######## ucode_issue_arbiter ########
ucode_issue_arbiter, congestion heat map:
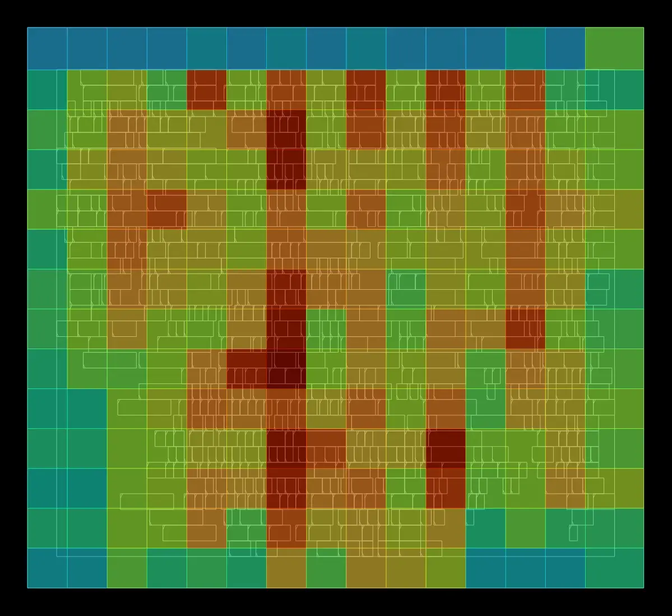

<file path="src/rtl/ucode_issue_arbiter.sv">
// ucode_issue_arbiter
// Owns the single instruction slot between IF and decode/issue. Plain
// instructions pass straight through. A MUL is swallowed and replaced by the
// micro-op stream from the microcode sequencer. A watchdog aborts the
// sequence if the sequencer goes silent for too long.
module ucode_issue_arbiter #(
  parameter logic [5:0]  MUL_OPCODE  = 6'b011100,
  parameter logic [31:0] NOP_INSTR   = 32'hC800_0000,
  parameter int          STALL_LIMIT = 64
) (
  input  logic        clk,
  input  logic        rst,
  // fetch side
  input  logic        if_valid,
  input  logic [31:0] if_instr,
  output logic        if_ready,
  // sequencer side
  output logic        seq_start,
  output logic [3:0]  seq_dest,
  output logic [3:0]  seq_src,
  output logic [15:0] seq_imm,
  input  logic        seq_valid,
  input  logic [31:0] seq_instr,
  input  logic        seq_last,
  output logic        seq_advance,
  output logic        seq_abort,
  // pipeline side
  output logic        out_valid,
  output logic [31:0] out_instr,
  input  logic        out_ready,
  // status
  output logic        busy,
  output logic        err_stall,
  output logic [15:0] mul_count,
  output logic [15:0] uop_count
);

  localparam int STALL_W = $clog2(STALL_LIMIT + 1);

  typedef enum logic [1:0] {
    PASS  = 2'd0,
    START = 2'd1,
    RUN   = 2'd2
  } state_t;

  state_t             state;
  logic [STALL_W-1:0] stall_cnt;

  logic is_mul;
  logic accept_mul;
  logic advance;
  logic stall_hit;

  assign is_mul     = (if_instr[31:26] == MUL_OPCODE);
  assign accept_mul = (state == PASS) && if_valid && is_mul;
  assign advance    = (state == RUN) && seq_valid && out_ready;
  // The current cycle is the STALL_LIMIT-th consecutive silent cycle.
  assign stall_hit  = (state == RUN) && !seq_valid &&
                      (stall_cnt == STALL_W'(STALL_LIMIT - 1));

  assign busy = (state != PASS);

  // Slot steering: outputs are a function of state and this cycle's inputs,
  // forced to their idle values while reset is held.
  always_comb begin
    // NOTE: every output gets a default first so no path through the case
    // leaves one unassigned, which would otherwise infer a latch.
    if_ready    = 1'b0;
    out_valid   = 1'b0;
    out_instr   = NOP_INSTR;
    seq_start   = 1'b0;
    seq_advance = 1'b0;
    seq_abort   = 1'b0;
    if (!rst) begin
      unique case (state)
        PASS: begin
          if (accept_mul) begin
            // Consume the MUL even if the pipeline is backpressured; it never
            // reaches the pipeline itself.
            if_ready = 1'b1;
          end else begin
            if_ready  = out_ready;
            out_valid = if_valid;
            out_instr = if_valid ? if_instr : NOP_INSTR;
          end
        end
        START: begin
          seq_start = 1'b1;
        end
        RUN: begin
          out_valid   = seq_valid;
          out_instr   = seq_valid ? seq_instr : NOP_INSTR;
          seq_advance = advance;
          seq_abort   = stall_hit;
        end
        default: ;
      endcase
    end
  end

  // Sequencing state, latched MUL operands, watchdog and counters.
  // NOTE: reset is asynchronous and active-high so the slot is released the
  // instant rst rises, even without a running clock.
  always_ff @(posedge clk or posedge rst) begin
    if (rst) begin
      state     <= PASS;
      stall_cnt <= '0;
      seq_dest  <= '0;
      seq_src   <= '0;
      seq_imm   <= '0;
      err_stall <= 1'b0;
      mul_count <= '0;
      uop_count <= '0;
    end else begin
      // NOTE: non-blocking assignments throughout, so every register samples
      // the pre-edge values regardless of statement order.
      unique case (state)
        PASS: begin
          if (accept_mul) begin
            seq_dest  <= if_instr[25:22];
            seq_src   <= if_instr[21:18];
            seq_imm   <= if_instr[15:0];
            uop_count <= '0;
            state     <= START;
          end
        end
        START: begin
          stall_cnt <= '0;
          state     <= RUN;
        end
        RUN: begin
          // Backpressure is not a sequencer stall: any valid micro-op resets
          // the watchdog.
          if (seq_valid) stall_cnt <= '0;
          else           stall_cnt <= stall_cnt + STALL_W'(1);

          if (advance) begin
            if (uop_count != 16'hFFFF) uop_count <= uop_count + 16'd1;
            if (seq_last) begin
              mul_count <= mul_count + 16'd1;
              state     <= PASS;
            end
          end else if (stall_hit) begin
            err_stall <= 1'b1;
            state     <= PASS;
          end
        end
        default: state <= PASS;
      endcase
    end
  end

endmodule

</file>
<file path="config.mk">
export PLATFORM = sky130hd
export DESIGN_NAME = ucode_issue_arbiter
export DESIGN_NICKNAME = d
export VERILOG_FILES = /design/src/rtl/ucode_issue_arbiter.sv
export SDC_FILE = /design/constraint.sdc
export NUM_CORES = 1
export LEC_CHECK = 0
export ABC_AREA = 1
export CORE_ASPECT_RATIO = 0.9
export CORE_MARGIN = 5
export CORE_UTILIZATION = 46
export CTS_CLUSTER_DIAMETER = 80
export DETAILED_ROUTE_END_ITERATION = 10
export HOLD_SLACK_MARGIN = 0.03
export PLACE_DENSITY = 0.89
export SYNTH_ARGS = -nofsm -noshare
export SYNTH_HDL_FRONTEND = slang
export SYNTH_SLANG_ARGS = --single-unit
</file>
<file path="constraint.sdc">
create_clock -name clk -period 4.08 [get_ports clk]
set_input_delay 0.816 -clock clk [delete_from_list [all_inputs] [get_ports clk]]
set_output_delay 0.816 -clock clk [all_outputs]
set_load 0.01 [all_outputs]
</file>
######## lut_cfg_sequencer ########
`config.mk`:
```
export PLATFORM = sky130hd
export DESIGN_NAME = lut_cfg_sequencer
export DESIGN_NICKNAME = d
export VERILOG_FILES = /design/src/rtl/lut_cfg_sequencer.sv
export SDC_FILE = /design/constraint.sdc
export NUM_CORES = 1
export LEC_CHECK = 0
export CAP_MARGIN = 20
export CORE_MARGIN = 2
export CORE_UTILIZATION = 53
export DETAILED_ROUTE_END_ITERATION = 8
export PLACE_DENSITY_LB_ADDON = 0.12
export REMOVE_ABC_BUFFERS = 1
export SETUP_SLACK_MARGIN = 0.5
export SLEW_MARGIN = 20
export SYNTH_ARGS = -nofsm -noshare
export SYNTH_HDL_FRONTEND = slang
export SYNTH_SLANG_ARGS = --single-unit
```
`constraint.sdc`:
```
create_clock -name clk -period 2.3 [get_ports clk]
set_input_delay 0.46 -clock clk [delete_from_list [all_inputs] [get_ports clk]]
set_output_delay 0.46 -clock clk [all_outputs]
set_load 0.05 [all_outputs]
```
`src/rtl/lut_cfg_sequencer.sv`:
```
// Serialises a parallel config word into an 8-entry shift-register LUT (MSB first)
// and services single-outstanding addressed lookups; lookups stall during reloads.
module lut_cfg_sequencer #(
   parameter int DEPTH  = 8,
   parameter int ADDR_W = 3
) (
   input  logic              clk,
   input  logic              rst,
   input  logic              cfg_valid,
   output logic              cfg_ready,
   input  logic [DEPTH-1:0]  cfg_data,
   input  logic              lk_valid,
   output logic              lk_ready,
   input  logic [ADDR_W-1:0] lk_addr,
   output logic              rsp_valid,
   output logic              rsp_data,
   output logic              sr_en,
   output logic              sr_bit,
   output logic [ADDR_W-1:0] sr_addr,
   input  logic              sr_z,
   output logic              configured,
   output logic              busy
);

   typedef enum logic [1:0] {IDLE, LOAD, READY} state_t;

   state_t            state, state_nxt;
   logic [ADDR_W-1:0] cnt, cnt_nxt;
   logic [DEPTH-1:0]  word, word_nxt;
   logic              done, done_nxt;
   logic              inflight, inflight_nxt;
   logic              cfg_ready_nxt, lk_ready_nxt, rsp_valid_nxt, rsp_data_nxt;
   logic              sr_en_nxt, sr_bit_nxt, configured_nxt, busy_nxt;
   logic [ADDR_W-1:0] sr_addr_nxt;
   logic              lk_acc, cfg_acc;

   // A lookup offered alongside a config word always wins the cycle.
   assign lk_acc  = lk_valid && lk_ready;
   assign cfg_acc = cfg_valid && cfg_ready && !lk_acc;

   always_ff @(posedge clk) begin
      if (rst) begin
         state      <= IDLE;
         cnt        <= '0;
         word       <= '0;
         done       <= 1'b0;
         inflight   <= 1'b0;
         cfg_ready  <= 1'b0;
         lk_ready   <= 1'b0;
         rsp_valid  <= 1'b0;
         rsp_data   <= 1'b0;
         sr_en      <= 1'b0;
         sr_bit     <= 1'b0;
         sr_addr    <= '0;
         configured <= 1'b0;
         busy       <= 1'b0;
      end else begin
         state      <= state_nxt;
         cnt        <= cnt_nxt;
         word       <= word_nxt;
         done       <= done_nxt;
         inflight   <= inflight_nxt;
         cfg_ready  <= cfg_ready_nxt;
         lk_ready   <= lk_ready_nxt;
         rsp_valid  <= rsp_valid_nxt;
         rsp_data   <= rsp_data_nxt;
         sr_en      <= sr_en_nxt;
         sr_bit     <= sr_bit_nxt;
         sr_addr    <= sr_addr_nxt;
         configured <= configured_nxt;
         busy       <= busy_nxt;
      end
   end

   always_comb begin
      state_nxt      = state;
      cnt_nxt        = cnt;
      word_nxt       = word;
      done_nxt       = done;
      inflight_nxt   = inflight;
      cfg_ready_nxt  = cfg_ready;
      lk_ready_nxt   = lk_ready;
      rsp_valid_nxt  = 1'b0;
      rsp_data_nxt   = rsp_data;
      sr_en_nxt      = 1'b0;
      sr_bit_nxt     = sr_bit;
      sr_addr_nxt    = sr_addr;
      configured_nxt = configured;
      busy_nxt       = busy;

      case (state)
         IDLE: begin
            cfg_ready_nxt = 1'b1;
            lk_ready_nxt  = 1'b0;
            if (cfg_acc) begin
               word_nxt      = cfg_data;
               cnt_nxt       = ADDR_W'(DEPTH - 1);
               done_nxt      = 1'b0;
               state_nxt     = LOAD;
               cfg_ready_nxt = 1'b0;
            end
         end
         LOAD: begin
            cfg_ready_nxt = 1'b0;
            lk_ready_nxt  = 1'b0;
            if (!done) begin
               sr_en_nxt  = 1'b1;
               busy_nxt   = 1'b1;
               sr_bit_nxt = word[cnt];
               if (cnt == '0) done_nxt = 1'b1;
               else           cnt_nxt  = cnt - ADDR_W'(1);
            end else begin
               // All bits shifted: the LUT is coherent from here on.
               busy_nxt       = 1'b0;
               configured_nxt = 1'b1;
               done_nxt       = 1'b0;
               state_nxt      = READY;
               lk_ready_nxt   = 1'b1;
               cfg_ready_nxt  = !lk_valid;
            end
         end
         READY: begin
            if (lk_acc) begin
               sr_addr_nxt   = lk_addr;
               inflight_nxt  = 1'b1;
               lk_ready_nxt  = 1'b0;
               cfg_ready_nxt = 1'b0;
            end else if (inflight) begin
               // sr_z has settled on the address registered last cycle.
               rsp_valid_nxt = 1'b1;
               rsp_data_nxt  = sr_z;
               inflight_nxt  = 1'b0;
               lk_ready_nxt  = 1'b1;
               cfg_ready_nxt = !lk_valid;
            end else if (cfg_acc) begin
               word_nxt      = cfg_data;
               cnt_nxt       = ADDR_W'(DEPTH - 1);
               done_nxt      = 1'b0;
               state_nxt     = LOAD;
               cfg_ready_nxt = 1'b0;
               lk_ready_nxt  = 1'b0;
            end else begin
               lk_ready_nxt  = 1'b1;
               cfg_ready_nxt = !lk_valid;
            end
         end
         default: state_nxt = IDLE;
      endcase
   end

endmodule

```
######## inst_cache ########
--- src/rtl/inst_cache.sv ---
// rtl/inst_cache.sv - direct-mapped one-word-line instruction cache with single-miss refill FSM
module inst_cache #(
    parameter int INDEX_BITS = 6
) (
    input  logic        clk,
    input  logic        rst,
    input  logic        rdy,
    input  logic        clr,
    input  logic        if_valid,
    input  logic [31:0] if_pc,
    output logic        if_hit,
    output logic [31:0] if_inst,
    output logic        mc_req,
    output logic [31:0] mc_addr,
    input  logic        mc_done,
    input  logic [31:0] mc_inst
);

    localparam int LINES = 1 << INDEX_BITS;
    localparam int TAG_W = 30 - INDEX_BITS;

    typedef enum logic {
        IDLE = 1'b0,
        MISS = 1'b1
    } state_t;

    state_t             state_q, state_d;
    logic [29:0]        miss_word_q, miss_word_d;
    logic [LINES-1:0]   valid_q;
    logic [TAG_W-1:0]   tag_q  [LINES];
    logic [31:0]        data_q [LINES];
    logic               fill_en;

    logic [INDEX_BITS-1:0] lk_idx;
    logic [TAG_W-1:0]      lk_tag;
    logic                  lk_match;
    logic [INDEX_BITS-1:0] miss_idx;
    logic [TAG_W-1:0]      miss_tag;
    logic                  unused_pc_bits;

    assign lk_idx         = if_pc[INDEX_BITS+1:2];
    assign lk_tag         = if_pc[31:INDEX_BITS+2];
    assign miss_idx       = miss_word_q[INDEX_BITS-1:0];
    assign miss_tag       = miss_word_q[29:INDEX_BITS];
    assign unused_pc_bits = ^if_pc[1:0];

    // Lookup: a hit needs a resident matching line, an idle FSM and no flush this cycle
    always_comb begin
        lk_match = valid_q[lk_idx] && (tag_q[lk_idx] == lk_tag);
        if_hit   = if_valid && (state_q == IDLE) && lk_match && !clr;
        if_inst  = if_hit ? data_q[lk_idx] : 32'h0;
    end

    // Refill request is a pure function of the registered state and latched address
    always_comb begin
        mc_req  = (state_q == MISS);
        mc_addr = (state_q == MISS) ? {miss_word_q, 2'b00} : 32'h0;
    end

    // Next-state: flush beats a coincident mc_done; rdy low freezes everything
    always_comb begin
        state_d     = state_q;
        miss_word_d = miss_word_q;
        fill_en     = 1'b0;
        if (rdy) begin
            if (clr) begin
                state_d = IDLE;
            end else if (state_q == IDLE) begin
                if (if_valid && !lk_match) begin
                    miss_word_d = if_pc[31:2];
                    state_d     = MISS;
                end
            end else if (mc_done) begin
                fill_en = 1'b1;
                state_d = IDLE;
            end
        end
    end

    // FSM state, latched miss address and valid bits; reset abandons any refill
    always_ff @(posedge clk or negedge rst) begin
        if (!rst) begin
            state_q     <= IDLE;
            miss_word_q <= '0;
            valid_q     <= '0;
        end else begin
            state_q     <= state_d;
            miss_word_q <= miss_word_d;
            if (fill_en) begin
                valid_q[miss_idx] <= 1'b1;
            end
        end
    end

    // Tag and data arrays are not reset; they are only meaningful under a set valid bit
    always_ff @(posedge clk) begin
        if (fill_en) begin
            data_q[miss_idx] <= mc_inst;
            tag_q[miss_idx]  <= miss_tag;
        end
    end

endmodule

--- config.mk ---
export PLATFORM = sky130hd
export DESIGN_NAME = inst_cache
export DESIGN_NICKNAME = d
export VERILOG_FILES = /design/src/rtl/inst_cache.sv
export SDC_FILE = /design/constraint.sdc
export NUM_CORES = 2
export LEC_CHECK = 0
export CORE_ASPECT_RATIO = 1.4
export CORE_MARGIN = 2
export CORE_UTILIZATION = 29
export CTS_CLUSTER_DIAMETER = 40
export DETAILED_ROUTE_END_ITERATION = 7
export PLACE_DENSITY = 0.48
export REMOVE_ABC_BUFFERS = 1
export SLEW_MARGIN = 10
export SYNTH_ARGS = -nofsm -noshare
export SYNTH_HDL_FRONTEND = slang
export SYNTH_SLANG_ARGS = --single-unit
--- constraint.sdc ---
create_clock -name clk -period 6.65 [get_ports clk]
set_input_delay 1.33 -clock clk [delete_from_list [all_inputs] [get_ports clk]]
set_output_delay 1.33 -clock clk [all_outputs]
set_load 0.01 [all_outputs]
######## pu_stream_tx ########
File: src/rtl/pu_stream_tx.sv
// pu_stream_tx: processing unit that accepts words from the NITTA data bus and
// sends them to an external sink over a valid/ready stream.
//
// Bus side:
//   signal_wr pushes {attr_in, data_in} into a circular buffer of FIFO_SIZE words.
//   signal_oe drives a status word onto the bus. Both outputs are zero when
//   signal_oe is low, so they can be ORed onto the bus:
//     data_out = words held (buffer count + output stage), zero-extended
//     attr_out = {.., tx_valid, empty, full, overflow}
// Stream side:
//   tx_data/tx_attr/tx_valid come from a single output register that the
//   buffer drains into; tx_ready is the sink's accept.
// Ports:
//   clk, rst (synchronous, active-high)
//   data_in, attr_in, signal_wr, signal_oe   bus inputs
//   data_out, attr_out                       bus status outputs
//   tx_data, tx_attr, tx_valid, tx_ready     stream interface
module pu_stream_tx #(
  parameter int DATA_WIDTH = 32,
  parameter int ATTR_WIDTH = 4,
  parameter int FIFO_SIZE  = 3,
  parameter int ADDR_WIDTH = $clog2(FIFO_SIZE)
) (
  input  logic                  clk,
  input  logic                  rst,
  input  logic [DATA_WIDTH-1:0] data_in,
  input  logic [ATTR_WIDTH-1:0] attr_in,
  input  logic                  signal_wr,
  input  logic                  signal_oe,
  output logic [DATA_WIDTH-1:0] data_out,
  output logic [ATTR_WIDTH-1:0] attr_out,
  output logic [DATA_WIDTH-1:0] tx_data,
  output logic [ATTR_WIDTH-1:0] tx_attr,
  output logic                  tx_valid,
  input  logic                  tx_ready
);

  // Count must represent FIFO_SIZE itself, so it can need one more bit than
  // the pointers (e.g. FIFO_SIZE=4).
  localparam int CNT_WIDTH = $clog2(FIFO_SIZE + 1);
  localparam int WORD_WIDTH = ATTR_WIDTH + DATA_WIDTH;
  localparam logic [ADDR_WIDTH-1:0] LAST_ADDR = ADDR_WIDTH'(FIFO_SIZE - 1);
  localparam logic [CNT_WIDTH-1:0]  FULL_CNT  = CNT_WIDTH'(FIFO_SIZE);

  logic [WORD_WIDTH-1:0] mem [FIFO_SIZE];
  logic [ADDR_WIDTH-1:0] rd_ptr;
  logic [ADDR_WIDTH-1:0] wr_ptr;
  logic [CNT_WIDTH-1:0]  count;
  logic                  overflow;

  logic buf_empty;
  logic buf_full;
  logic pop;
  logic push;
  logic ovf_event;

  // Pointers wrap explicitly because FIFO_SIZE need not be a power of two.
  function automatic logic [ADDR_WIDTH-1:0] next_ptr(input logic [ADDR_WIDTH-1:0] p);
    return (p == LAST_ADDR) ? '0 : p + ADDR_WIDTH'(1);
  endfunction

  assign buf_empty = (count == '0);
  assign buf_full  = (count == FULL_CNT);

  // The output stage takes a new word whenever it is empty or its current
  // word is being accepted this cycle.
  assign pop       = (!tx_valid || tx_ready) && !buf_empty;
  // A pop frees a slot in the same edge, so a push at full is still accepted.
  assign push      = signal_wr && (!buf_full || pop);
  assign ovf_event = signal_wr && buf_full && !pop;

  // NOTE: the storage array has no reset; validity is tracked solely by
  // count/pointers, so stale contents are never observed and the array can
  // map onto plain RAM/register cells without a reset network.
  always_ff @(posedge clk) begin
    if (!rst && push) begin
      mem[wr_ptr] <= {attr_in, data_in};
    end
  end

  // NOTE: all state is updated with non-blocking assignments so every
  // register samples pre-edge values, matching the combinational pop/push
  // decisions above regardless of statement order.
  always_ff @(posedge clk) begin
    if (rst) begin
      rd_ptr   <= '0;
      wr_ptr   <= '0;
      count    <= '0;
      overflow <= 1'b0;
      tx_valid <= 1'b0;
      tx_data  <= '0;
      tx_attr  <= '0;
    end else begin
      if (push) begin
        wr_ptr <= next_ptr(wr_ptr);
      end

      if (pop) begin
        {tx_attr, tx_data} <= mem[rd_ptr];
        tx_valid           <= 1'b1;
        rd_ptr             <= next_ptr(rd_ptr);
      end else if (tx_valid && tx_ready) begin
        // Sink took the last word; data/attr keep their value.
        tx_valid <= 1'b0;
      end

      unique case ({push, pop})
        2'b10:   count <= count + CNT_WIDTH'(1);
        2'b01:   count <= count - CNT_WIDTH'(1);
        default: count <= count;
      endcase

      // A same-edge overflow beats the clear from a status read.
      if (ovf_event) begin
        overflow <= 1'b1;
      end else if (signal_oe) begin
        overflow <= 1'b0;
      end
    end
  end

  // NOTE: defaults are assigned first so every path drives every output
  // and no latch is inferred.
  always_comb begin
    data_out = '0;
    attr_out = '0;
    if (signal_oe) begin
      data_out    = DATA_WIDTH'(count) + DATA_WIDTH'(tx_valid);
      attr_out[0] = overflow;
      attr_out[1] = buf_full;
      attr_out[2] = buf_empty && !tx_valid;
      attr_out[3] = tx_valid;
    end
  end

endmodule

File: config.mk
export PLATFORM = sky130hd
export DESIGN_NAME = pu_stream_tx
export DESIGN_NICKNAME = d
export VERILOG_FILES = /design/src/rtl/pu_stream_tx.sv
export SDC_FILE = /design/constraint.sdc
export NUM_CORES = 1
export LEC_CHECK = 0
export ABC_AREA = 1
export CAP_MARGIN = 20
export CORE_ASPECT_RATIO = 0.5
export CORE_UTILIZATION = 46
export CTS_BUF_LIST = sky130_fd_sc_hd__clkbuf_8 sky130_fd_sc_hd__clkbuf_16
export DETAILED_ROUTE_END_ITERATION = 8
export HOLD_SLACK_MARGIN = 0.12
export PLACE_DENSITY_LB_ADDON = 0.25
export SLEW_MARGIN = 5
export SYNTH_ARGS = -nofsm -noshare
export SYNTH_HDL_FRONTEND = slang
export SYNTH_SLANG_ARGS = --single-unit
File: constraint.sdc
create_clock -name clk -period 5.9 [get_ports clk]
set_input_delay 1.475 -clock clk [delete_from_list [all_inputs] [get_ports clk]]
set_output_delay 1.475 -clock clk [all_outputs]
set_load 0.005 [all_outputs]
lut_cfg_sequencer, routed metal, one colour a layer:
Two of the layers only.
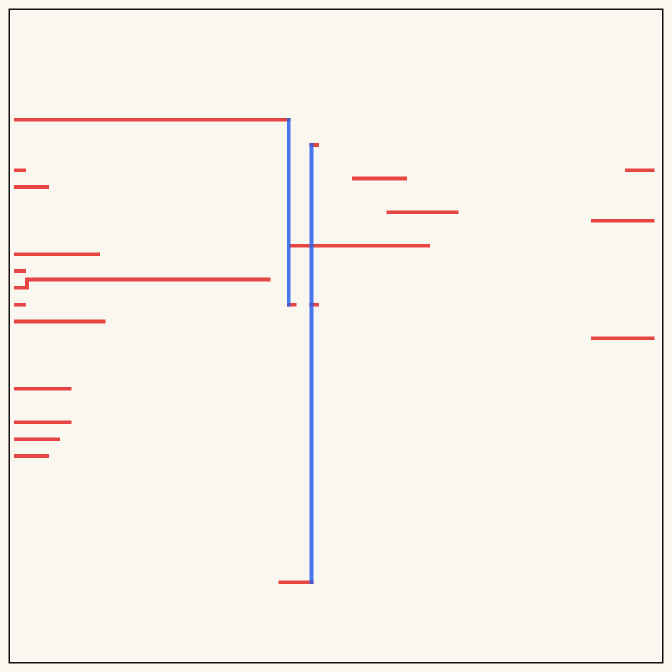
Key: blue = met4 [wire length 50.3 um]; red = met3 [wire length 112 um]

lut_cfg_sequencer, sequential cells grouped by signal name:
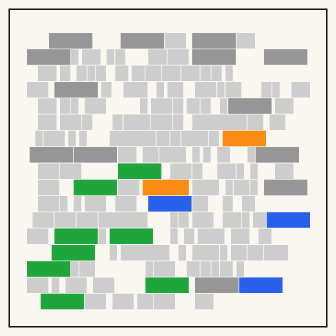
Key: blue = cnt [sequential cells 3]; green = word [sequential cells 8]; orange = state [sequential cells 2]
Another 13 sequential cells are not coloured.

==> datasheet_impl.txt, lut_cfg_sequencer <==
Table: implementation figures

Parameter                              Value

Synthesis
  Largest area contributor in the netlist .................. sky130_fd_sc_hd__dfxtp_1
  Post-synthesis share of cell area spent on full adders, half adders and majority gates .................. around 6%
  Area share of xor/xnor cells in the synthesized design .................. 0%

Layout
  Max reg flops .................. 8
  Number of non-clock inverters in the layout .................. 8

Flow run
  Maximum capacitance violations .................. 0

Routing
  Count of vias placed by the detailed router .................. 1053
  Number of vias per cell .................. 5.60
  Violation count after the first detailed-routing iteration .................. 21

CTS
  PostCTS Resize Cnt .................. 12
  Number of setup buffers added after CTS .................. 0

Run status
  Result of the run .................. finished clean

Min path
  Depth of the worst hold-timing path .................. 2

Power and ir drop
  Group drawing the most power .................. sequential cells

Floorplan
  Number of tap cells inserted .................. 28
==> lut_cfg_sequencer: tightest hold or removal path, delay by kind of cell, from the launching register on <==
family,cells,cell delay [ns]
flops,1,0.34
simple gates,1,0.05
compound gates,1,0.05
==> lut_cfg_sequencer: cell usage after synthesis, types with 2 or more instances <==
cell	number
sky130_fd_sc_hd__nor2_1	15
sky130_fd_sc_hd__inv_1	8
sky130_fd_sc_hd__nor3_1	4
sky130_fd_sc_hd__buf_6	2
sky130_fd_sc_hd__nand2_1	11
sky130_fd_sc_hd__clkbuf_1	2
sky130_fd_sc_hd__dfxtp_1	26
sky130_fd_sc_hd__a311oi_1	2
sky130_fd_sc_hd__a21oi_1	7
sky130_fd_sc_hd__nand4_1	2
sky130_fd_sc_hd__o21a_1	3
sky130_fd_sc_hd__mux2i_1	9
sky130_fd_sc_hd__ha_1	6
sky130_fd_sc_hd__nand2b_1	3
sky130_fd_sc_hd__nor2b_1	2
sky130_fd_sc_hd__mux4_2	2
sky130_fd_sc_hd__o21ai_0	4
sky130_fd_sc_hd__a31oi_1	2
sky130_fd_sc_hd__nand3_1	5
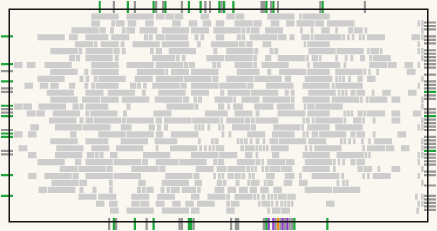
pu_stream_tx: pin placement
Pins as bars across the die edge, other pins in grey.
Key: purple = attr_out [pins 4, direction output, edge bottom]; orange = signal_oe [pins 1, direction input, edge bottom]; green = data_in [pins 32, direction input, edge 12 top, 9 left, 8 bottom, 3 right]
All pins by edge: 43 right, 28 bottom, 26 top, 17 left.

==> datasheet_impl.txt, pu_stream_tx <==
Table: implementation figures

Parameter                              Value

Synthesis
  Count of cell types in the netlist .................. 35
  Largest area contributor in the netlist .................. sky130_fd_sc_hd__edfxtp_1
  Main logic family after synthesis .................. simple AND/OR/NAND/NOR gates
  Post-synthesis share of cell area spent on full adders, half adders and majority gates .................. 0.417%
  Post-synth design cell area .................. 6000 um2
  Primary FF master, synth .................. sky130_fd_sc_hd__edfxtp_1

Layout
  Seq Cell Count .................. approximately 150
  #MultiIn Comb .................. 272
  Clk tree area frac .................. 7.86%
  NonClk Buf Share .................. between 10% and 20%
  Non-filler instance count after layout .................. ~740

Timing
  Period utilisation layout .................. 72.5%
  Final critical-path required period .................. approximately 4.3 ns
  Relative slew margins .................. a little under two fifths

Flow run
  Total number of warnings across the stage logs .................. 26

Floorplan
  Die extent in x .................. 164 um
  Floorplan-stage core utilization .................. 47.3%
  Rows .................. 29

Placement
  Placer's final routability congestion estimate .................. 0.714
  Placed insts .................. 712

Global route
  Leftover overflow at the end of global routing .................. 0

CTS
  Cts bufs inserted .................. 17
  CTS H-Tree Depth .................. 4
  Longest Clk Path Bufs .................. 2

Run status
  Result of the run .................. finished clean
pu_stream_tx: cell families after synthesis:
family,after synthesis
AOI/OAI and AO/OA,106
adders and majority gates,2
buffers and inverters,80
DFF,152
other,1
and+or+nand+nor,135
pu_stream_tx: routing by layer:
| metal | up-vias | track usage (%) | routed length [um] | part of all wire, % |
|---|---|---|---|---|
| met2 | 126 | 30.9 | 5680 | 49 |
| met1 | 1735 | 22.7 | 5040 | 44 |
| met5 | - | 0 | 0 | 0 |
| li1 | 1783 | - | - | - |
| met4 | 0 | 6.02 | 78 | 0.68 |
| met3 | 6 | 4.17 | 714 | 6.2 |
pu_stream_tx: power by group:
part           switching [mW]  internal [mW]  leakage [nW]
clock network           0.410          0.659         0.282
logic                   0.593          0.451          1.24
registers               0.129           1.28          1.35
pu_stream_tx: registers in the layout (all words and copies together) (netlist names):
signal / count
overflow: 1
tx_valid: 1
tx_data: 32
rd_ptr: 2
count: 2
wr_ptr: 2
tx_attr: 4
mem: 108
pu_stream_tx: worst min-delay path, cell delays in order, from the launching register on:
cell and delay [ns]:
sky130_fd_sc_hd__dfxtp_1 0.31, sky130_fd_sc_hd__nand2_1 0.08, sky130_fd_sc_hd__a21oi_2 0.05
ucode_issue_arbiter, pin placement:
Pins as bars across the die edge, other pins in grey.
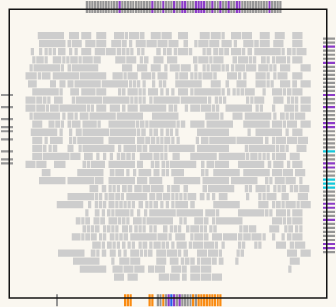
Key: cyan = seq_dest [pins 4, direction output, edge right]; orange = uop_count [pins 16, direction output, edge bottom]; purple = seq_instr [pins 32, direction input, edge 16 top, 13 right, 3 bottom]; blue = if_ready [pins 1, direction output, edge bottom]
All pins by edge: 72 top, 54 right, 30 bottom, 9 left.

About 'congestion heat map' of ucode_issue_arbiter:
GR Layer Usage met2: 40.9%
peak-usage layer in the global routing report: met2
utilization after layout: 71.7%
Avg WL per Cell: 15.2 um
overall routing resource usage: 23.4%

==> datasheet_impl.txt, ucode_issue_arbiter <==
Table: implementation figures

Parameter                              Value

Run status
  Result of the run .................. finished clean

Synthesis
  Share of synthesized registers carrying an async set or reset .................. 100%
  Most frequent cells after synthesis .................. sky130_fd_sc_hd__nand2_1 (232), sky130_fd_sc_hd__dfrtp_1 (66), sky130_fd_sc_hd__nor2_1 (42)
  Synthesized area per cell .................. 7.14 um2
  Chip area line of the yosys report .................. 3870 um2
  Warnings from Yosys .................. 0

Global route
  Largest net degree at the start of global routing .................. 38

CTS
  Hold Buf Count CTS .................. 0
  Number of setup buffers added after CTS .................. 0
  Count of clock tree sinks .................. 66
  PostCTS Resize Cnt .................. 0

Flow run
  Maximum capacitance violations .................. 0

Min path
  Worst Hold Class .................. flop to flop
  Origin of the worst min-delay path .................. seq_dest[1]
  Depth of the worst hold-timing path .................. 2

Floorplan
  Placeable Area .................. 8150 um2
  Rows .................. 31
  Die Size .................. between 10000 and 15000 um2

Placement
  Placed insts .................. 793
  Port-buffer cells .................. 164
  Post-placement setup slack .................. 0.366 ns

Layout
  Registers with the most flip-flops .................. mul_count (16), seq_imm (16), uop_count (16)
  Post-route cell area .................. approximately 6000 um2
  Diodes inserted .................. 0
  Non-filler instance count after layout .................. 809

Power and ir drop
  Comb power .................. a little over 0.9 mW
  Clock group share of total power .................. 28.5%

Setup path
  Type of element capturing the critical path .................. output pin
  R2R Setup Slk .................. 1.67 ns
  Worst reg2reg path startpoint .................. state[0]
  Capture instance of the worst register-to-register path .................. mul_count[14]

Timing
  Final critical-path required period .................. a little under 4 ns
  Final clock skew .................. 0.0102 ns

Routing
  Detail Route met2 WL .................. 6210 um
  Top routing layer in use .................. met4
==> ucode_issue_arbiter: cells by family (layout without fill, tap and decap cells) <==
group | after synthesis | after routing | synth area share [%]
buffers and inverters | 58 | 226 | 6.30
xor gates and xnor gates | 17 | 17 | 3.84
and+or+nand+nor | 344 | 344 | 37.6
AOI/OAI and AO/OA | 49 | 49 | 6.98
adders and majority gates | 8 | 8 | 2.58
DFF | 66 | 66 | 42.6
==> ucode_issue_arbiter: critical path: stages, from the launching register on <==
cell and delay, ns:
sky130_fd_sc_hd__dfrtp_1 0.42, sky130_fd_sc_hd__inv_1 0.13, sky130_fd_sc_hd__ha_1 0.49, sky130_fd_sc_hd__nand2_1 0.30, sky130_fd_sc_hd__inv_1 0.11, sky130_fd_sc_hd__buf_4 0.30
sky130_fd_sc_hd__nand2_1 0.10, sky130_fd_sc_hd__a21oi_1 0.24, sky130_fd_sc_hd__clkdlybuf4s50_1 0.60
==> ucode_issue_arbiter: final cells by class <==
cell class              count  area (um2)  area share, %
multi-input cells         418        1980           33.8
repair buffers            171        1690           29.0
flip-flops and latches     66        1650           28.3
inverters                  39         146           2.51
clock inverters             7         125           2.14
clock buffers               9         124           2.12
well taps                  99         124           2.12
inst_cache, pin placement:
Pins as bars across the die edge, other pins in grey.
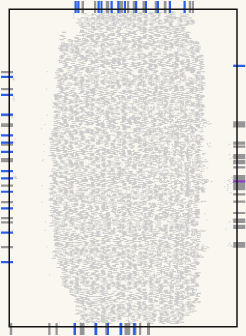
Key: purple = mc_done [pins 1, direction input, edge right]; blue = if_inst [pins 32, direction output, edge 12 left, 12 top, 7 bottom, 1 right]

==> datasheet_impl.txt, inst_cache <==
Table: implementation figures

Parameter                              Value

Synthesis
  Count of cell types in the netlist .................. ~80
  Warnings from Yosys .................. 0
  Most used standard cell by instance count after synthesis .................. sky130_fd_sc_hd__edfxtp_1

Setup path
  WP data arrival .................. between 5 and 6 ns
  R2R Setup Slk .................. 2.44 ns
  Worst Path Max Fanout .................. 8
  Worst Setup Start Kind .................. primary input
  Length in cells of the worst reg-to-reg path .................. 12

Placement
  Port-buffer cells .................. 131

Timing
  Setup violators final .................. 2
  Post-route worst setup slack .................. -0.0360 ns
  Accumulated negative setup slack .................. -0.0384 ns
  Final hold viol count .................. 0

Run status
  Result of the run .................. finished, violations left
  Violated checks .................. setup timing

Layout
  Largest reg by FF count .................. data_q
  Utilization after layout .................. 35.0%

Floorplan
  Placeable Area .................. 486000 um2

Routing
  Routed Antenna Nets .................. 0

CTS
  CTS H-Tree Depth .................. 5

Power and ir drop
  Power density over the cells .................. 305 nW/um2
[inst_cache: cell families (layout without fill, tap and decap cells)]
logic type             Yosys count  after routing  synth area share (%)
AND/OR/NAND/NOR                508            508                  1.88
AND-OR/OR-AND                  219            219                  1.14
buffers and inverters          323           1515                  1.19
flip-flops                    3679           3679                  77.9
other                            1             13               0.00265
XOR/XNOR                        22             22                 0.136
multiplexers                  1207           1207                  17.8
[inst_cache: routing by layer]
| metal | part of all wire (%) | vias to the layer above | wire length [um] |
|---|---|---|---|
| met4 | 3.9 | 20 | 18300 |
| met3 | 5.3 | 701 | 25000 |
| met1 | 39 | 39500 | 183000 |
| li1 | - | 27300 | - |
| met2 | 52 | 2461 | 247000 |
| met5 | 0.030 | - | 141 |
[inst_cache: where the power goes]
group	total, mW	leakage, nW	switching (mW)	internal, mW
clock network	22.3	6.26	9.54	12.7
registers	26.7	33.5	0.497	26.2
logic	2.87	14.2	1.66	1.21

==> layout pictures side by side <==
Congestion heat map.
panel A
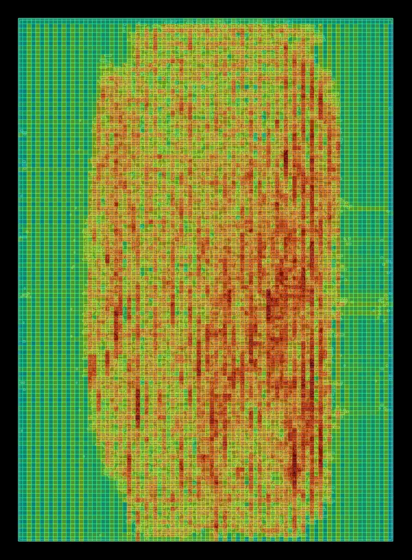
panel B
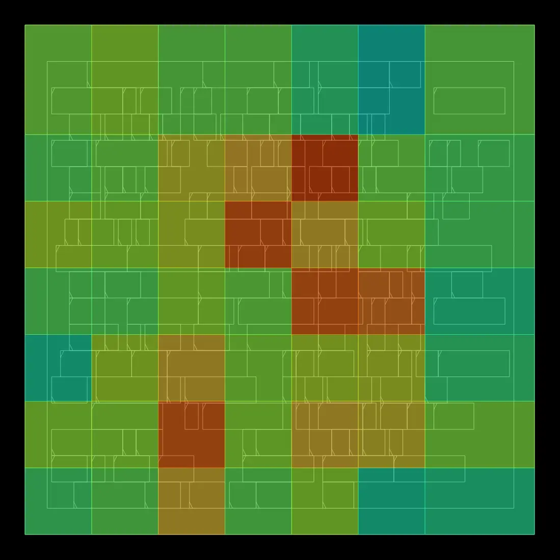
panel C
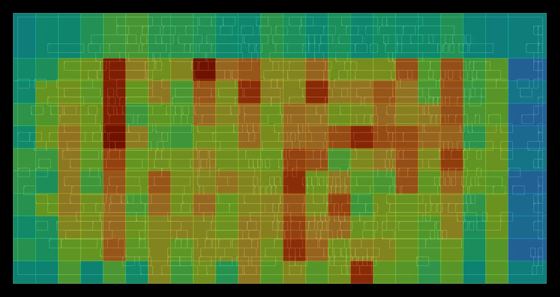
panel C -> pu_stream_tx
panel B -> lut_cfg_sequencer
panel A -> inst_cache
The one with the most wire per cell is panel A.
The one with the lowest utilization is panel A.


######## cnn_window_framer ########
**src/rtl/cnn_window_framer.sv**
```systemverilog
// Builds a registered KxK window from line-buffer tap columns and flags in-image windows in raster order.
// Optional stride-2 qualification is enabled by defining CNN_WIN_STRIDE2_EN.
module cnn_window_framer #(
  parameter  int DW    = 9,
  parameter  int K     = 5,
  parameter  int IMG_W = 28,
  parameter  int IMG_H = 28,
  localparam int CW    = $clog2(IMG_W),
  localparam int RW    = $clog2(IMG_H)
) (
  input  logic              clk,
  input  logic              rst,
  input  logic              in_valid,
  input  logic              sof,
  input  logic [K*DW-1:0]   taps,
  output logic              win_valid,
  output logic [K*K*DW-1:0] win,
  output logic [RW-1:0]     win_row,
  output logic [CW-1:0]     win_col,
  output logic              frame_done
);

  localparam logic [CW-1:0] ColLast  = CW'(IMG_W - 1);
  localparam logic [RW-1:0] RowLast  = RW'(IMG_H - 1);
  localparam logic [CW-1:0] ColFirst = CW'(K - 1);
  localparam logic [RW-1:0] RowFirst = RW'(K - 1);

  logic [K*DW-1:0]   cols_q [K];
  logic [K*DW-1:0]   cols_d [K];
  logic [K*DW-1:0]   newCol;
  logic [CW-1:0]     colCnt_q, colCnt_d, curCol;
  logic [RW-1:0]     rowCnt_q, rowCnt_d, curRow;
  logic              qualify, frameEnd, winValid_d;
  logic [K*K*DW-1:0] win_d, win_q;
  logic [RW-1:0]     winRow_d, winRow_q;
  logic [CW-1:0]     winCol_d, winCol_q;
  logic              winValid_q, frameDone_q;

  always_comb begin
    curCol = sof ? '0 : colCnt_q;
    curRow = sof ? '0 : rowCnt_q;

    // Tap K-1 is the oldest line, so it becomes window line 0.
    newCol = '0;
    for (int r = 0; r < K; r++) begin
      newCol[r*DW +: DW] = taps[(K-1-r)*DW +: DW];
    end

    for (int c = 0; c < K-1; c++) begin
      cols_d[c] = cols_q[c+1];
    end
    cols_d[K-1] = newCol;

    win_d = '0;
    for (int r = 0; r < K; r++) begin
      for (int c = 0; c < K; c++) begin
        win_d[(r*K+c)*DW +: DW] = cols_d[c][r*DW +: DW];
      end
    end

    qualify  = (curCol >= ColFirst) && (curRow >= RowFirst);
    winRow_d = curRow - RowFirst;
    winCol_d = curCol - ColFirst;
`ifdef CNN_WIN_STRIDE2_EN
    winValid_d = qualify && !winRow_d[0] && !winCol_d[0];
`else
    winValid_d = qualify;
`endif
    frameEnd = (curRow == RowLast) && (curCol == ColLast);

    // Row wraps at the frame end so consecutive frames need no sof.
    if (curCol == ColLast) begin
      colCnt_d = '0;
      rowCnt_d = (curRow == RowLast) ? '0 : curRow + 1'b1;
    end else begin
      colCnt_d = curCol + 1'b1;
      rowCnt_d = curRow;
    end
  end

  always_ff @(posedge clk) begin
    if (rst) begin
      for (int c = 0; c < K; c++) begin
        cols_q[c] <= '0;
      end
      colCnt_q    <= '0;
      rowCnt_q    <= '0;
      win_q       <= '0;
      winRow_q    <= '0;
      winCol_q    <= '0;
      winValid_q  <= 1'b0;
      frameDone_q <= 1'b0;
    end else if (in_valid) begin
      for (int c = 0; c < K; c++) begin
        cols_q[c] <= cols_d[c];
      end
      colCnt_q    <= colCnt_d;
      rowCnt_q    <= rowCnt_d;
      winValid_q  <= winValid_d;
      frameDone_q <= frameEnd;
      if (qualify) begin
        win_q    <= win_d;
        winRow_q <= winRow_d;
        winCol_q <= winCol_d;
      end
    end else begin
      winValid_q  <= 1'b0;
      frameDone_q <= 1'b0;
    end
  end

  assign win_valid  = winValid_q;
  assign win        = win_q;
  assign win_row    = winRow_q;
  assign win_col    = winCol_q;
  assign frame_done = frameDone_q;

endmodule
```
**config.mk**
```make
export PLATFORM = sky130hd
export DESIGN_NAME = cnn_window_framer
export DESIGN_NICKNAME = d
export VERILOG_FILES = /design/src/rtl/cnn_window_framer.sv
export SDC_FILE = /design/constraint.sdc
export NUM_CORES = 1
export LEC_CHECK = 0
export CORE_AREA = 2 2 184 186
export CTS_BUF_LIST = sky130_fd_sc_hd__clkbuf_16
export DETAILED_ROUTE_END_ITERATION = 12
export DIE_AREA = 0 0 186 188
export MAX_ROUTING_LAYER = met4
export PLACE_DENSITY = 0.8
export SKIP_CTS_REPAIR_TIMING = 1
export SYNTH_ARGS = -nofsm -noshare
export SYNTH_HDL_FRONTEND = slang
export SYNTH_SLANG_ARGS = --single-unit
```
**constraint.sdc**
```tcl
create_clock -name clk -period 4.3 [get_ports clk]
set_input_delay 0.43 -clock clk [delete_from_list [all_inputs] [get_ports clk]]
set_output_delay 0.43 -clock clk [all_outputs]
set_load 0.01 [all_outputs]
```
######## lsu_axi_st_seq_flat ########
[config.mk]
export PLATFORM = sky130hd
export DESIGN_NAME = lsu_axi_st_seq_flat
export DESIGN_NICKNAME = d
export VERILOG_FILES = /design/src/rtl/lsu_axi_st_seq_if.sv /design/src/rtl/lsu_axi_st_seq.sv /design/src/flat_wrapper.sv
export SDC_FILE = /design/constraint.sdc
export NUM_CORES = 1
export LEC_CHECK = 0
export CORE_ASPECT_RATIO = 1.5
export CORE_UTILIZATION = 52
export CTS_BUF_LIST = sky130_fd_sc_hd__clkbuf_8
export CTS_CLUSTER_DIAMETER = 50
export CTS_CLUSTER_SIZE = 30
export DETAILED_ROUTE_END_ITERATION = 6
export PLACE_DENSITY = 0.83
export SETUP_SLACK_MARGIN = 0.4
export SYNTH_ARGS = -nofsm -noshare
export SYNTH_HDL_FRONTEND = slang
export SYNTH_SLANG_ARGS = --single-unit
[constraint.sdc]
create_clock -name clk -period 2.3 [get_ports clk]
set_input_delay 0.345 -clock clk [delete_from_list [all_inputs] [get_ports clk]]
set_output_delay 0.345 -clock clk [all_outputs]
set_load 0.01 [all_outputs]
[src/rtl/lsu_axi_st_seq_if.sv]
// AXI write request/response bundle between the LSU store sequencer
// and the AXI write interface.
interface lsu_axi_st_seq_if #(
    parameter int ORAM_AW = 12,
    parameter int AXI_AW  = 10,
    parameter int DW      = 64
);
    logic [7:0]         lsu_axi_awid;
    logic [AXI_AW-1:0]  lsu_axi_awaddr;
    logic [7:0]         lsu_axi_awlen;
    logic [2:0]         lsu_axi_awsize;
    logic [1:0]         lsu_axi_awburst;
    logic [2:0]         lsu_axi_awstr;
    logic               lsu_axi_awvld;
    logic [ORAM_AW-1:0] lsu_axi_oram_addr;
    logic               axi_lsu_awrdy;
    logic [DW-1:0]      lsu_axi_wdata;
    logic [DW/8-1:0]    lsu_axi_wstrb;
    logic               lsu_axi_wlast;
    logic               lsu_axi_wvld;
    logic               axi_lsu_wrdy;
    logic               axi_lsu_bvld;
    logic [1:0]         axi_lsu_bresp;
    logic [ORAM_AW-1:0] axi_lsu_resp_oram_addr;
    logic               lsu_axi_brdy;

    modport master (
        output lsu_axi_awid, lsu_axi_awaddr, lsu_axi_awlen,
        output lsu_axi_awsize, lsu_axi_awburst, lsu_axi_awstr,
        output lsu_axi_awvld, lsu_axi_oram_addr,
        input  axi_lsu_awrdy,
        output lsu_axi_wdata, lsu_axi_wstrb, lsu_axi_wlast,
        output lsu_axi_wvld,
        input  axi_lsu_wrdy,
        input  axi_lsu_bvld, axi_lsu_bresp, axi_lsu_resp_oram_addr,
        output lsu_axi_brdy
    );

    modport slave (
        input  lsu_axi_awid, lsu_axi_awaddr, lsu_axi_awlen,
        input  lsu_axi_awsize, lsu_axi_awburst, lsu_axi_awstr,
        input  lsu_axi_awvld, lsu_axi_oram_addr,
        output axi_lsu_awrdy,
        input  lsu_axi_wdata, lsu_axi_wstrb, lsu_axi_wlast,
        input  lsu_axi_wvld,
        output axi_lsu_wrdy,
        output axi_lsu_bvld, axi_lsu_bresp, axi_lsu_resp_oram_addr,
        input  lsu_axi_brdy
    );
endinterface

[src/rtl/lsu_axi_st_seq.sv]
// LSU store sequencer: turns one strided store command into AXI AW
// bursts and W beats streamed from the output RAM, then drains B.
module lsu_axi_st_seq #(
    parameter int ORAM_AW = 12,
    parameter int AXI_AW  = 10,
    parameter int DW      = 64
) (
    input  logic               clk,
    input  logic               rst_n,
    input  logic               st_req_vld,
    output logic               st_req_rdy,
    input  logic [AXI_AW-1:0]  st_base_addr,
    input  logic [2:0]         st_stride,
    input  logic [3:0]         st_num,
    input  logic [7:0]         st_len,
    input  logic [ORAM_AW-1:0] st_oram_addr,
    output logic               st_done,
    output logic               st_err,
    output logic [ORAM_AW-1:0] st_err_oram_addr,
    output logic               oram_rd_en,
    output logic [ORAM_AW-1:0] oram_rd_addr,
    input  logic [DW-1:0]      oram_rd_data,
    lsu_axi_st_seq_if.master   axi
);

    localparam logic [1:0] S_IDLE  = 2'd0;
    localparam logic [1:0] S_RUN   = 2'd1;
    localparam logic [1:0] S_WAITB = 2'd2;
    localparam logic [1:0] S_DONE  = 2'd3;

    localparam logic [ORAM_AW-1:0] ORAM_ONE = ORAM_AW'(1);

    logic [1:0]         r_state;
    logic [3:0]         r_num;
    logic [7:0]         r_len;
    logic [AXI_AW-1:0]  r_step;
    logic [AXI_AW-1:0]  r_awaddr;
    logic [ORAM_AW-1:0] r_aw_oram;
    logic               r_awvld;
    logic [4:0]         r_aw_cnt;
    logic [ORAM_AW-1:0] r_rd_addr;
    logic [7:0]         r_rd_beat;
    logic [4:0]         r_rd_burst;
    logic               r_infl;
    logic               r_infl_last;
    logic [DW-1:0]      r_fdata [2];
    logic [1:0]         r_flast;
    logic               r_wp;
    logic               r_rp;
    logic [1:0]         r_fcnt;
    logic [4:0]         r_w_burst;
    logic [4:0]         r_b_cnt;
    logic               r_err;
    logic [ORAM_AW-1:0] r_err_addr;

    logic               w_idle;
    logic               w_run;
    logic               w_acc;
    logic               w_aw_hs;
    logic               w_wvld;
    logic               w_w_hs;
    logic               w_head_last;
    logic               w_w_fin;
    logic               w_brdy;
    logic               w_b_hs;
    logic [4:0]         w_num1;
    logic               w_rd_en;
    logic               w_rd_last;
    logic [2:0]         w_occ;
    logic [AXI_AW-1:0]  w_step;

    assign w_idle      = (r_state == S_IDLE);
    assign w_run       = (r_state == S_RUN);
    assign w_acc       = w_idle & st_req_vld;
    assign w_aw_hs     = r_awvld & axi.axi_lsu_awrdy;
    assign w_wvld      = (r_fcnt != 2'd0);
    assign w_w_hs      = w_wvld & axi.axi_lsu_wrdy;
    assign w_head_last = r_flast[r_rp];
    assign w_w_fin     = w_w_hs & w_head_last
                       & (r_w_burst == {1'b0, r_num});
    assign w_brdy      = w_run | (r_state == S_WAITB);
    assign w_b_hs      = axi.axi_lsu_bvld & w_brdy;
    assign w_num1      = {1'b0, r_num} + 5'd1;

    // Occupancy plus the read in flight must stay below the FIFO depth.
    assign w_occ       = {1'b0, r_fcnt} + {2'b00, r_infl};
    assign w_rd_last   = (r_rd_beat == r_len);
    assign w_rd_en     = w_run & (r_rd_burst < r_aw_cnt)
                       & (w_occ < 3'd2);

    always_comb begin
        w_step = AXI_AW'(16);
        case (st_stride)
            3'b001:  w_step = AXI_AW'(32);
            3'b010:  w_step = AXI_AW'(64);
            3'b011:  w_step = AXI_AW'(128);
            3'b100:  w_step = AXI_AW'(256);
            default: w_step = AXI_AW'(16);
        endcase
    end

    always_ff @(posedge clk or negedge rst_n) begin
        if (!rst_n) begin
            r_state <= S_IDLE;
        end else begin
            unique case (r_state)
                S_IDLE:  if (st_req_vld) r_state <= S_RUN;
                S_RUN:   if (w_w_fin) r_state <= S_WAITB;
                S_WAITB: if (r_b_cnt == w_num1) r_state <= S_DONE;
                S_DONE:  r_state <= S_IDLE;
                default: r_state <= S_IDLE;
            endcase
        end
    end

    always_ff @(posedge clk or negedge rst_n) begin
        if (!rst_n) begin
            r_num     <= '0;
            r_len     <= '0;
            r_step    <= '0;
            r_awaddr  <= '0;
            r_aw_oram <= '0;
            r_awvld   <= 1'b0;
            r_aw_cnt  <= '0;
        end else if (w_acc) begin
            r_num     <= st_num;
            r_len     <= st_len;
            r_step    <= w_step;
            r_awaddr  <= st_base_addr;
            r_aw_oram <= st_oram_addr;
            r_awvld   <= 1'b0;
            r_aw_cnt  <= '0;
        end else if (w_run) begin
            if (w_aw_hs) begin
                r_aw_cnt  <= r_aw_cnt + 5'd1;
                r_awaddr  <= r_awaddr + r_step;
                r_aw_oram <= r_aw_oram + ORAM_AW'(r_len) + ORAM_ONE;
                r_awvld   <= (r_aw_cnt[3:0] != r_num);
            end else if (r_aw_cnt == 5'd0) begin
                r_awvld   <= 1'b1;
            end
        end
    end

    always_ff @(posedge clk or negedge rst_n) begin
        if (!rst_n) begin
            r_rd_addr   <= '0;
            r_rd_beat   <= '0;
            r_rd_burst  <= '0;
            r_infl      <= 1'b0;
            r_infl_last <= 1'b0;
        end else begin
            r_infl      <= w_rd_en;
            r_infl_last <= w_rd_en & w_rd_last;
            if (w_acc) begin
                r_rd_addr  <= st_oram_addr;
                r_rd_beat  <= '0;
                r_rd_burst <= '0;
            end else if (w_rd_en) begin
                r_rd_addr <= r_rd_addr + ORAM_ONE;
                if (w_rd_last) begin
                    r_rd_beat  <= '0;
                    r_rd_burst <= r_rd_burst + 5'd1;
                end else begin
                    r_rd_beat  <= r_rd_beat + 8'd1;
                end
            end
        end
    end

    // RAM data lands one cycle after the read; the FIFO tags burst ends.
    always_ff @(posedge clk or negedge rst_n) begin
        if (!rst_n) begin
            for (int i = 0; i < 2; i++) r_fdata[i] <= '0;
            r_flast   <= '0;
            r_wp      <= 1'b0;
            r_rp      <= 1'b0;
            r_fcnt    <= '0;
            r_w_burst <= '0;
        end else begin
            if (r_infl) begin
                r_fdata[r_wp] <= oram_rd_data;
                r_flast[r_wp] <= r_infl_last;
                r_wp          <= ~r_wp;
            end
            if (w_w_hs) r_rp <= ~r_rp;
            case ({r_infl, w_w_hs})
                2'b10:   r_fcnt <= r_fcnt + 2'd1;
                2'b01:   r_fcnt <= r_fcnt - 2'd1;
                default: r_fcnt <= r_fcnt;
            endcase
            if (w_acc) begin
                r_w_burst <= '0;
            end else if (w_w_hs & w_head_last) begin
                r_w_burst <= r_w_burst + 5'd1;
            end
        end
    end

    always_ff @(posedge clk or negedge rst_n) begin
        if (!rst_n) begin
            r_b_cnt    <= '0;
            r_err      <= 1'b0;
            r_err_addr <= '0;
        end else if (w_acc) begin
            r_b_cnt    <= '0;
            r_err      <= 1'b0;
            r_err_addr <= '0;
        end else if (w_b_hs) begin
            r_b_cnt <= r_b_cnt + 5'd1;
            if ((axi.axi_lsu_bresp != 2'b00) && !r_err) begin
                r_err      <= 1'b1;
                r_err_addr <= axi.axi_lsu_resp_oram_addr;
            end
        end
    end

    assign st_req_rdy       = w_idle;
    assign st_done          = (r_state == S_DONE);
    assign st_err           = st_done & r_err;
    assign st_err_oram_addr = r_err_addr;
    assign oram_rd_en       = w_rd_en;
    assign oram_rd_addr     = r_rd_addr;

    assign axi.lsu_axi_awid      = {4'b0000, r_aw_cnt[3:0]};
    assign axi.lsu_axi_awaddr    = r_awaddr;
    assign axi.lsu_axi_awlen     = r_len;
    assign axi.lsu_axi_awsize    = 3'b011;
    assign axi.lsu_axi_awburst   = 2'b01;
    assign axi.lsu_axi_awstr     = 3'b000;
    assign axi.lsu_axi_awvld     = r_awvld;
    assign axi.lsu_axi_oram_addr = r_aw_oram;
    assign axi.lsu_axi_wdata     = r_fdata[r_rp];
    assign axi.lsu_axi_wstrb     = '1;
    assign axi.lsu_axi_wlast     = w_head_last;
    assign axi.lsu_axi_wvld      = w_wvld;
    assign axi.lsu_axi_brdy      = w_brdy;

endmodule

[src/flat_wrapper.sv]
// flat-port wrapper written by rule: the top's interface ports become plain ports
module lsu_axi_st_seq_flat 
#(
    parameter int ORAM_AW = 12,
    parameter int AXI_AW  = 10,
    parameter int DW      = 64
)
  (clk, rst_n, st_req_vld, st_req_rdy, st_base_addr, st_stride, st_num, st_len, st_oram_addr, st_done, st_err, st_err_oram_addr, oram_rd_en, oram_rd_addr, oram_rd_data, axi_lsu_axi_awid, axi_lsu_axi_awaddr, axi_lsu_axi_awlen, axi_lsu_axi_awsize, axi_lsu_axi_awburst, axi_lsu_axi_awstr, axi_lsu_axi_awvld, axi_lsu_axi_oram_addr, axi_axi_lsu_awrdy, axi_lsu_axi_wdata, axi_lsu_axi_wstrb, axi_lsu_axi_wlast, axi_lsu_axi_wvld, axi_axi_lsu_wrdy, axi_axi_lsu_bvld, axi_axi_lsu_bresp, axi_axi_lsu_resp_oram_addr, axi_lsu_axi_brdy);
  lsu_axi_st_seq_if #(.ORAM_AW(ORAM_AW), .AXI_AW(AXI_AW), .DW(DW)) axi_i ();
  input  logic clk;
  input  logic rst_n;
  input  logic st_req_vld;
  output logic st_req_rdy;
  input  logic [AXI_AW-1:0] st_base_addr;
  input  logic [2:0] st_stride;
  input  logic [3:0] st_num;
  input  logic [7:0] st_len;
  input  logic [ORAM_AW-1:0] st_oram_addr;
  output logic st_done;
  output logic st_err;
  output logic [ORAM_AW-1:0] st_err_oram_addr;
  output logic oram_rd_en;
  output logic [ORAM_AW-1:0] oram_rd_addr;
  input  logic [DW-1:0] oram_rd_data;
  output wire logic [$bits(axi_i.lsu_axi_awid)-1:0] axi_lsu_axi_awid;
  output wire logic [$bits(axi_i.lsu_axi_awaddr)-1:0] axi_lsu_axi_awaddr;
  output wire logic [$bits(axi_i.lsu_axi_awlen)-1:0] axi_lsu_axi_awlen;
  output wire logic [$bits(axi_i.lsu_axi_awsize)-1:0] axi_lsu_axi_awsize;
  output wire logic [$bits(axi_i.lsu_axi_awburst)-1:0] axi_lsu_axi_awburst;
  output wire logic [$bits(axi_i.lsu_axi_awstr)-1:0] axi_lsu_axi_awstr;
  output wire logic [$bits(axi_i.lsu_axi_awvld)-1:0] axi_lsu_axi_awvld;
  output wire logic [$bits(axi_i.lsu_axi_oram_addr)-1:0] axi_lsu_axi_oram_addr;
  input wire logic [$bits(axi_i.axi_lsu_awrdy)-1:0] axi_axi_lsu_awrdy;
  output wire logic [$bits(axi_i.lsu_axi_wdata)-1:0] axi_lsu_axi_wdata;
  output wire logic [$bits(axi_i.lsu_axi_wstrb)-1:0] axi_lsu_axi_wstrb;
  output wire logic [$bits(axi_i.lsu_axi_wlast)-1:0] axi_lsu_axi_wlast;
  output wire logic [$bits(axi_i.lsu_axi_wvld)-1:0] axi_lsu_axi_wvld;
  input wire logic [$bits(axi_i.axi_lsu_wrdy)-1:0] axi_axi_lsu_wrdy;
  input wire logic [$bits(axi_i.axi_lsu_bvld)-1:0] axi_axi_lsu_bvld;
  input wire logic [$bits(axi_i.axi_lsu_bresp)-1:0] axi_axi_lsu_bresp;
  input wire logic [$bits(axi_i.axi_lsu_resp_oram_addr)-1:0] axi_axi_lsu_resp_oram_addr;
  output wire logic [$bits(axi_i.lsu_axi_brdy)-1:0] axi_lsu_axi_brdy;
  assign axi_lsu_axi_awid = axi_i.lsu_axi_awid;
  assign axi_lsu_axi_awaddr = axi_i.lsu_axi_awaddr;
  assign axi_lsu_axi_awlen = axi_i.lsu_axi_awlen;
  assign axi_lsu_axi_awsize = axi_i.lsu_axi_awsize;
  assign axi_lsu_axi_awburst = axi_i.lsu_axi_awburst;
  assign axi_lsu_axi_awstr = axi_i.lsu_axi_awstr;
  assign axi_lsu_axi_awvld = axi_i.lsu_axi_awvld;
  assign axi_lsu_axi_oram_addr = axi_i.lsu_axi_oram_addr;
  assign axi_i.axi_lsu_awrdy = axi_axi_lsu_awrdy;
  assign axi_lsu_axi_wdata = axi_i.lsu_axi_wdata;
  assign axi_lsu_axi_wstrb = axi_i.lsu_axi_wstrb;
  assign axi_lsu_axi_wlast = axi_i.lsu_axi_wlast;
  assign axi_lsu_axi_wvld = axi_i.lsu_axi_wvld;
  assign axi_i.axi_lsu_wrdy = axi_axi_lsu_wrdy;
  assign axi_i.axi_lsu_bvld = axi_axi_lsu_bvld;
  assign axi_i.axi_lsu_bresp = axi_axi_lsu_bresp;
  assign axi_i.axi_lsu_resp_oram_addr = axi_axi_lsu_resp_oram_addr;
  assign axi_lsu_axi_brdy = axi_i.lsu_axi_brdy;
  lsu_axi_st_seq #(.ORAM_AW(ORAM_AW), .AXI_AW(AXI_AW), .DW(DW)) u_core (.clk(clk), .rst_n(rst_n), .st_req_vld(st_req_vld), .st_req_rdy(st_req_rdy), .st_base_addr(st_base_addr), .st_stride(st_stride), .st_num(st_num), .st_len(st_len), .st_oram_addr(st_oram_addr), .st_done(st_done), .st_err(st_err), .st_err_oram_addr(st_err_oram_addr), .oram_rd_en(oram_rd_en), .oram_rd_addr(oram_rd_addr), .oram_rd_data(oram_rd_data), .axi(axi_i));
endmodule
######## psu_maskacc ########
--- src/rtl/psu_maskacc.sv ---
// psu_maskacc: sweeps every psu_maskext demux slot, OR-accumulates the per-qubit masks, hands them off valid/ready.
// Define PSU_MASKACC_COLLISION_EN to build the sticky overlap detector on collision.
`ifndef NUM_UCDMX_OUT
`define NUM_UCDMX_OUT 2
`endif
`ifndef NUM_QBDMX_OUT
`define NUM_QBDMX_OUT 3
`endif
`ifndef NUM_UCC
`define NUM_UCC 2
`endif
`ifndef UCADDR_BW
`define UCADDR_BW 4
`endif
`ifndef NUM_QBCTRL
`define NUM_QBCTRL 2
`endif
`ifndef QBADDR_BW
`define QBADDR_BW 4
`endif
`ifndef NUM_PQ
`define NUM_PQ 16
`endif

module psu_maskacc #(
   parameter int UC_STEPS = `NUM_UCDMX_OUT,
   parameter int QB_STEPS = `NUM_QBDMX_OUT,
   parameter int STEP_BW  = 8
) (
   input  logic                                clk,
   input  logic                                rst,
   input  logic                                start_valid,
   output logic                                start_ready,
   output logic                                sweep_busy,
   output logic [`NUM_UCC*`UCADDR_BW-1:0]      uc_counter,
   output logic [`NUM_QBCTRL*`QBADDR_BW-1:0]   qb_counter,
   input  logic [`NUM_PQ-1:0]                  mask_ext_array,
   input  logic [`NUM_PQ-1:0]                  special_ext_array,
   output logic                                out_valid,
   input  logic                                out_ready,
   output logic [`NUM_PQ-1:0]                  out_mask,
   output logic [`NUM_PQ-1:0]                  out_special,
   output logic                                collision
);
   localparam logic [1:0] S_IDLE = 2'd0, S_SWEEP = 2'd1, S_HOLD = 2'd2;
   localparam int UCB = `UCADDR_BW;
   localparam int QBB = `QBADDR_BW;
   logic [1:0]         r_state;
   logic [STEP_BW-1:0] r_uc, r_qb;
   logic [`NUM_PQ-1:0] r_mask, r_special;
   logic               w_qb_last, w_last;
   assign w_qb_last   = r_qb == STEP_BW'(QB_STEPS - 1);
   assign w_last      = w_qb_last && r_uc == STEP_BW'(UC_STEPS - 1);
   assign start_ready = r_state == S_IDLE;
   assign sweep_busy  = r_state == S_SWEEP;
   assign out_valid   = r_state == S_HOLD;
   assign out_mask    = r_mask;
   assign out_special = r_special;
   for (genvar j = 0; j < `NUM_UCC; j++) begin : g_uc
      assign uc_counter[j*UCB +: UCB] = UCB'(j + int'(r_uc) * `NUM_UCC);
   end
   for (genvar k = 0; k < `NUM_QBCTRL; k++) begin : g_qb
      assign qb_counter[k*QBB +: QBB] = QBB'(k + int'(r_qb) * `NUM_QBCTRL);
   end
   // qb is the inner loop; both steps wrap to 0 on the last slot so IDLE/HOLD present step 0
   always_ff @(posedge clk)
      if (!rst) begin
         r_state   <= S_IDLE;
         r_uc      <= '0;
         r_qb      <= '0;
         r_mask    <= '0;
         r_special <= '0;
      end else if (r_state == S_IDLE) begin
         if (start_valid) begin
            r_state   <= S_SWEEP;
            r_mask    <= '0;
            r_special <= '0;
         end
      end else if (r_state == S_SWEEP) begin
         r_mask    <= r_mask | mask_ext_array;
         r_special <= r_special | special_ext_array;
         r_qb      <= w_qb_last ? '0 : r_qb + 1'b1;
         r_uc      <= w_last ? '0 : w_qb_last ? r_uc + 1'b1 : r_uc;
         r_state   <= w_last ? S_HOLD : S_SWEEP;
      end else if (out_ready)
         r_state <= S_IDLE;
`ifdef PSU_MASKACC_COLLISION_EN
   logic r_coll;
   always_ff @(posedge clk)
      if (!rst || (start_ready && start_valid))
         r_coll <= 1'b0;
      else if (sweep_busy && (|(r_mask & mask_ext_array) || |(r_special & special_ext_array)))
         r_coll <= 1'b1;
   assign collision = r_coll;
`else
   assign collision = 1'b0;
`endif
endmodule
--- config.mk ---
export PLATFORM = sky130hd
export DESIGN_NAME = psu_maskacc
export DESIGN_NICKNAME = d
export VERILOG_FILES = /design/src/rtl/psu_maskacc.sv
export SDC_FILE = /design/constraint.sdc
export NUM_CORES = 1
export LEC_CHECK = 0
export CORE_MARGIN = 2
export CORE_UTILIZATION = 30
export CTS_BUF_LIST = sky130_fd_sc_hd__clkbuf_8
export CTS_CLUSTER_DIAMETER = 150
export DETAILED_ROUTE_END_ITERATION = 10
export PLACE_DENSITY = 0.67
export SYNTH_ARGS = -nofsm -noshare
export SYNTH_HDL_FRONTEND = slang
export SYNTH_SLANG_ARGS = --single-unit
--- constraint.sdc ---
create_clock -name clk -period 2.1 [get_ports clk]
set_clock_uncertainty 0.15 [all_clocks]
set_input_delay 0.63 -clock clk [delete_from_list [all_inputs] [get_ports clk]]
set_output_delay 0.63 -clock clk [all_outputs]
set_load 0.1 [all_outputs]
lsu_axi_st_seq_flat, congestion heat map:
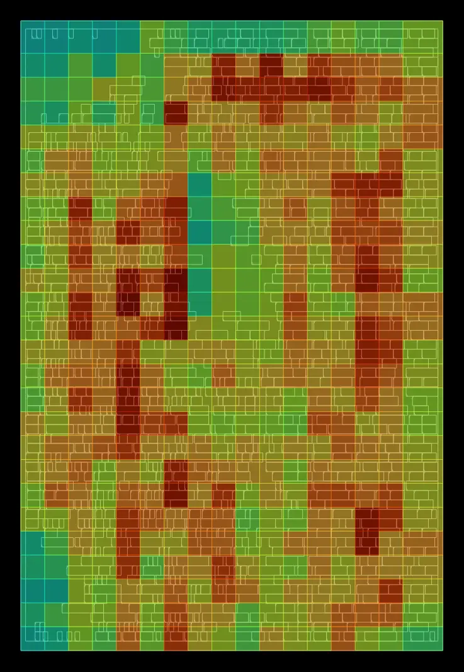
M1 GR Usage: 29.7%
overall routing resource usage: 26.4%

lsu_axi_st_seq_flat, sequential cells grouped by signal name:
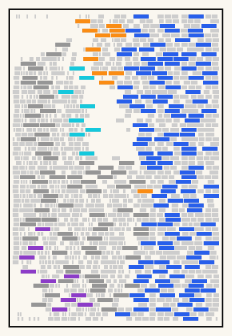
Key: purple = u_core.axi.lsu_axi_awaddr [sequential cells 10, where bottom left]; blue = u_core.r_fdata [sequential cells 128]; cyan = u_core.r_rd_beat [sequential cells 8]; orange = u_core.st_err_oram_addr [sequential cells 12, where top middle]
Another 73 sequential cells are not coloured.

==> datasheet_impl.txt, lsu_axi_st_seq_flat <==
Table: implementation figures

Parameter                              Value

Run status
  Result of the run .................. finished, violations left
  Violated checks .................. setup timing

Routing
  Routed Antenna Nets .................. 0
  Top routing layer in use .................. met4
  Final routed DRC violation total .................. 0
  Met1 wire length .................. between 10000 and 15000 um

Power and ir drop
  Maximum vdd drop .................. 0.755 mV
  Power Internal .................. 14.1 mW

Timing
  Accumulated negative setup slack .................. -0.126 ns
  Setup repair after global routing missed its margin .................. yes
  Setup violators final .................. 3
  Period utilisation layout .................. 104%
  Post-route worst setup slack .................. -0.0860 ns
  Final hold viol count .................. 0

Setup path
  Worst setup startpoint .................. u_core.r_aw_cnt[4]
  Capture instance of the worst register-to-register path .................. u_core.oram_rd_addr[7]
  WP data arrival .................. around 2 ns
  R2R Setup Slk .................. -0.04 ns
  Worst Setup Start Kind .................. flop
  Cells along the critical path .................. inv_2, ha_4, a22o_1, nor4b_2, o21ai_2, inv_2, buf_6

Floorplan
  Die extent in x .................. 122 um
  I/O pin cnt .................. 271

Synthesis
  Sequential cell area fraction in the yosys report .................. around 50%

Min path
  Worst Hold Class .................. primary input to async pin

Global route
  Leftover overflow at the end of global routing .................. 0
  Global-route wire length before repair .................. approximately 46000 um

Layout
  Area Growth Syn to Fin .................. 42.5%
  Max reg flops .................. 128
  Most frequently placed logic cell in the final layout .................. sky130_fd_sc_hd__dfrtp_1

Placement
  Port-buffer cells .................. 250

CTS
  Clock slew at reported path FFs .................. 0.15 ns
  Cts bufs inserted .................. 15
  Hold Buf Count CTS .................. 1
  Root buf cell .................. sky130_fd_sc_hd__clkbuf_8
==> lsu_axi_st_seq_flat: cell type report <==
class                   instances  share of cell area [%]
multi-input cells             659                    34.7
repair buffers                355                    24.4
clock buffers                  15                    1.29
flip-flops and latches        231                    36.3
inverters                      18                   0.438
well taps                     268                    2.10
clock inverters                11                   0.838
==> lsu_axi_st_seq_flat: worst register-to-register path, cell delays in order (launching register included) <==
cell and delay [ns]:
sky130_fd_sc_hd__dfrtp_1 0.42, sky130_fd_sc_hd__inv_2 0.09, sky130_fd_sc_hd__ha_4 0.20, sky130_fd_sc_hd__a22o_1 0.18, sky130_fd_sc_hd__nor4b_2 0.25, sky130_fd_sc_hd__o21ai_2 0.15
sky130_fd_sc_hd__buf_4 0.17, sky130_fd_sc_hd__buf_12 0.12, sky130_fd_sc_hd__buf_12 0.14, sky130_fd_sc_hd__nor4_4 0.27, sky130_fd_sc_hd__xnor2_1 0.15, sky130_fd_sc_hd__a21oi_1 0.09
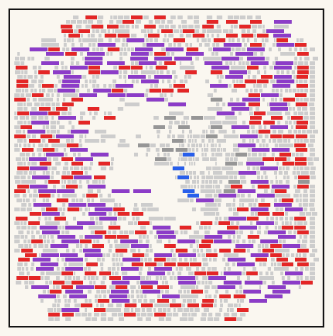
cnn_window_framer: sequential cells grouped by signal name
Key: purple = cols_q [sequential cells 180, where spread over the die]; blue = colCnt_q [sequential cells 5, where middle]; red = win [sequential cells 225, where spread over the die]
Another 17 sequential cells are not coloured.

==> datasheet_impl.txt, cnn_window_framer <==
Table: implementation figures

Parameter                              Value

Setup path
  Length in cells of the worst reg-to-reg path .................. 7
  Type of element capturing the critical path .................. flop
  Worst setup startpoint .................. sof
  R2R Setup Slk .................. 2.02 ns
  Worst Path Max Fanout .................. 153
  Worst Setup Start Kind .................. primary input
  Capture point of the critical path .................. win[192]

Min path
  Sink of the worst hold path .................. win[97]
  Origin of the worst min-delay path .................. win[97]
  Worst Hold Class .................. flop to flop

Layout
  Post-route cell area .................. 21700 um2
  Register area .................. 10300 um2
  Total area of multi-input combinational cells .................. 6130 um2
  Diodes inserted .................. 2
  Number of non-clock inverters in the layout .................. 8
  Combinational share of cell area .................. roughly 28%
  #MultiIn Comb .................. 966
  Non-clock buffers .................. ~310
  Utilization after layout .................. between 60% and 70%

Floorplan
  Floorplan-stage core utilization .................. 53.0%
  Die extent in x .................. 186 um

Synthesis
  Area share of xor/xnor cells in the synthesized design .................. 0.0998%
  Share of synthesized registers carrying an async set or reset .................. 0%
  Mapped Cells .................. between 1500 and 2000
  Main logic family after synthesis .................. AND-OR/OR-AND gates

Global route
  Global routing met3 resource utilization .................. 5.11%
  Overall routing resource usage .................. 26.3%
  Leftover overflow at the end of global routing .................. 0

Flow run
  Maximum capacitance violations .................. 0

Timing
  Relative slew margins .................. between 20% and 30%
  Period utilisation layout .................. 66.3%
  Final tally of max-slew violations .................. 0

Routing
  Top routing layer in use .................. met4
  Detail Route met2 WL .................. 22100 um

Run status
  Result of the run .................. finished clean

Placement
  Placed Instance Area .................. between 20000 and 25000 um2

CTS
  Clock slew at reported path FFs .................. about 0.060 ns
[cnn_window_framer: power breakdown]
| group | total [mW] | switching (mW) | internal (mW) |
|---|---|---|---|
| Sequential | 4.41 | 0.0556 | 4.35 |
| Combinational | 0.296 | 0.211 | 0.0853 |
| Clock | 3.69 | 1.55 | 2.14 |
| Total | 8.39 | 1.81 | 6.58 |
[cnn_window_framer: registers in the layout, summed over array words and instances, names as in the netlist]
register    count
win           225
cols_q        180
colCnt_q        5
rowCnt_q        5
win_col         5
win_row         5
frame_done      1
win_valid       1
[cnn_window_framer: worst max-delay path: stages]
cell	delay, ns
sky130_fd_sc_hd__clkdlybuf4s50_1	0.89
sky130_fd_sc_hd__nor2b_1	0.47
sky130_fd_sc_hd__ha_1	0.21
sky130_fd_sc_hd__nand2_1	0.11
sky130_fd_sc_hd__o21ai_4	0.11
sky130_fd_sc_hd__buf_12	0.52
sky130_fd_sc_hd__nand4_1	0.23
sky130_fd_sc_hd__a21oi_1	0.20
psu_maskacc, sequential cells grouped by signal name:
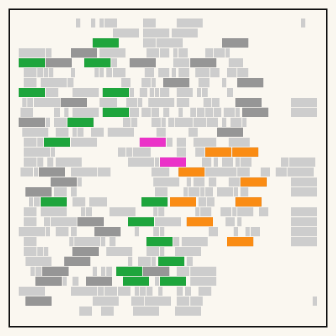
Key: orange = r_qb [sequential cells 8]; magenta = r_state [sequential cells 2]; green = out_special [sequential cells 16]

==> datasheet_impl.txt, psu_maskacc <==
Table: implementation figures

Parameter                              Value

Floorplan
  Rows .................. 30
  Number of tap cells inserted .................. 80
  Die extent in x .................. 86.5 um

Timing
  Slew at the pin with the worst max-slew slack .................. 0.522 ns
  Final tally of max-slew violations .................. 0
  Accumulated negative setup slack .................. 0 ns

Min path
  Depth of the worst hold-timing path .................. 2

Synthesis
  Synthesized area per cell .................. 9.00 um2
  Synth area leaders .................. sky130_fd_sc_hd__dfxtp_1 (49%), sky130_fd_sc_hd__nor2_1 (8.5%), sky130_fd_sc_hd__a21oi_1 (7.3%)
  Primary FF master, synth .................. sky130_fd_sc_hd__dfxtp_1

Routing
  Routed Antenna Nets .................. 0

Run status
  Result of the run .................. finished clean

Power and ir drop
  Power consumed by the clock network .................. ~0.5 mW
  Power Internal .................. 1.47 mW

Layout
  Area-dominant cell class after layout .................. buffers
  Combinational share of cell area .................. around a quarter

Setup path
  R2R Setup Slk .................. 0.26 ns
  Worst setup startpoint .................. r_state[1]

Global route
  Antenna violations before repair .................. 0

CTS
  Longest Clk Path Bufs .................. 2
## psu_maskacc: sequential cells by signal (all words and copies together) (netlist names)
| signal | flops |
|---|---|
| r_qb | 8 |
| out_mask | 16 |
| r_state | 2 |
| r_uc | 8 |
| out_special | 16 |
## psu_maskacc: cell families (layout without fill, tap and decap cells)
family | after synthesis | after routing | share of synthesized area [%]
buf+inv | 29 | 105 | 8.51
other cells | 2 | 5 | 0.368
simple gates | 86 | 86 | 22.4
flops | 50 | 50 | 49.0
compound gates | 44 | 44 | 12.1
xor+xnor | 12 | 12 | 5.14
fa+ha+maj | 4 | 4 | 2.45
## psu_maskacc: worst max-delay path, stage by stage, from the launching register on
cell and delay [ns]:
sky130_fd_sc_hd__dfxtp_1 0.32, sky130_fd_sc_hd__and2b_1 0.34, sky130_fd_sc_hd__buf_12 0.22
## psu_maskacc: metrics by stage
| stage | hold WS [ns] | cells | worst slack (ns) |
|---|---|---|---|
| after floorplan | 0.331 | 230 | 0.00986 |
| after global placement | 0.359 | 379 | 0.137 |
| after detailed placement | 0.370 | 379 | 0.124 |
| after CTS | 0.385 | 386 | 0.128 |
| after global routing | 0.410 | 386 | 0.0529 |
| final | 0.381 | 386 | 0.147 |

## Gallery

Metal 3.
image #1
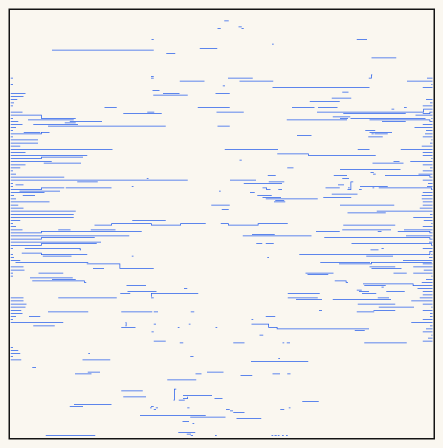
image #2
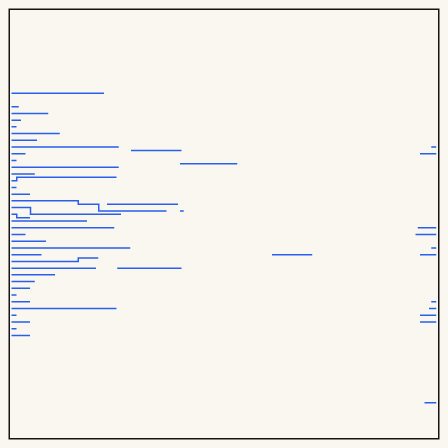
image #3
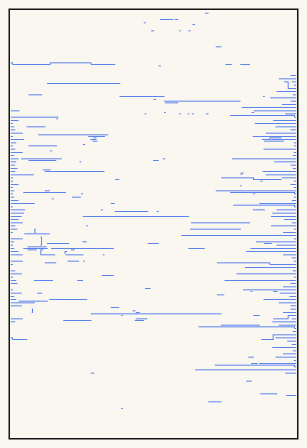
Image #2 is psu_maskacc.
Image #3 is lsu_axi_st_seq_flat.
Image #1 is cnn_window_framer.

Key to image #2:
49 nets have wire on it. The wires run mostly horizontal.


######## reg_file ########
reg_file, pin placement:
Pins as bars across the die edge, other pins in grey.
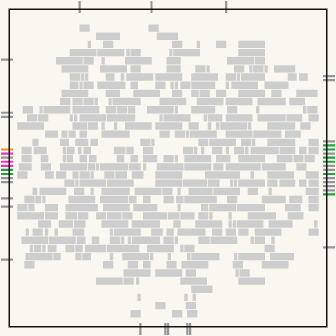

[config.mk]
export PLATFORM = sky130hd
export DESIGN_NAME = reg_file
export DESIGN_NICKNAME = d
export VERILOG_FILES = /design/src/rtl/reg_file_pkg.sv /design/src/rtl/reg_file_clr_ctrl.sv /design/src/rtl/reg_file.sv
export SDC_FILE = /design/constraint.sdc
export NUM_CORES = 1
export LEC_CHECK = 0
export CAP_MARGIN = 20
export CORE_MARGIN = 2
export CORE_UTILIZATION = 40
export DETAILED_ROUTE_END_ITERATION = 12
export PLACE_DENSITY = 0.66
export SLEW_MARGIN = 20
export SYNTH_ARGS = -nofsm -noshare
export SYNTH_HDL_FRONTEND = slang
export SYNTH_SLANG_ARGS = --single-unit
[constraint.sdc]
create_clock -name clk -period 2.5 [get_ports clk]
set_input_delay 0.25 -clock clk [delete_from_list [all_inputs] [get_ports clk]]
set_output_delay 0.25 -clock clk [all_outputs]
set_load 0.01 [all_outputs]
[src/rtl/reg_file_pkg.sv]
// Shared types and helpers for the reg_file register bank.
package reg_file_pkg;

  typedef enum logic {
    IDLE  = 1'b0,
    CLEAR = 1'b1
  } reg_file_state_t;

  function automatic int unsigned reg_file_aw(input int unsigned depth);
    return (depth < 2) ? 1 : $clog2(depth);
  endfunction

endpackage

[src/rtl/reg_file_clr_ctrl.sv]
// Clear sequencer for reg_file: walks the sweep counter across every entry,
// one per cycle, and pulses o_clr_done once the last entry has been written.
module reg_file_clr_ctrl
  import reg_file_pkg::*;
#(
  parameter  int unsigned DEPTH = 8,
  localparam int unsigned AW    = reg_file_aw(DEPTH)
) (
  input  logic          clk,
  input  logic          rst,
  input  logic          i_clr_req,
  output logic          o_busy,
  output logic          o_clr_done,
  output logic [AW-1:0] o_sweep_addr,
  output logic          o_sweep_we
);

  localparam logic [AW-1:0] LAST = AW'(DEPTH - 1);

  reg_file_state_t r_state, w_state_nxt;
  logic [AW-1:0]   r_cnt, w_cnt_nxt;
  logic            r_done, w_done_nxt;

  always_ff @(posedge clk or posedge rst) begin
    if (rst) begin
      r_state <= IDLE;
      r_cnt   <= '0;
      r_done  <= 1'b0;
    end else begin
      r_state <= w_state_nxt;
      r_cnt   <= w_cnt_nxt;
      r_done  <= w_done_nxt;
    end
  end

  // clr_req is only looked at in IDLE, so a request during a sweep is ignored.
  always_comb begin
    w_state_nxt = r_state;
    w_cnt_nxt   = r_cnt;
    w_done_nxt  = 1'b0;
    unique case (r_state)
      IDLE: begin
        if (i_clr_req) begin
          w_state_nxt = CLEAR;
          w_cnt_nxt   = '0;
        end
      end
      CLEAR: begin
        if (r_cnt == LAST) begin
          w_state_nxt = IDLE;
          w_cnt_nxt   = '0;
          w_done_nxt  = 1'b1;
        end else begin
          w_cnt_nxt = r_cnt + AW'(1);
        end
      end
      default: w_state_nxt = IDLE;
    endcase
  end

  assign o_busy       = (r_state == CLEAR);
  assign o_sweep_we   = (r_state == CLEAR);
  assign o_sweep_addr = r_cnt;
  assign o_clr_done   = r_done;

endmodule

[src/rtl/reg_file.sv]
// Multi-entry register file: one write port, two combinational read ports,
// command-driven clear sweep. Optional write-first bypass: REG_FILE_BYPASS_EN.
module reg_file
  import reg_file_pkg::*;
#(
  parameter  int unsigned      WIDTH    = 8,
  parameter  int unsigned      DEPTH    = 8,
  parameter  logic [WIDTH-1:0] INIT_VAL = '0,
  localparam int unsigned      AW       = reg_file_aw(DEPTH)
) (
  input  logic             clk,
  input  logic             rst,
  input  logic             we,
  input  logic [AW-1:0]    waddr,
  input  logic [WIDTH-1:0] wdata,
  input  logic [AW-1:0]    raddr_a,
  output logic [WIDTH-1:0] rdata_a,
  input  logic [AW-1:0]    raddr_b,
  output logic [WIDTH-1:0] rdata_b,
  input  logic             clr_req,
  output logic             busy,
  output logic             clr_done,
  output logic             wr_err
);

  logic [WIDTH-1:0] r_mem [DEPTH];
  logic             r_wr_err;

  logic             w_busy;
  logic             w_sweep_we;
  logic [AW-1:0]    w_sweep_addr;
  logic             w_waddr_ok;
  logic             w_raddr_a_ok;
  logic             w_raddr_b_ok;
  logic             w_wr_ok;
  logic [WIDTH-1:0] w_rdata_a;
  logic [WIDTH-1:0] w_rdata_b;

  reg_file_clr_ctrl #(
    .DEPTH(DEPTH)
  ) u_clr_ctrl (
    .clk         (clk),
    .rst         (rst),
    .i_clr_req   (clr_req),
    .o_busy      (w_busy),
    .o_clr_done  (clr_done),
    .o_sweep_addr(w_sweep_addr),
    .o_sweep_we  (w_sweep_we)
  );

  // A power-of-two depth makes every address legal; skip the range compare.
  generate
    if (DEPTH == (1 << AW)) begin : g_full_range
      assign w_waddr_ok   = 1'b1;
      assign w_raddr_a_ok = 1'b1;
      assign w_raddr_b_ok = 1'b1;
    end else begin : g_part_range
      localparam logic [AW:0] DEPTH_W = (AW + 1)'(DEPTH);
      assign w_waddr_ok   = ({1'b0, waddr}   < DEPTH_W);
      assign w_raddr_a_ok = ({1'b0, raddr_a} < DEPTH_W);
      assign w_raddr_b_ok = ({1'b0, raddr_b} < DEPTH_W);
    end
  endgenerate

  assign w_wr_ok = we && !w_busy && w_waddr_ok;

  always_ff @(posedge clk or posedge rst) begin
    if (rst) begin
      for (int unsigned i = 0; i < DEPTH; i++) begin
        r_mem[i] <= INIT_VAL;
      end
    end else if (w_sweep_we) begin
      r_mem[w_sweep_addr] <= INIT_VAL;
    end else if (w_wr_ok) begin
      r_mem[waddr] <= wdata;
    end
  end

  always_ff @(posedge clk or posedge rst) begin
    if (rst) begin
      r_wr_err <= 1'b0;
    end else begin
      r_wr_err <= we && !w_wr_ok;
    end
  end

  always_comb begin
    w_rdata_a = w_raddr_a_ok ? r_mem[raddr_a] : '0;
`ifdef REG_FILE_BYPASS_EN
    if (w_wr_ok && (raddr_a == waddr)) begin
      w_rdata_a = wdata;
    end
`endif
  end

  always_comb begin
    w_rdata_b = w_raddr_b_ok ? r_mem[raddr_b] : '0;
`ifdef REG_FILE_BYPASS_EN
    if (w_wr_ok && (raddr_b == waddr)) begin
      w_rdata_b = wdata;
    end
`endif
  end

  assign rdata_a = w_rdata_a;
  assign rdata_b = w_rdata_b;
  assign busy    = w_busy;
  assign wr_err  = r_wr_err;

endmodule

######## i2c_apb_top_level ########
`src/rtl/i2c_apb_top_level.sv`:
```
// APB-programmed I2C master: PRESCALE/ADDR/CMD registers, 4-deep TX and RX
// byte FIFOs, and a quarter-tick-paced bus FSM driving open-drain SCL/SDA.
module i2c_apb_top_level (
   input  logic       PCLK,
   input  logic       PRESETn,
   input  logic       PSELx,
   input  logic       PENABLE,
   input  logic       PWRITE,
   input  logic [7:0] PADDR,
   input  logic [7:0] PWDATA,
   input  logic       sda_in,
   input  logic       i2c_core_clk_top,
   output logic       PREADY,
   output logic [7:0] PRDATA,
   output logic       sda_out,
   output logic       scl_out
);

   typedef enum logic [3:0] {
      S_IDLE, S_START, S_ADDR, S_ADDR_ACK, S_WR, S_WR_ACK, S_RD, S_RD_ACK, S_STOP
   } state_t;

   localparam logic [2:0] REG_PRESCALE = 3'b001;
   localparam logic [2:0] REG_ADDR     = 3'b010;
   localparam logic [2:0] REG_STATUS   = 3'b011;
   localparam logic [2:0] REG_TXDATA   = 3'b100;
   localparam logic [2:0] REG_RXDATA   = 3'b101;
   localparam logic [2:0] REG_CMD      = 3'b110;

   logic       apb_wr, apb_rd;
   logic [2:0] sel;
   logic [7:0] prescale;
   logic [6:0] slave_addr;
   logic       cmd_en, cmd_start, cmd_dir;
   logic [3:0] cmd_cnt;
   logic       nack, busy;
   state_t     state;

   logic [7:0] tx_mem [4];
   logic [1:0] tx_wp, tx_rp;
   logic [2:0] tx_cnt;
   logic       tx_full, tx_empty, tx_push, tx_pop;
   logic [7:0] rx_mem [4];
   logic [1:0] rx_wp, rx_rp;
   logic [2:0] rx_cnt;
   logic       rx_full, rx_empty, rx_push, rx_pop;

   logic [2:0] core_sync;
   logic       core_rise, qtick;
   logic [7:0] presc_cnt, presc_eff;

   logic [1:0] q;
   logic [2:0] bit_cnt;
   logic [7:0] shreg;
   logic       samp;
   logic [3:0] rd_left;
   logic       start_go;

   assign PREADY   = 1'b1;
   assign apb_wr   = PSELx & PENABLE & PWRITE;
   assign apb_rd   = PSELx & PENABLE & ~PWRITE;
   assign sel      = PADDR[7:5];
   assign busy     = (state != S_IDLE);
   assign tx_full  = (tx_cnt == 3'd4);
   assign tx_empty = (tx_cnt == 3'd0);
   assign rx_full  = (rx_cnt == 3'd4);
   assign rx_empty = (rx_cnt == 3'd0);

   assign start_go = qtick && (state == S_IDLE) && cmd_en && cmd_start;
   assign tx_push  = apb_wr && (sel == REG_TXDATA) && !tx_full;
   assign tx_pop   = qtick && (q == 2'd3) && !samp && !tx_empty &&
                     (((state == S_ADDR_ACK) && !cmd_dir) || (state == S_WR_ACK));
   assign rx_push  = qtick && (state == S_RD) && (q == 2'd3) && (bit_cnt == 3'd0) && !rx_full;
   assign rx_pop   = apb_rd && (sel == REG_RXDATA) && !rx_empty;

   // Host-visible control registers; the FSM clears the start bit when it launches.
   // NOTE: sequential state always uses non-blocking (<=) so every flop samples pre-edge values.
   always_ff @(posedge PCLK or negedge PRESETn) begin
      if (!PRESETn) begin
         prescale   <= '0;
         slave_addr <= '0;
         cmd_en     <= 1'b0;
         cmd_start  <= 1'b0;
         cmd_dir    <= 1'b0;
         cmd_cnt    <= '0;
      end else begin
         if (start_go) cmd_start <= 1'b0;
         if (apb_wr) begin
            case (sel)
               REG_PRESCALE: prescale   <= PWDATA;
               REG_ADDR:     slave_addr <= PWDATA[6:0];
               REG_CMD: begin
                  cmd_en    <= PWDATA[7];
                  cmd_start <= PWDATA[6] & ~busy;
                  cmd_dir   <= PWDATA[5];
                  cmd_cnt   <= PWDATA[3:0];
               end
               default: ;
            endcase
         end
      end
   end

   // FIFO storage arrays; contents are only meaningful between the pointers.
   // NOTE: the memories carry no reset -- the pointer/count reset makes them empty.
   always_ff @(posedge PCLK) begin
      if (tx_push) tx_mem[tx_wp] <= PWDATA;
      if (rx_push) rx_mem[rx_wp] <= shreg;
   end

   // FIFO pointers and occupancy; push and pop in one cycle both take effect.
   always_ff @(posedge PCLK or negedge PRESETn) begin
      if (!PRESETn) begin
         tx_wp  <= '0;
         tx_rp  <= '0;
         tx_cnt <= '0;
         rx_wp  <= '0;
         rx_rp  <= '0;
         rx_cnt <= '0;
      end else begin
         if (tx_push) tx_wp <= tx_wp + 2'd1;
         if (tx_pop)  tx_rp <= tx_rp + 2'd1;
         tx_cnt <= tx_cnt + {2'b00, tx_push} - {2'b00, tx_pop};
         if (rx_push) rx_wp <= rx_wp + 2'd1;
         if (rx_pop)  rx_rp <= rx_rp + 2'd1;
         rx_cnt <= rx_cnt + {2'b00, rx_push} - {2'b00, rx_pop};
      end
   end

   // Bit-rate reference: two-flop synchroniser plus one flop for rising-edge detection.
   assign core_rise = core_sync[1] & ~core_sync[2];
   assign presc_eff = (prescale == 8'd0) ? 8'd1 : prescale;
   assign qtick     = core_rise && (presc_cnt >= presc_eff - 8'd1);

   // Quarter-tick divider: counts synchronised reference edges up to PRESCALE.
   always_ff @(posedge PCLK or negedge PRESETn) begin
      if (!PRESETn) begin
         core_sync <= '0;
         presc_cnt <= '0;
      end else begin
         core_sync <= {core_sync[1:0], i2c_core_clk_top};
         if (qtick)          presc_cnt <= '0;
         else if (core_rise) presc_cnt <= presc_cnt + 8'd1;
      end
   end

   // Bus sequencer: each quarter tick applies one quarter of SCL/SDA waveform.
   always_ff @(posedge PCLK or negedge PRESETn) begin
      if (!PRESETn) begin
         state   <= S_IDLE;
         q       <= '0;
         bit_cnt <= '0;
         shreg   <= '0;
         samp    <= 1'b0;
         rd_left <= '0;
         nack    <= 1'b0;
         sda_out <= 1'b1;
         scl_out <= 1'b1;
      end else if (qtick) begin
         q <= q + 2'd1;
         case (state)
            S_IDLE: begin
               q       <= '0;
               sda_out <= 1'b1;
               scl_out <= 1'b1;
               if (cmd_en && cmd_start) begin
                  state <= S_START;
                  nack  <= 1'b0;
               end
            end
            S_START: begin
               case (q)
                  2'd0:    begin sda_out <= 1'b1; scl_out <= 1'b1; end
                  2'd1:    sda_out <= 1'b0;
                  default: begin
                     scl_out <= 1'b0;
                     q       <= '0;
                     state   <= S_ADDR;
                     shreg   <= {slave_addr, cmd_dir};
                     bit_cnt <= 3'd7;
                  end
               endcase
            end
            S_ADDR, S_WR: begin
               case (q)
                  2'd0:    begin scl_out <= 1'b0; sda_out <= shreg[7]; end
                  2'd1,
                  2'd2:    scl_out <= 1'b1;
                  default: begin
                     scl_out <= 1'b0;
                     if (bit_cnt == 3'd0) begin
                        state <= (state == S_ADDR) ? S_ADDR_ACK : S_WR_ACK;
                     end else begin
                        bit_cnt <= bit_cnt - 3'd1;
                        shreg   <= {shreg[6:0], 1'b0};
                     end
                  end
               endcase
            end
            S_ADDR_ACK, S_WR_ACK: begin
               case (q)
                  2'd0:    begin scl_out <= 1'b0; sda_out <= 1'b1; end
                  2'd1:    scl_out <= 1'b1;
                  2'd2:    begin scl_out <= 1'b1; samp <= sda_in; end
                  default: begin
                     scl_out <= 1'b0;
                     if (samp) begin
                        nack  <= 1'b1;
                        state <= S_STOP;
                     end else if ((state == S_ADDR_ACK) && cmd_dir) begin
                        state   <= S_RD;
                        bit_cnt <= 3'd7;
                        rd_left <= (cmd_cnt == 4'd0) ? 4'd1 : cmd_cnt;
                     end else if (!tx_empty) begin
                        state   <= S_WR;
                        shreg   <= tx_mem[tx_rp];
                        bit_cnt <= 3'd7;
                     end else begin
                        state <= S_STOP;
                     end
                  end
               endcase
            end
            S_RD: begin
               case (q)
                  2'd0:    begin scl_out <= 1'b0; sda_out <= 1'b1; end
                  2'd1:    scl_out <= 1'b1;
                  2'd2:    begin scl_out <= 1'b1; shreg <= {shreg[6:0], sda_in}; end
                  default: begin
                     scl_out <= 1'b0;
                     if (bit_cnt == 3'd0) begin
                        state   <= S_RD_ACK;
                        rd_left <= rd_left - 4'd1;
                     end else begin
                        bit_cnt <= bit_cnt - 3'd1;
                     end
                  end
               endcase
            end
            S_RD_ACK: begin
               case (q)
                  2'd0:    begin scl_out <= 1'b0; sda_out <= (rd_left == 4'd0); end
                  2'd1,
                  2'd2:    scl_out <= 1'b1;
                  default: begin
                     scl_out <= 1'b0;
                     if (rd_left == 4'd0) begin
                        state <= S_STOP;
                     end else begin
                        state   <= S_RD;
                        bit_cnt <= 3'd7;
                     end
                  end
               endcase
            end
            S_STOP: begin
               case (q)
                  2'd0:    begin sda_out <= 1'b0; scl_out <= 1'b0; end
                  2'd1:    scl_out <= 1'b1;
                  default: begin
                     sda_out <= 1'b1;
                     q       <= '0;
                     state   <= S_IDLE;
                  end
               endcase
            end
            default: state <= S_IDLE;
         endcase
      end
   end

   // Read-data mux, driven only while an APB read access phase is active.
   // NOTE: PRDATA gets a default first so no path through the mux infers a latch.
   always_comb begin
      PRDATA = 8'h00;
      if (apb_rd) begin
         case (sel)
            REG_PRESCALE: PRDATA = prescale;
            REG_ADDR:     PRDATA = {1'b0, slave_addr};
            REG_STATUS:   PRDATA = {2'b00, nack, rx_empty, rx_full, tx_empty, tx_full, busy};
            REG_RXDATA:   PRDATA = rx_empty ? 8'h00 : rx_mem[rx_rp];
            REG_CMD:      PRDATA = {cmd_en, cmd_start, cmd_dir, 1'b0, cmd_cnt};
            default:      PRDATA = 8'h00;
         endcase
      end
   end

endmodule

```
`config.mk`:
```
export PLATFORM = sky130hd
export DESIGN_NAME = i2c_apb_top_level
export DESIGN_NICKNAME = d
export VERILOG_FILES = /design/src/rtl/i2c_apb_top_level.sv
export SDC_FILE = /design/constraint.sdc
export NUM_CORES = 1
export LEC_CHECK = 0
export CORE_MARGIN = 8
export CORE_UTILIZATION = 34
export DETAILED_ROUTE_END_ITERATION = 7
export HOLD_SLACK_MARGIN = 0.02
export PLACE_DENSITY = 0.6
export SLEW_MARGIN = 20
export SYNTH_ARGS = -nofsm -noshare
export SYNTH_HDL_FRONTEND = slang
export SYNTH_SLANG_ARGS = --single-unit
```
`constraint.sdc`:
```
create_clock -name PCLK -period 4.7 [get_ports PCLK]
set_input_delay 0.94 -clock PCLK [delete_from_list [all_inputs] [get_ports PCLK]]
set_output_delay 0.94 -clock PCLK [all_outputs]
set_load 0.02 [all_outputs]
```
######## booth_r4_datapath ########
[config.mk]
export PLATFORM = sky130hd
export DESIGN_NAME = booth_r4_datapath
export DESIGN_NICKNAME = d
export VERILOG_FILES = /design/src/rtl/booth_r4_datapath.sv
export SDC_FILE = /design/constraint.sdc
export NUM_CORES = 1
export LEC_CHECK = 0
export CORE_ASPECT_RATIO = 0.8
export CORE_MARGIN = 8
export CORE_UTILIZATION = 30
export CTS_BUF_LIST = sky130_fd_sc_hd__clkbuf_8
export CTS_CLUSTER_DIAMETER = 50
export DETAILED_ROUTE_END_ITERATION = 16
export HOLD_SLACK_MARGIN = 0.05
export SLEW_MARGIN = 20
export SYNTH_ARGS = -nofsm -noshare
export SYNTH_HDL_FRONTEND = slang
export SYNTH_SLANG_ARGS = --single-unit
[constraint.sdc]
create_clock -name clk -period 3.9 [get_ports clk]
set_input_delay 0.78 -clock clk [delete_from_list [all_inputs] [get_ports clk]]
set_output_delay 0.78 -clock clk [all_outputs]
set_load 0.02 [all_outputs]
[src/rtl/booth_r4_datapath.sv]
// Radix-4 Booth multiplier datapath: multiplicand, accumulator and multiplier
// shift chain, plus a valid/ready product output register with sequence checking.
module booth_r4_datapath #(
  parameter int WIDTH = 6
) (
  input  logic                 clk,
  input  logic                 rst_n,
  input  logic [WIDTH-1:0]     m_in,
  input  logic [WIDTH-1:0]     x_in,
  input  logic                 init,
  input  logic                 load_a,
  input  logic                 shift,
  input  logic                 fin,
  output logic [2:0]           q,
  output logic [2*WIDTH-1:0]   product,
  output logic                 out_valid,
  input  logic                 out_ready,
  output logic                 seq_err
);

  localparam int AW = WIDTH + 2;
  localparam int CW = $clog2(WIDTH / 2 + 1);
  localparam logic [CW-1:0] STEPS = CW'(WIDTH / 2);

  logic [WIDTH-1:0]   m_q, m_d;
  logic [AW-1:0]      a_q, a_d;
  logic [WIDTH-1:0]   qr_q, qr_d;
  logic               qm1_q, qm1_d;
  logic [CW-1:0]      step_q, step_d;
  logic [2*WIDTH-1:0] prod_q, prod_d;
  logic               valid_q, valid_d;
  logic               err_q, err_d;
  logic               fin_done_q, fin_done_d;

  logic [AW-1:0]      m_ext_s;
  logic [AW-1:0]      pp_s;
  logic               fin_attempt_s;
  logic               capture_s;
  logic               clash_s;
  logic               overrun_s;
  logic               fin_err_s;

  assign q         = {qr_q[1], qr_q[0], qm1_q};
  assign product   = prod_q;
  assign out_valid = valid_q;
  assign seq_err   = err_q;

  // Booth partial product selected by the current window
  always_comb begin
    m_ext_s = {{2{m_q[WIDTH-1]}}, m_q};
    pp_s    = '0;
    case (q)
      3'b001, 3'b010: pp_s = m_ext_s;
      3'b011:         pp_s = m_ext_s << 1;
      3'b100:         pp_s = AW'(0) - (m_ext_s << 1);
      3'b101, 3'b110: pp_s = AW'(0) - m_ext_s;
      default:        pp_s = '0;
    endcase
  end

  // Next-state logic for the arithmetic chain, capture and error tracking
  always_comb begin
    m_d        = m_q;
    a_d        = a_q;
    qr_d       = qr_q;
    qm1_d      = qm1_q;
    step_d     = step_q;
    prod_d     = prod_q;
    valid_d    = valid_q;

    // A capture attempt is armed by fin going high, or by fin after an init
    fin_attempt_s = fin && !fin_done_q && !init;
    fin_done_d    = fin && !init;
    clash_s       = !init && load_a && shift;
    overrun_s     = !init && !load_a && shift && (step_q == STEPS);
    capture_s     = fin_attempt_s && (step_q == STEPS) && (!valid_q || out_ready);
    fin_err_s     = fin_attempt_s && !capture_s;
    err_d         = err_q || clash_s || overrun_s || fin_err_s;

    if (init) begin
      m_d    = m_in;
      a_d    = '0;
      qr_d   = x_in;
      qm1_d  = 1'b0;
      step_d = '0;
    end else if (load_a) begin
      a_d = a_q + pp_s;
    end else if (shift && (step_q != STEPS)) begin
      qm1_d  = qr_q[1];
      qr_d   = {a_q[1:0], qr_q[WIDTH-1:2]};
      a_d    = {{2{a_q[AW-1]}}, a_q[AW-1:2]};
      step_d = step_q + CW'(1);
    end else begin
      step_d = step_q;
    end

    if (capture_s) begin
      prod_d  = {a_q[WIDTH-1:0], qr_q};
      valid_d = 1'b1;
    end else if (valid_q && out_ready) begin
      valid_d = 1'b0;
    end else begin
      valid_d = valid_q;
    end
  end

  // State registers
  always_ff @(posedge clk or negedge rst_n) begin
    if (!rst_n) begin
      m_q        <= '0;
      a_q        <= '0;
      qr_q       <= '0;
      qm1_q      <= 1'b0;
      step_q     <= '0;
      prod_q     <= '0;
      valid_q    <= 1'b0;
      err_q      <= 1'b0;
      fin_done_q <= 1'b0;
    end else begin
      m_q        <= m_d;
      a_q        <= a_d;
      qr_q       <= qr_d;
      qm1_q      <= qm1_d;
      step_q     <= step_d;
      prod_q     <= prod_d;
      valid_q    <= valid_d;
      err_q      <= err_d;
      fin_done_q <= fin_done_d;
    end
  end

endmodule

######## down_counter_timer ########
**src/rtl/down_counter_timer_pkg.sv**
```systemverilog
// Shared constants for the down-counter/timer: FSM state encodings and the
// default counter width.
package down_counter_timer_pkg;

  localparam int DEFAULT_WIDTH = 4;

  localparam logic [1:0] ST_IDLE = 2'b00;
  localparam logic [1:0] ST_RUN  = 2'b01;
  localparam logic [1:0] ST_DONE = 2'b10;

endpackage

```
**src/rtl/down_count_core.sv**
```systemverilog
// Datapath of the down-counter: count register, reload register, decrement
// and zero detect. Driven by load / dec / reload strobes from the control FSM.
module down_count_core
  import down_counter_timer_pkg::*;
#(
  parameter int WIDTH = DEFAULT_WIDTH
) (
  input  logic             clk,
  input  logic             clr,
  input  logic             load,
  input  logic             dec,
  input  logic             reload,
  input  logic [WIDTH-1:0] in,
  output logic [WIDTH-1:0] out,
  output logic             zero
);

  logic [WIDTH-1:0] count;
  logic [WIDTH-1:0] reload_val;

  // Count register: load beats reload beats decrement; otherwise hold.
  // The control side only asserts dec when the count is nonzero, so the
  // register can never wrap below zero.
  always_ff @(posedge clk or posedge clr) begin
    if (clr) begin
      count      <= '0;
      reload_val <= '0;
    end else if (load) begin
      count      <= in;
      reload_val <= in;
    end else if (reload) begin
      count      <= reload_val;
    end else if (dec) begin
      count      <= count - WIDTH'(1);
    end
  end

  assign out  = count;
  assign zero = (count == '0);

endmodule

```
**src/rtl/down_counter_timer.sv**
```systemverilog
// Loadable down-counter/timer with one-shot and periodic (auto-reload) modes.
// The FSM and the registered done/busy flags live here; the count and reload
// registers live in down_count_core.
module down_counter_timer
  import down_counter_timer_pkg::*;
#(
  parameter int WIDTH = DEFAULT_WIDTH
) (
  input  logic             clk,
  input  logic             clr,
  input  logic             load_n,
  input  logic             enp,
  input  logic             ent,
  input  logic             mode,
  input  logic [WIDTH-1:0] in,
  output logic [WIDTH-1:0] out,
  output logic             tc,
  output logic             done,
  output logic             busy
);

  logic [1:0] state;
  logic [1:0] next_state;
  logic       done_next;
  logic       zero;
  logic       count_edge;
  logic       load;
  logic       dec;
  logic       reload;

  // A counting edge needs RUN, both enables, and no load on the same edge.
  assign load       = ~load_n;
  assign count_edge = (state == ST_RUN) & enp & ent & load_n;
  assign dec        = count_edge & ~zero;
  assign reload     = count_edge & zero & mode;

  down_count_core #(
    .WIDTH(WIDTH)
  ) u_core (
    .clk    (clk),
    .clr    (clr),
    .load   (load),
    .dec    (dec),
    .reload (reload),
    .in     (in),
    .out    (out),
    .zero   (zero)
  );

  // Terminal count is purely combinational so it can be cascaded via ent.
  assign tc = ent & zero;

  // Next-state and expiry decode; an unused encoding falls back to IDLE.
  always_comb begin
    next_state = state;
    done_next  = 1'b0;
    if (state != ST_IDLE && state != ST_RUN && state != ST_DONE) begin
      next_state = ST_IDLE;
    end
    if (load) begin
      next_state = ST_RUN;
    end else if (count_edge && zero) begin
      done_next = 1'b1;
      if (!mode) begin
        next_state = ST_DONE;
      end
    end
  end

  // State, done pulse and busy flag; busy is registered alongside state.
  always_ff @(posedge clk or posedge clr) begin
    if (clr) begin
      state <= ST_IDLE;
      done  <= 1'b0;
      busy  <= 1'b0;
    end else begin
      state <= next_state;
      done  <= done_next;
      busy  <= (next_state == ST_RUN);
    end
  end

endmodule

```
**config.mk**
```make
export PLATFORM = sky130hd
export DESIGN_NAME = down_counter_timer
export DESIGN_NICKNAME = d
export VERILOG_FILES = /design/src/rtl/down_counter_timer_pkg.sv /design/src/rtl/down_count_core.sv /design/src/rtl/down_counter_timer.sv
export SDC_FILE = /design/constraint.sdc
export NUM_CORES = 1
export LEC_CHECK = 0
export CAP_MARGIN = 20
export CORE_MARGIN = 8
export CORE_UTILIZATION = 30
export DETAILED_ROUTE_END_ITERATION = 10
export PLACE_DENSITY = 0.56
export SETUP_SLACK_MARGIN = 0.02
export SYNTH_ARGS = -nofsm -noshare
export SYNTH_HDL_FRONTEND = slang
export SYNTH_SLANG_ARGS = --single-unit
```
**constraint.sdc**
```tcl
create_clock -name clk -period 1.5 [get_ports clk]
set_input_delay 0.375 -clock clk [delete_from_list [all_inputs] [get_ports clk]]
set_output_delay 0.375 -clock clk [all_outputs]
set_load 0.02 [all_outputs]
```
i2c_apb_top_level, congestion heat map:
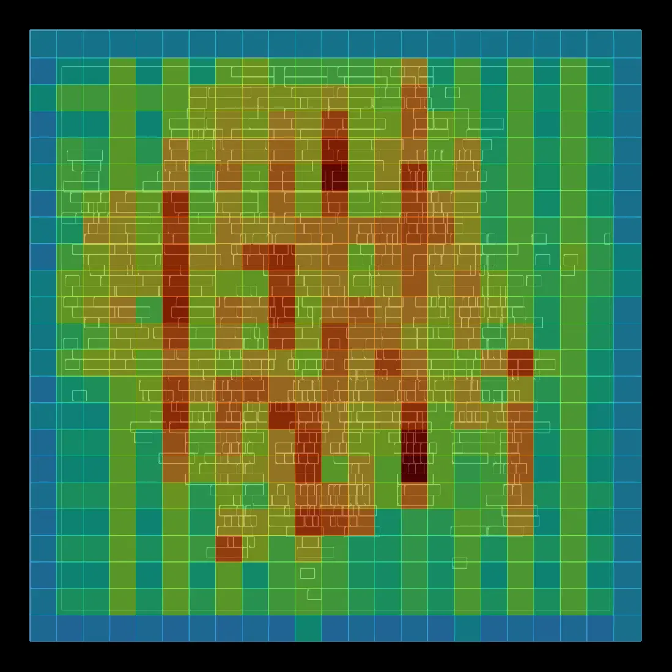
overall routing resource usage: 12.6%
M1 GR Usage: 16.1%
Avg WL per Cell: 17.6 um
GR Layer Usage met2: 20.7%
utilization after layout: 40.0%

==> datasheet_impl.txt, i2c_apb_top_level <==
Table: implementation figures

Parameter                              Value

Global route
  Via count of the first global-routing pass .................. 4732
  Leftover overflow at the end of global routing .................. 0
  Largest net degree at the start of global routing .................. 73

Placement
  Post-placement setup slack .................. 0.526 ns

Run status
  Result of the run .................. finished clean

Synthesis
  Mux contribution to synthesized area .................. approximately 11%
  Count of cell types in the netlist .................. 71
  Largest area contributor in the netlist .................. sky130_fd_sc_hd__edfxtp_1
  Warnings from Yosys .................. 0
  Post-synth EDFFs .................. 64
  Post-synthesis share of cell area spent on full adders, half adders and majority gates .................. 5.97%

Power and ir drop
  Maximum vdd drop .................. 0.260 mV
  Comb power frac .................. a little under a quarter
  Net switching fraction of the power .................. a little under a third
  Total sequential power .................. 1.60 mW
  Power consumed by the clock network .................. 1.30 mW

Setup path
  Cell depth of the worst setup path .................. 5
  WP data arrival .................. 3.31 ns
  Capture point of the critical path .................. PRDATA[2]
  Capture instance of the worst register-to-register path .................. rx_cnt[2]

Layout
  Diodes inserted .................. 0

Timing
  Final hold viol count .................. 0

Min path
  Origin of the worst min-delay path .................. core_sync[0]

CTS
  Clock Latency Late Sink .................. 0.42 ns
  Cts bufs inserted .................. 17
  Root buf cell .................. sky130_fd_sc_hd__clkbuf_16
==> i2c_apb_top_level: metrics by stage <==
step	hold slack (ns)	power, mW	instances
after CTS	0.349	3.82	883
after detailed placement	0.336	2.50	851
after global placement	0.342	2.46	851
after floorplan	0.331	2.23	575
final	0.347	3.78	883
after global routing	0.359	3.98	883
==> i2c_apb_top_level: worst min path at each step <==
stage	end	slack [ns]	cells after the start
finish	core_sync[1]	0.35	0
floorplan	core_sync[1]	0.33	0
global placement	core_sync[1]	0.34	0
global route	core_sync[1]	0.36	0
detailed placement	core_sync[1]	0.34	0
CTS	core_sync[1]	0.35	0
==> i2c_apb_top_level: per-layer routing <==
metal  wire [um]  global-route usage [%]  vias up
met1        6900                    16.1     2399
li1            -                       -     2162
met5           0                       0        -
met2        7760                    20.7      133
met3         745                    2.64       14
met4         154                    4.33        0
==> i2c_apb_top_level: cell type report <==
class / instances / area, um2 / area share (%)
sequential: 136 / 3730 / 46.1
multi-input combinational: 375 / 2970 / 36.7
clock buffer: 19 / 443 / 5.48
tap: 270 / 338 / 4.18
timing repair buffer: 35 / 328 / 4.06
clock inverter: 13 / 144 / 1.78
inverter: 35 / 131 / 1.63
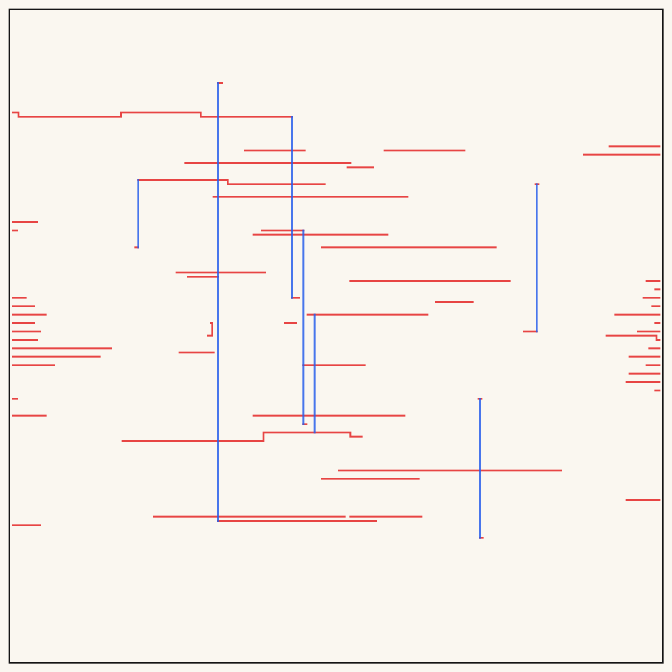
reg_file: routed metal, one colour a layer
Two of the layers only.
Key: red = met3 [wire length 645 um]; blue = met4 [wire length 207 um]

reg_file, congestion heat map:
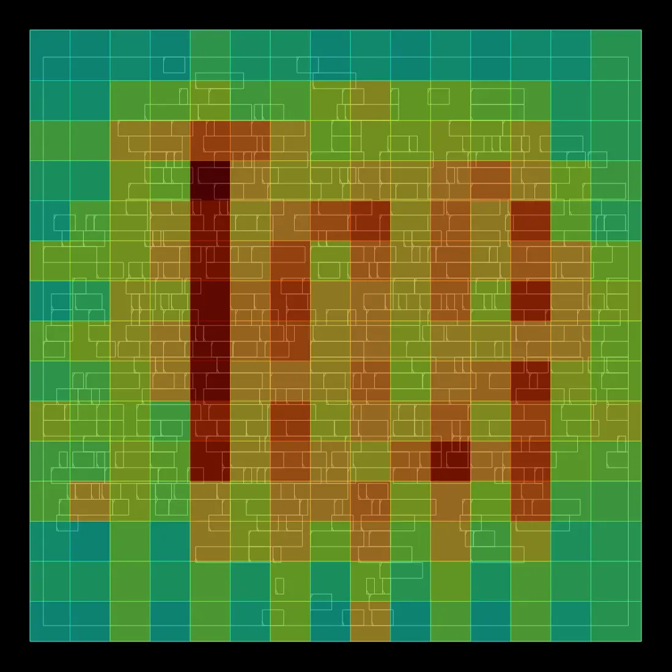
M1 GR Usage: 28.6%
utilization after layout: 51.6%

About 'pin placement' of reg_file:
Key: green = rdata_b [pins 8, direction output, edge 6 right, 2 left]; orange = clr_req [pins 1, direction input, edge left]; magenta = waddr [pins 3, direction input, edge left]

==> datasheet_impl.txt, reg_file <==
Table: implementation figures

Parameter                              Value

Synthesis
  Post-synthesis share of cell area spent on full adders, half adders and majority gates .................. 0.914%
  Post-Synthesis Net Count .................. between 300 and 400
  Most frequent cells after synthesis .................. sky130_fd_sc_hd__dfrtp_1 (70), sky130_fd_sc_hd__nand2_1 (68), sky130_fd_sc_hd__mux2i_1 (65)
  Fraction of post-synthesis cell area in the top cell type by area .................. 42.7%
  Synth area leaders .................. sky130_fd_sc_hd__dfrtp_1 (43%), sky130_fd_sc_hd__mux2i_1 (16%), sky130_fd_sc_hd__mux4_1 (13%)

Setup path
  Slowest cell on crit path .................. sky130_fd_sc_hd__mux4_2
  Worst Setup Start Kind .................. primary input
  Cells along the critical path .................. clkdlybuf4s50_1, buf_12, mux4_2, mux2_2, clkdlybuf4s50_1
  Worst Path Max Fanout .................. 7
  Capture instance of the worst register-to-register path .................. r_mem[30]

Timing
  Period utilisation layout .................. 98.0%
  Final clock skew .................. 0.00683 ns
  Accumulated negative setup slack .................. 0 ns

CTS
  Hold Buf Count CTS .................. 0

Layout
  #MultiIn Comb .................. between 200 and 250
  Area Growth Syn to Fin .................. 24.1%
  Non-clock buffers .................. 69
  Post-route cell area .................. between 5000 and 6000 um2
  Number of non-clock inverters in the layout .................. 11
  Combinational share of cell area .................. 42.3%

Power and ir drop
  Power Internal .................. 3.18 mW
  Net switching fraction of the power .................. between 30% and 40%
  Power density over the cells .................. slightly above 900 nW/um2
  Clock group share of total power .................. 23.7%

Run status
  Result of the run .................. finished clean

Placement
  Placer's final routability congestion estimate .................. 0.803
==> reg_file: metal layers <==
metal	up-vias	track usage, %	wire length (um)
met2	89	33.1	5220
met1	1432	28.6	4830
met4	0	6.29	207
li1	1262	-	-
met3	16	4.76	645
met5	-	0	0
==> reg_file: cells in the final DEF (no fill, tap or decap), drive strengths merged <==
| cell | count |
|---|---|
| a21o | 1 |
| and2 | 2 |
| and3 | 1 |
| buf | 28 |
| bufbuf | 2 |
| bufinv | 3 |
| clkbuf | 10 |
| clkdlybuf4s50 | 31 |
| clkinv | 2 |
| dfrtp | 70 |
| dlygate4sd2 | 4 |
| dlymetal6s2s | 4 |
| ha | 3 |
| inv | 11 |
| mux2 | 16 |
| mux2i | 65 |
| mux4 | 32 |
| nand2 | 68 |
| nand2b | 2 |
| nand3b | 3 |
| nand4 | 1 |
| nand4b | 3 |
| nand4bb | 3 |
| nor2 | 3 |
| nor3b | 4 |
| o21ai | 1 |
| o32ai | 1 |
| or4b | 1 |
==> reg_file: registers in the layout (all words and copies together), names as in the netlist <==
name / cells
u_clr_ctrl.o_busy: 1
r_mem: 64
u_clr_ctrl.o_sweep_addr: 3
wr_err: 1
u_clr_ctrl.o_clr_done: 1
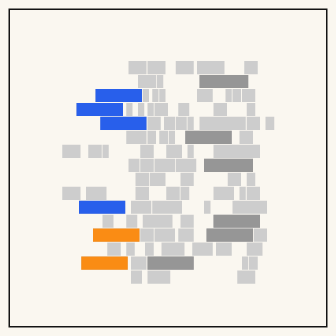
down_counter_timer: sequential cells grouped by signal name
Key: orange = state [sequential cells 2]; blue = u_core.reload_val [sequential cells 4]
Another 6 sequential cells are not coloured.

==> datasheet_impl.txt, down_counter_timer <==
Table: implementation figures

Parameter                              Value

Synthesis
  Count of instantiated cells in the yosys netlist .................. 61

CTS
  CTS tree .................. yes
  Clock Latency Late Sink .................. ~0.27 ns

Setup path
  Capture point of the critical path .................. tc
  Worst setup startpoint .................. u_core.out[1]

Global route
  Largest net degree at the start of global routing .................. 13

Timing
  Post-route worst setup slack .................. -0.241 ns
  Setup violators final .................. 3
  Final hold viol count .................. 0

Run status
  Violated checks .................. setup timing
  Result of the run .................. finished, violations left

Layout
  Utilization after layout .................. 51.0%
  Filler cells .................. 208

Routing
  Final routed DRC violation total .................. 0
  Top routing layer in use .................. met4
-- down_counter_timer: layout by cell type (no fill, tap or decap), drive strengths merged --
cell type and count:
buf 19, dfrtp 12, nand2 7, clkdlybuf4s50 7, clkbuf 5, nor2 4
inv 4, o21ai 4, mux2 2, a31oi 2, nand2b 2, ha 2
dlymetal6s2s 2, dlygate4sd2 2, or2 2, o221ai 2, o221a 2, nor3 2
nand4b 1, or3b 1, nor3b 1, nand3 1, or3 1, a31o 1
nor2b 1, o21a 1, and2 1, a211oi 1, a21oi 1, o41a 1
-- down_counter_timer: cell families after synthesis --
family / synth area share, %
AND-OR/OR-AND: 18.1
adder cells (fa/ha/maj): 4.02
buffers and inverters: 3.82
flip-flops: 48.3
multiplexers: 3.62
AND/OR/NAND/NOR: 22.1
-- down_counter_timer: area by class of cell --
cell class                 instances  area share, %
inverter                           4           1.50
multi-input combinational         43           36.5
tap                               27           3.38
timing repair buffer              31           25.7
clock buffer                       4           2.63
sequential                        12           30.3
-- down_counter_timer: power breakdown --
group	total (mW)	switching [mW]	internal, mW	leakage [nW]
Clock	0.210	0.107	0.103	0.0150
Combinational	0.258	0.125	0.133	0.292
Sequential	0.365	0.0165	0.348	0.137
booth_r4_datapath, pin placement:
Pins as bars across the die edge, other pins in grey.
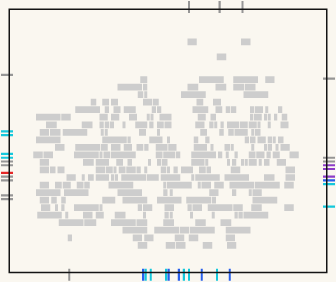
Key: cyan = product [pins 12, direction output, edge 6 bottom, 4 left, 2 right]; red = fin [pins 1, direction input, edge left]; purple = q [pins 3, direction output, edge right]; blue = x_in [pins 6, direction input, edge 5 bottom, 1 right]
All pins by edge: 12 left, 12 bottom, 9 right, 3 top.

==> datasheet_impl.txt, booth_r4_datapath <==
Table: implementation figures

Parameter                              Value

Run status
  Result of the run .................. finished clean

Power and ir drop
  Total sequential power .................. 0.476 mW
  Switching pwr .................. roughly 0.33 mW
  Maximum vdd drop .................. 0.148 mV
  Comb power frac .................. 26.7%
  Total Power .................. 1.03 mW
  Group drawing the most power .................. sequential cells
  Power Internal .................. 0.699 mW

Synthesis
  Count of instantiated cells in the yosys netlist .................. around 240
  Post-Synthesis Net Count .................. ~270
  Most frequent cells after synthesis .................. sky130_fd_sc_hd__dfrtp_1 (38), sky130_fd_sc_hd__nand2_1 (35), sky130_fd_sc_hd__mux2_2 (15)

Global route
  Via count of the first global-routing pass .................. 1893
  Largest net degree at the start of global routing .................. 39

CTS
  Clock Latency Late Sink .................. 0.29 ns
  CTS H-Tree Depth .................. 2
  CTS tree .................. yes

Timing
  Post-route worst hold slack .................. 0.483 ns
  Final critical-path required period .................. between 3 and 4 ns

Placement
  Post-detailed-placement half-perimeter wirelength .................. 3950 um

Setup path
  WS Path Type .................. flop to flop
  Cells along the critical path .................. inv_1, ha_1, or4b_4, a32oi_1, a21oi_1, ha_1, a21oi_1, o21ai_0, nor4_1, o21ai_0, o31ai_1
  Capture point of the critical path .................. a_q[7]
  Length in cells of the worst reg-to-reg path .................. 11

Layout
  Diodes inserted .................. 0
  Most frequently placed logic cell in the final layout .................. sky130_fd_sc_hd__dfrtp_1
  Non-filler instance count after layout .................. 373
  Final #Nets .................. 296

Routing
  Count of vias placed by the detailed router .................. 1782
## booth_r4_datapath: cell type report
class / instances / area, um2 / area share (%)
flip-flops and latches: 38 / 951 / 34.0
inverters: 9 / 33.8 / 1.21
multi-input cells: 177 / 1240 / 44.3
well taps: 105 / 131 / 4.69
clock buffers: 6 / 82.6 / 2.95
repair buffers: 36 / 353 / 12.6
clock inverters: 2 / 8.76 / 0.313
## booth_r4_datapath: logic make-up (layout without fill, tap and decap cells)
| family | count (synthesis) | after routing | synth area share [%] |
|---|---|---|---|
| and+or+nand+nor | 77 | 77 | 16.3 |
| AOI/OAI and AO/OA | 57 | 57 | 16.6 |
| DFF | 38 | 38 | 41.2 |
| muxes | 26 | 26 | 12.1 |
| buffers and inverters | 26 | 53 | 5.42 |
| adders and majority gates | 10 | 10 | 5.74 |
| xor gates and xnor gates | 7 | 7 | 2.65 |
## booth_r4_datapath: per-layer routing
metal	global-route usage, %	part of all wire, %
met1	15.2	53
met2	15.6	40
met3	3.83	6.4
met4	2.32	0.42
met5	0	0


==> screenshots <==
Pin placement.
Pins as bars across the die edge, other pins in grey.
shot_01.png
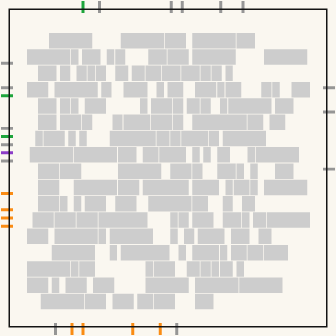
shot_02.png
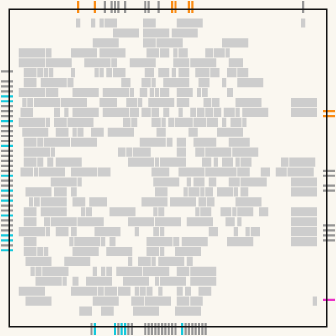
shot_03.png
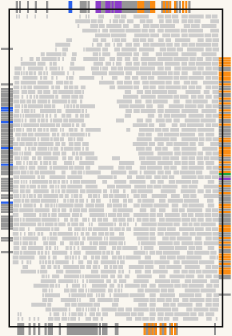
shot_04.png
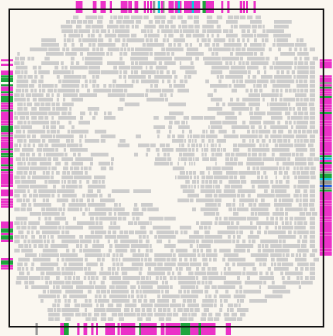
shot_05.png
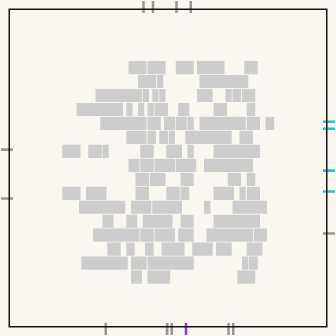
shot_06.png
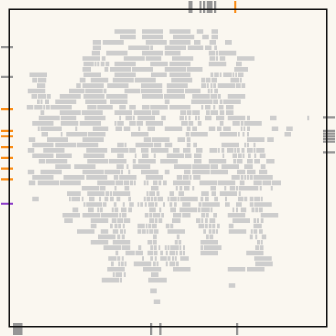
- fewest pins: shot_05.png
shot_02.png is psu_maskacc.
shot_04.png is cnn_window_framer.
shot_03.png is lsu_axi_st_seq_flat.
shot_01.png is lut_cfg_sequencer.
shot_06.png is i2c_apb_top_level.
shot_05.png is down_counter_timer.


==> notes/layouts.md <==
Pictures saved along the way, in no particular order.

Routed metal, one colour a layer.
Two of the layers only.
(a)
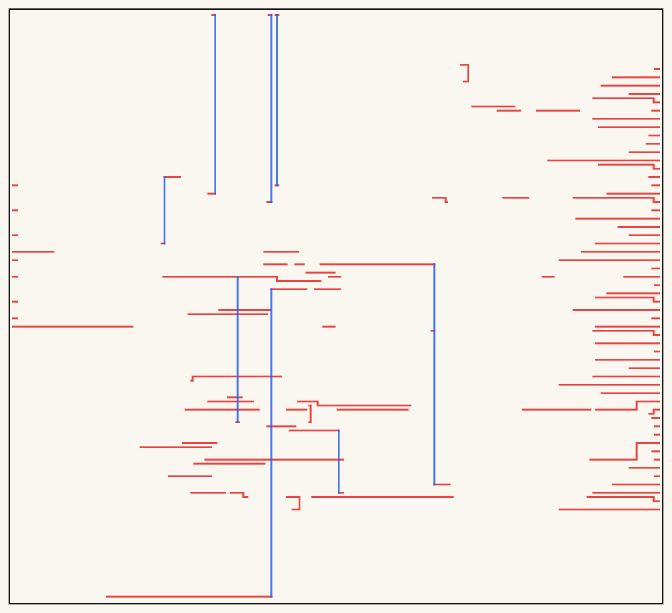
(b)
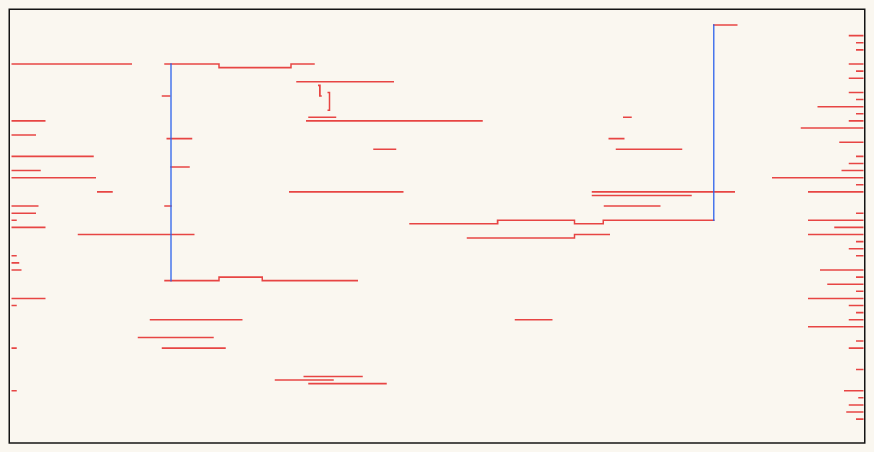
(c)
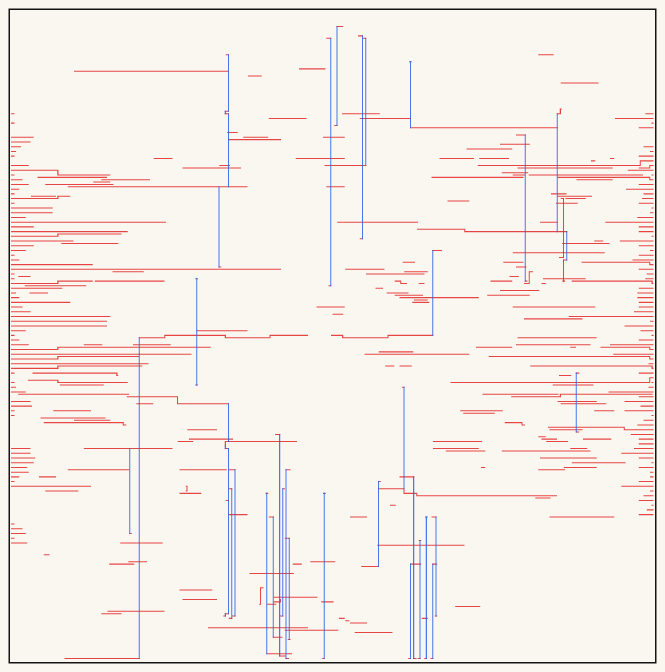
(d)
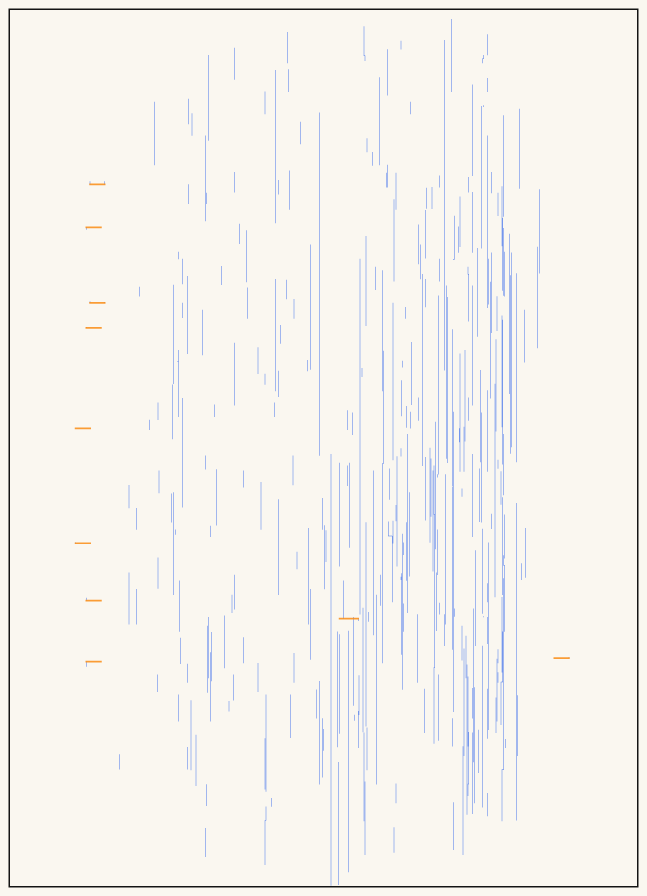
(e)
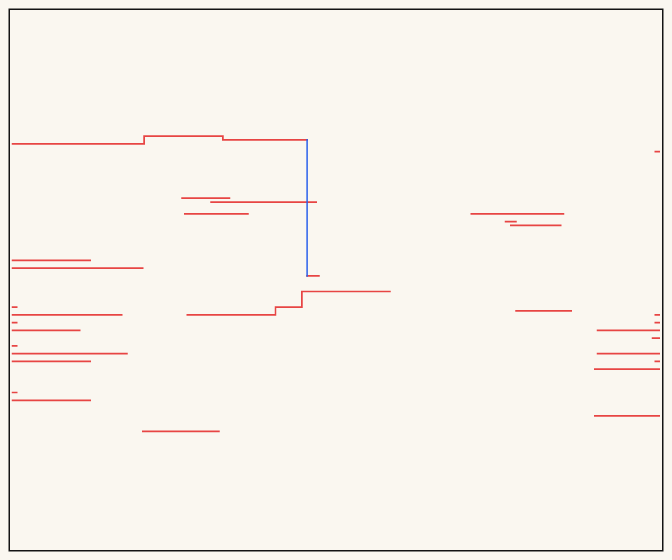
(f)
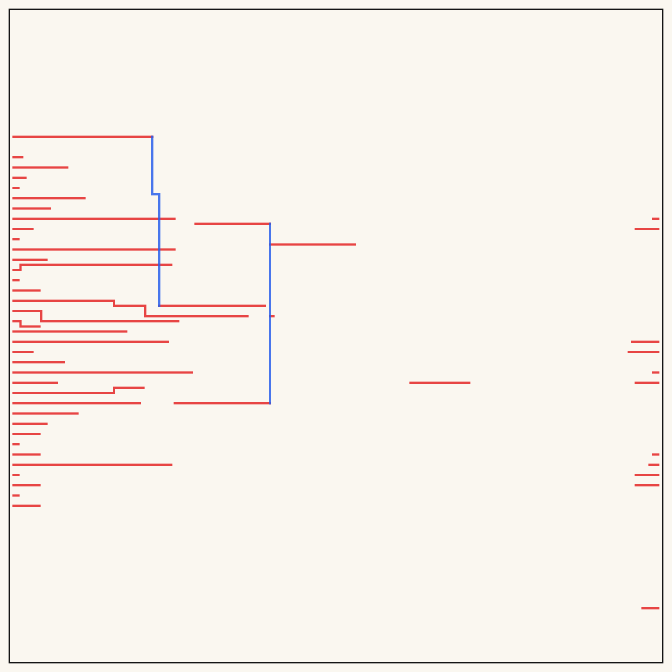
psu_maskacc -> (f)
ucode_issue_arbiter -> (a)
booth_r4_datapath -> (e)
inst_cache -> (d)
cnn_window_framer -> (c)
pu_stream_tx -> (b)
The one with the most wire is (d).

Power figures rest on the tool's default switching activity, not on a simulated workload.
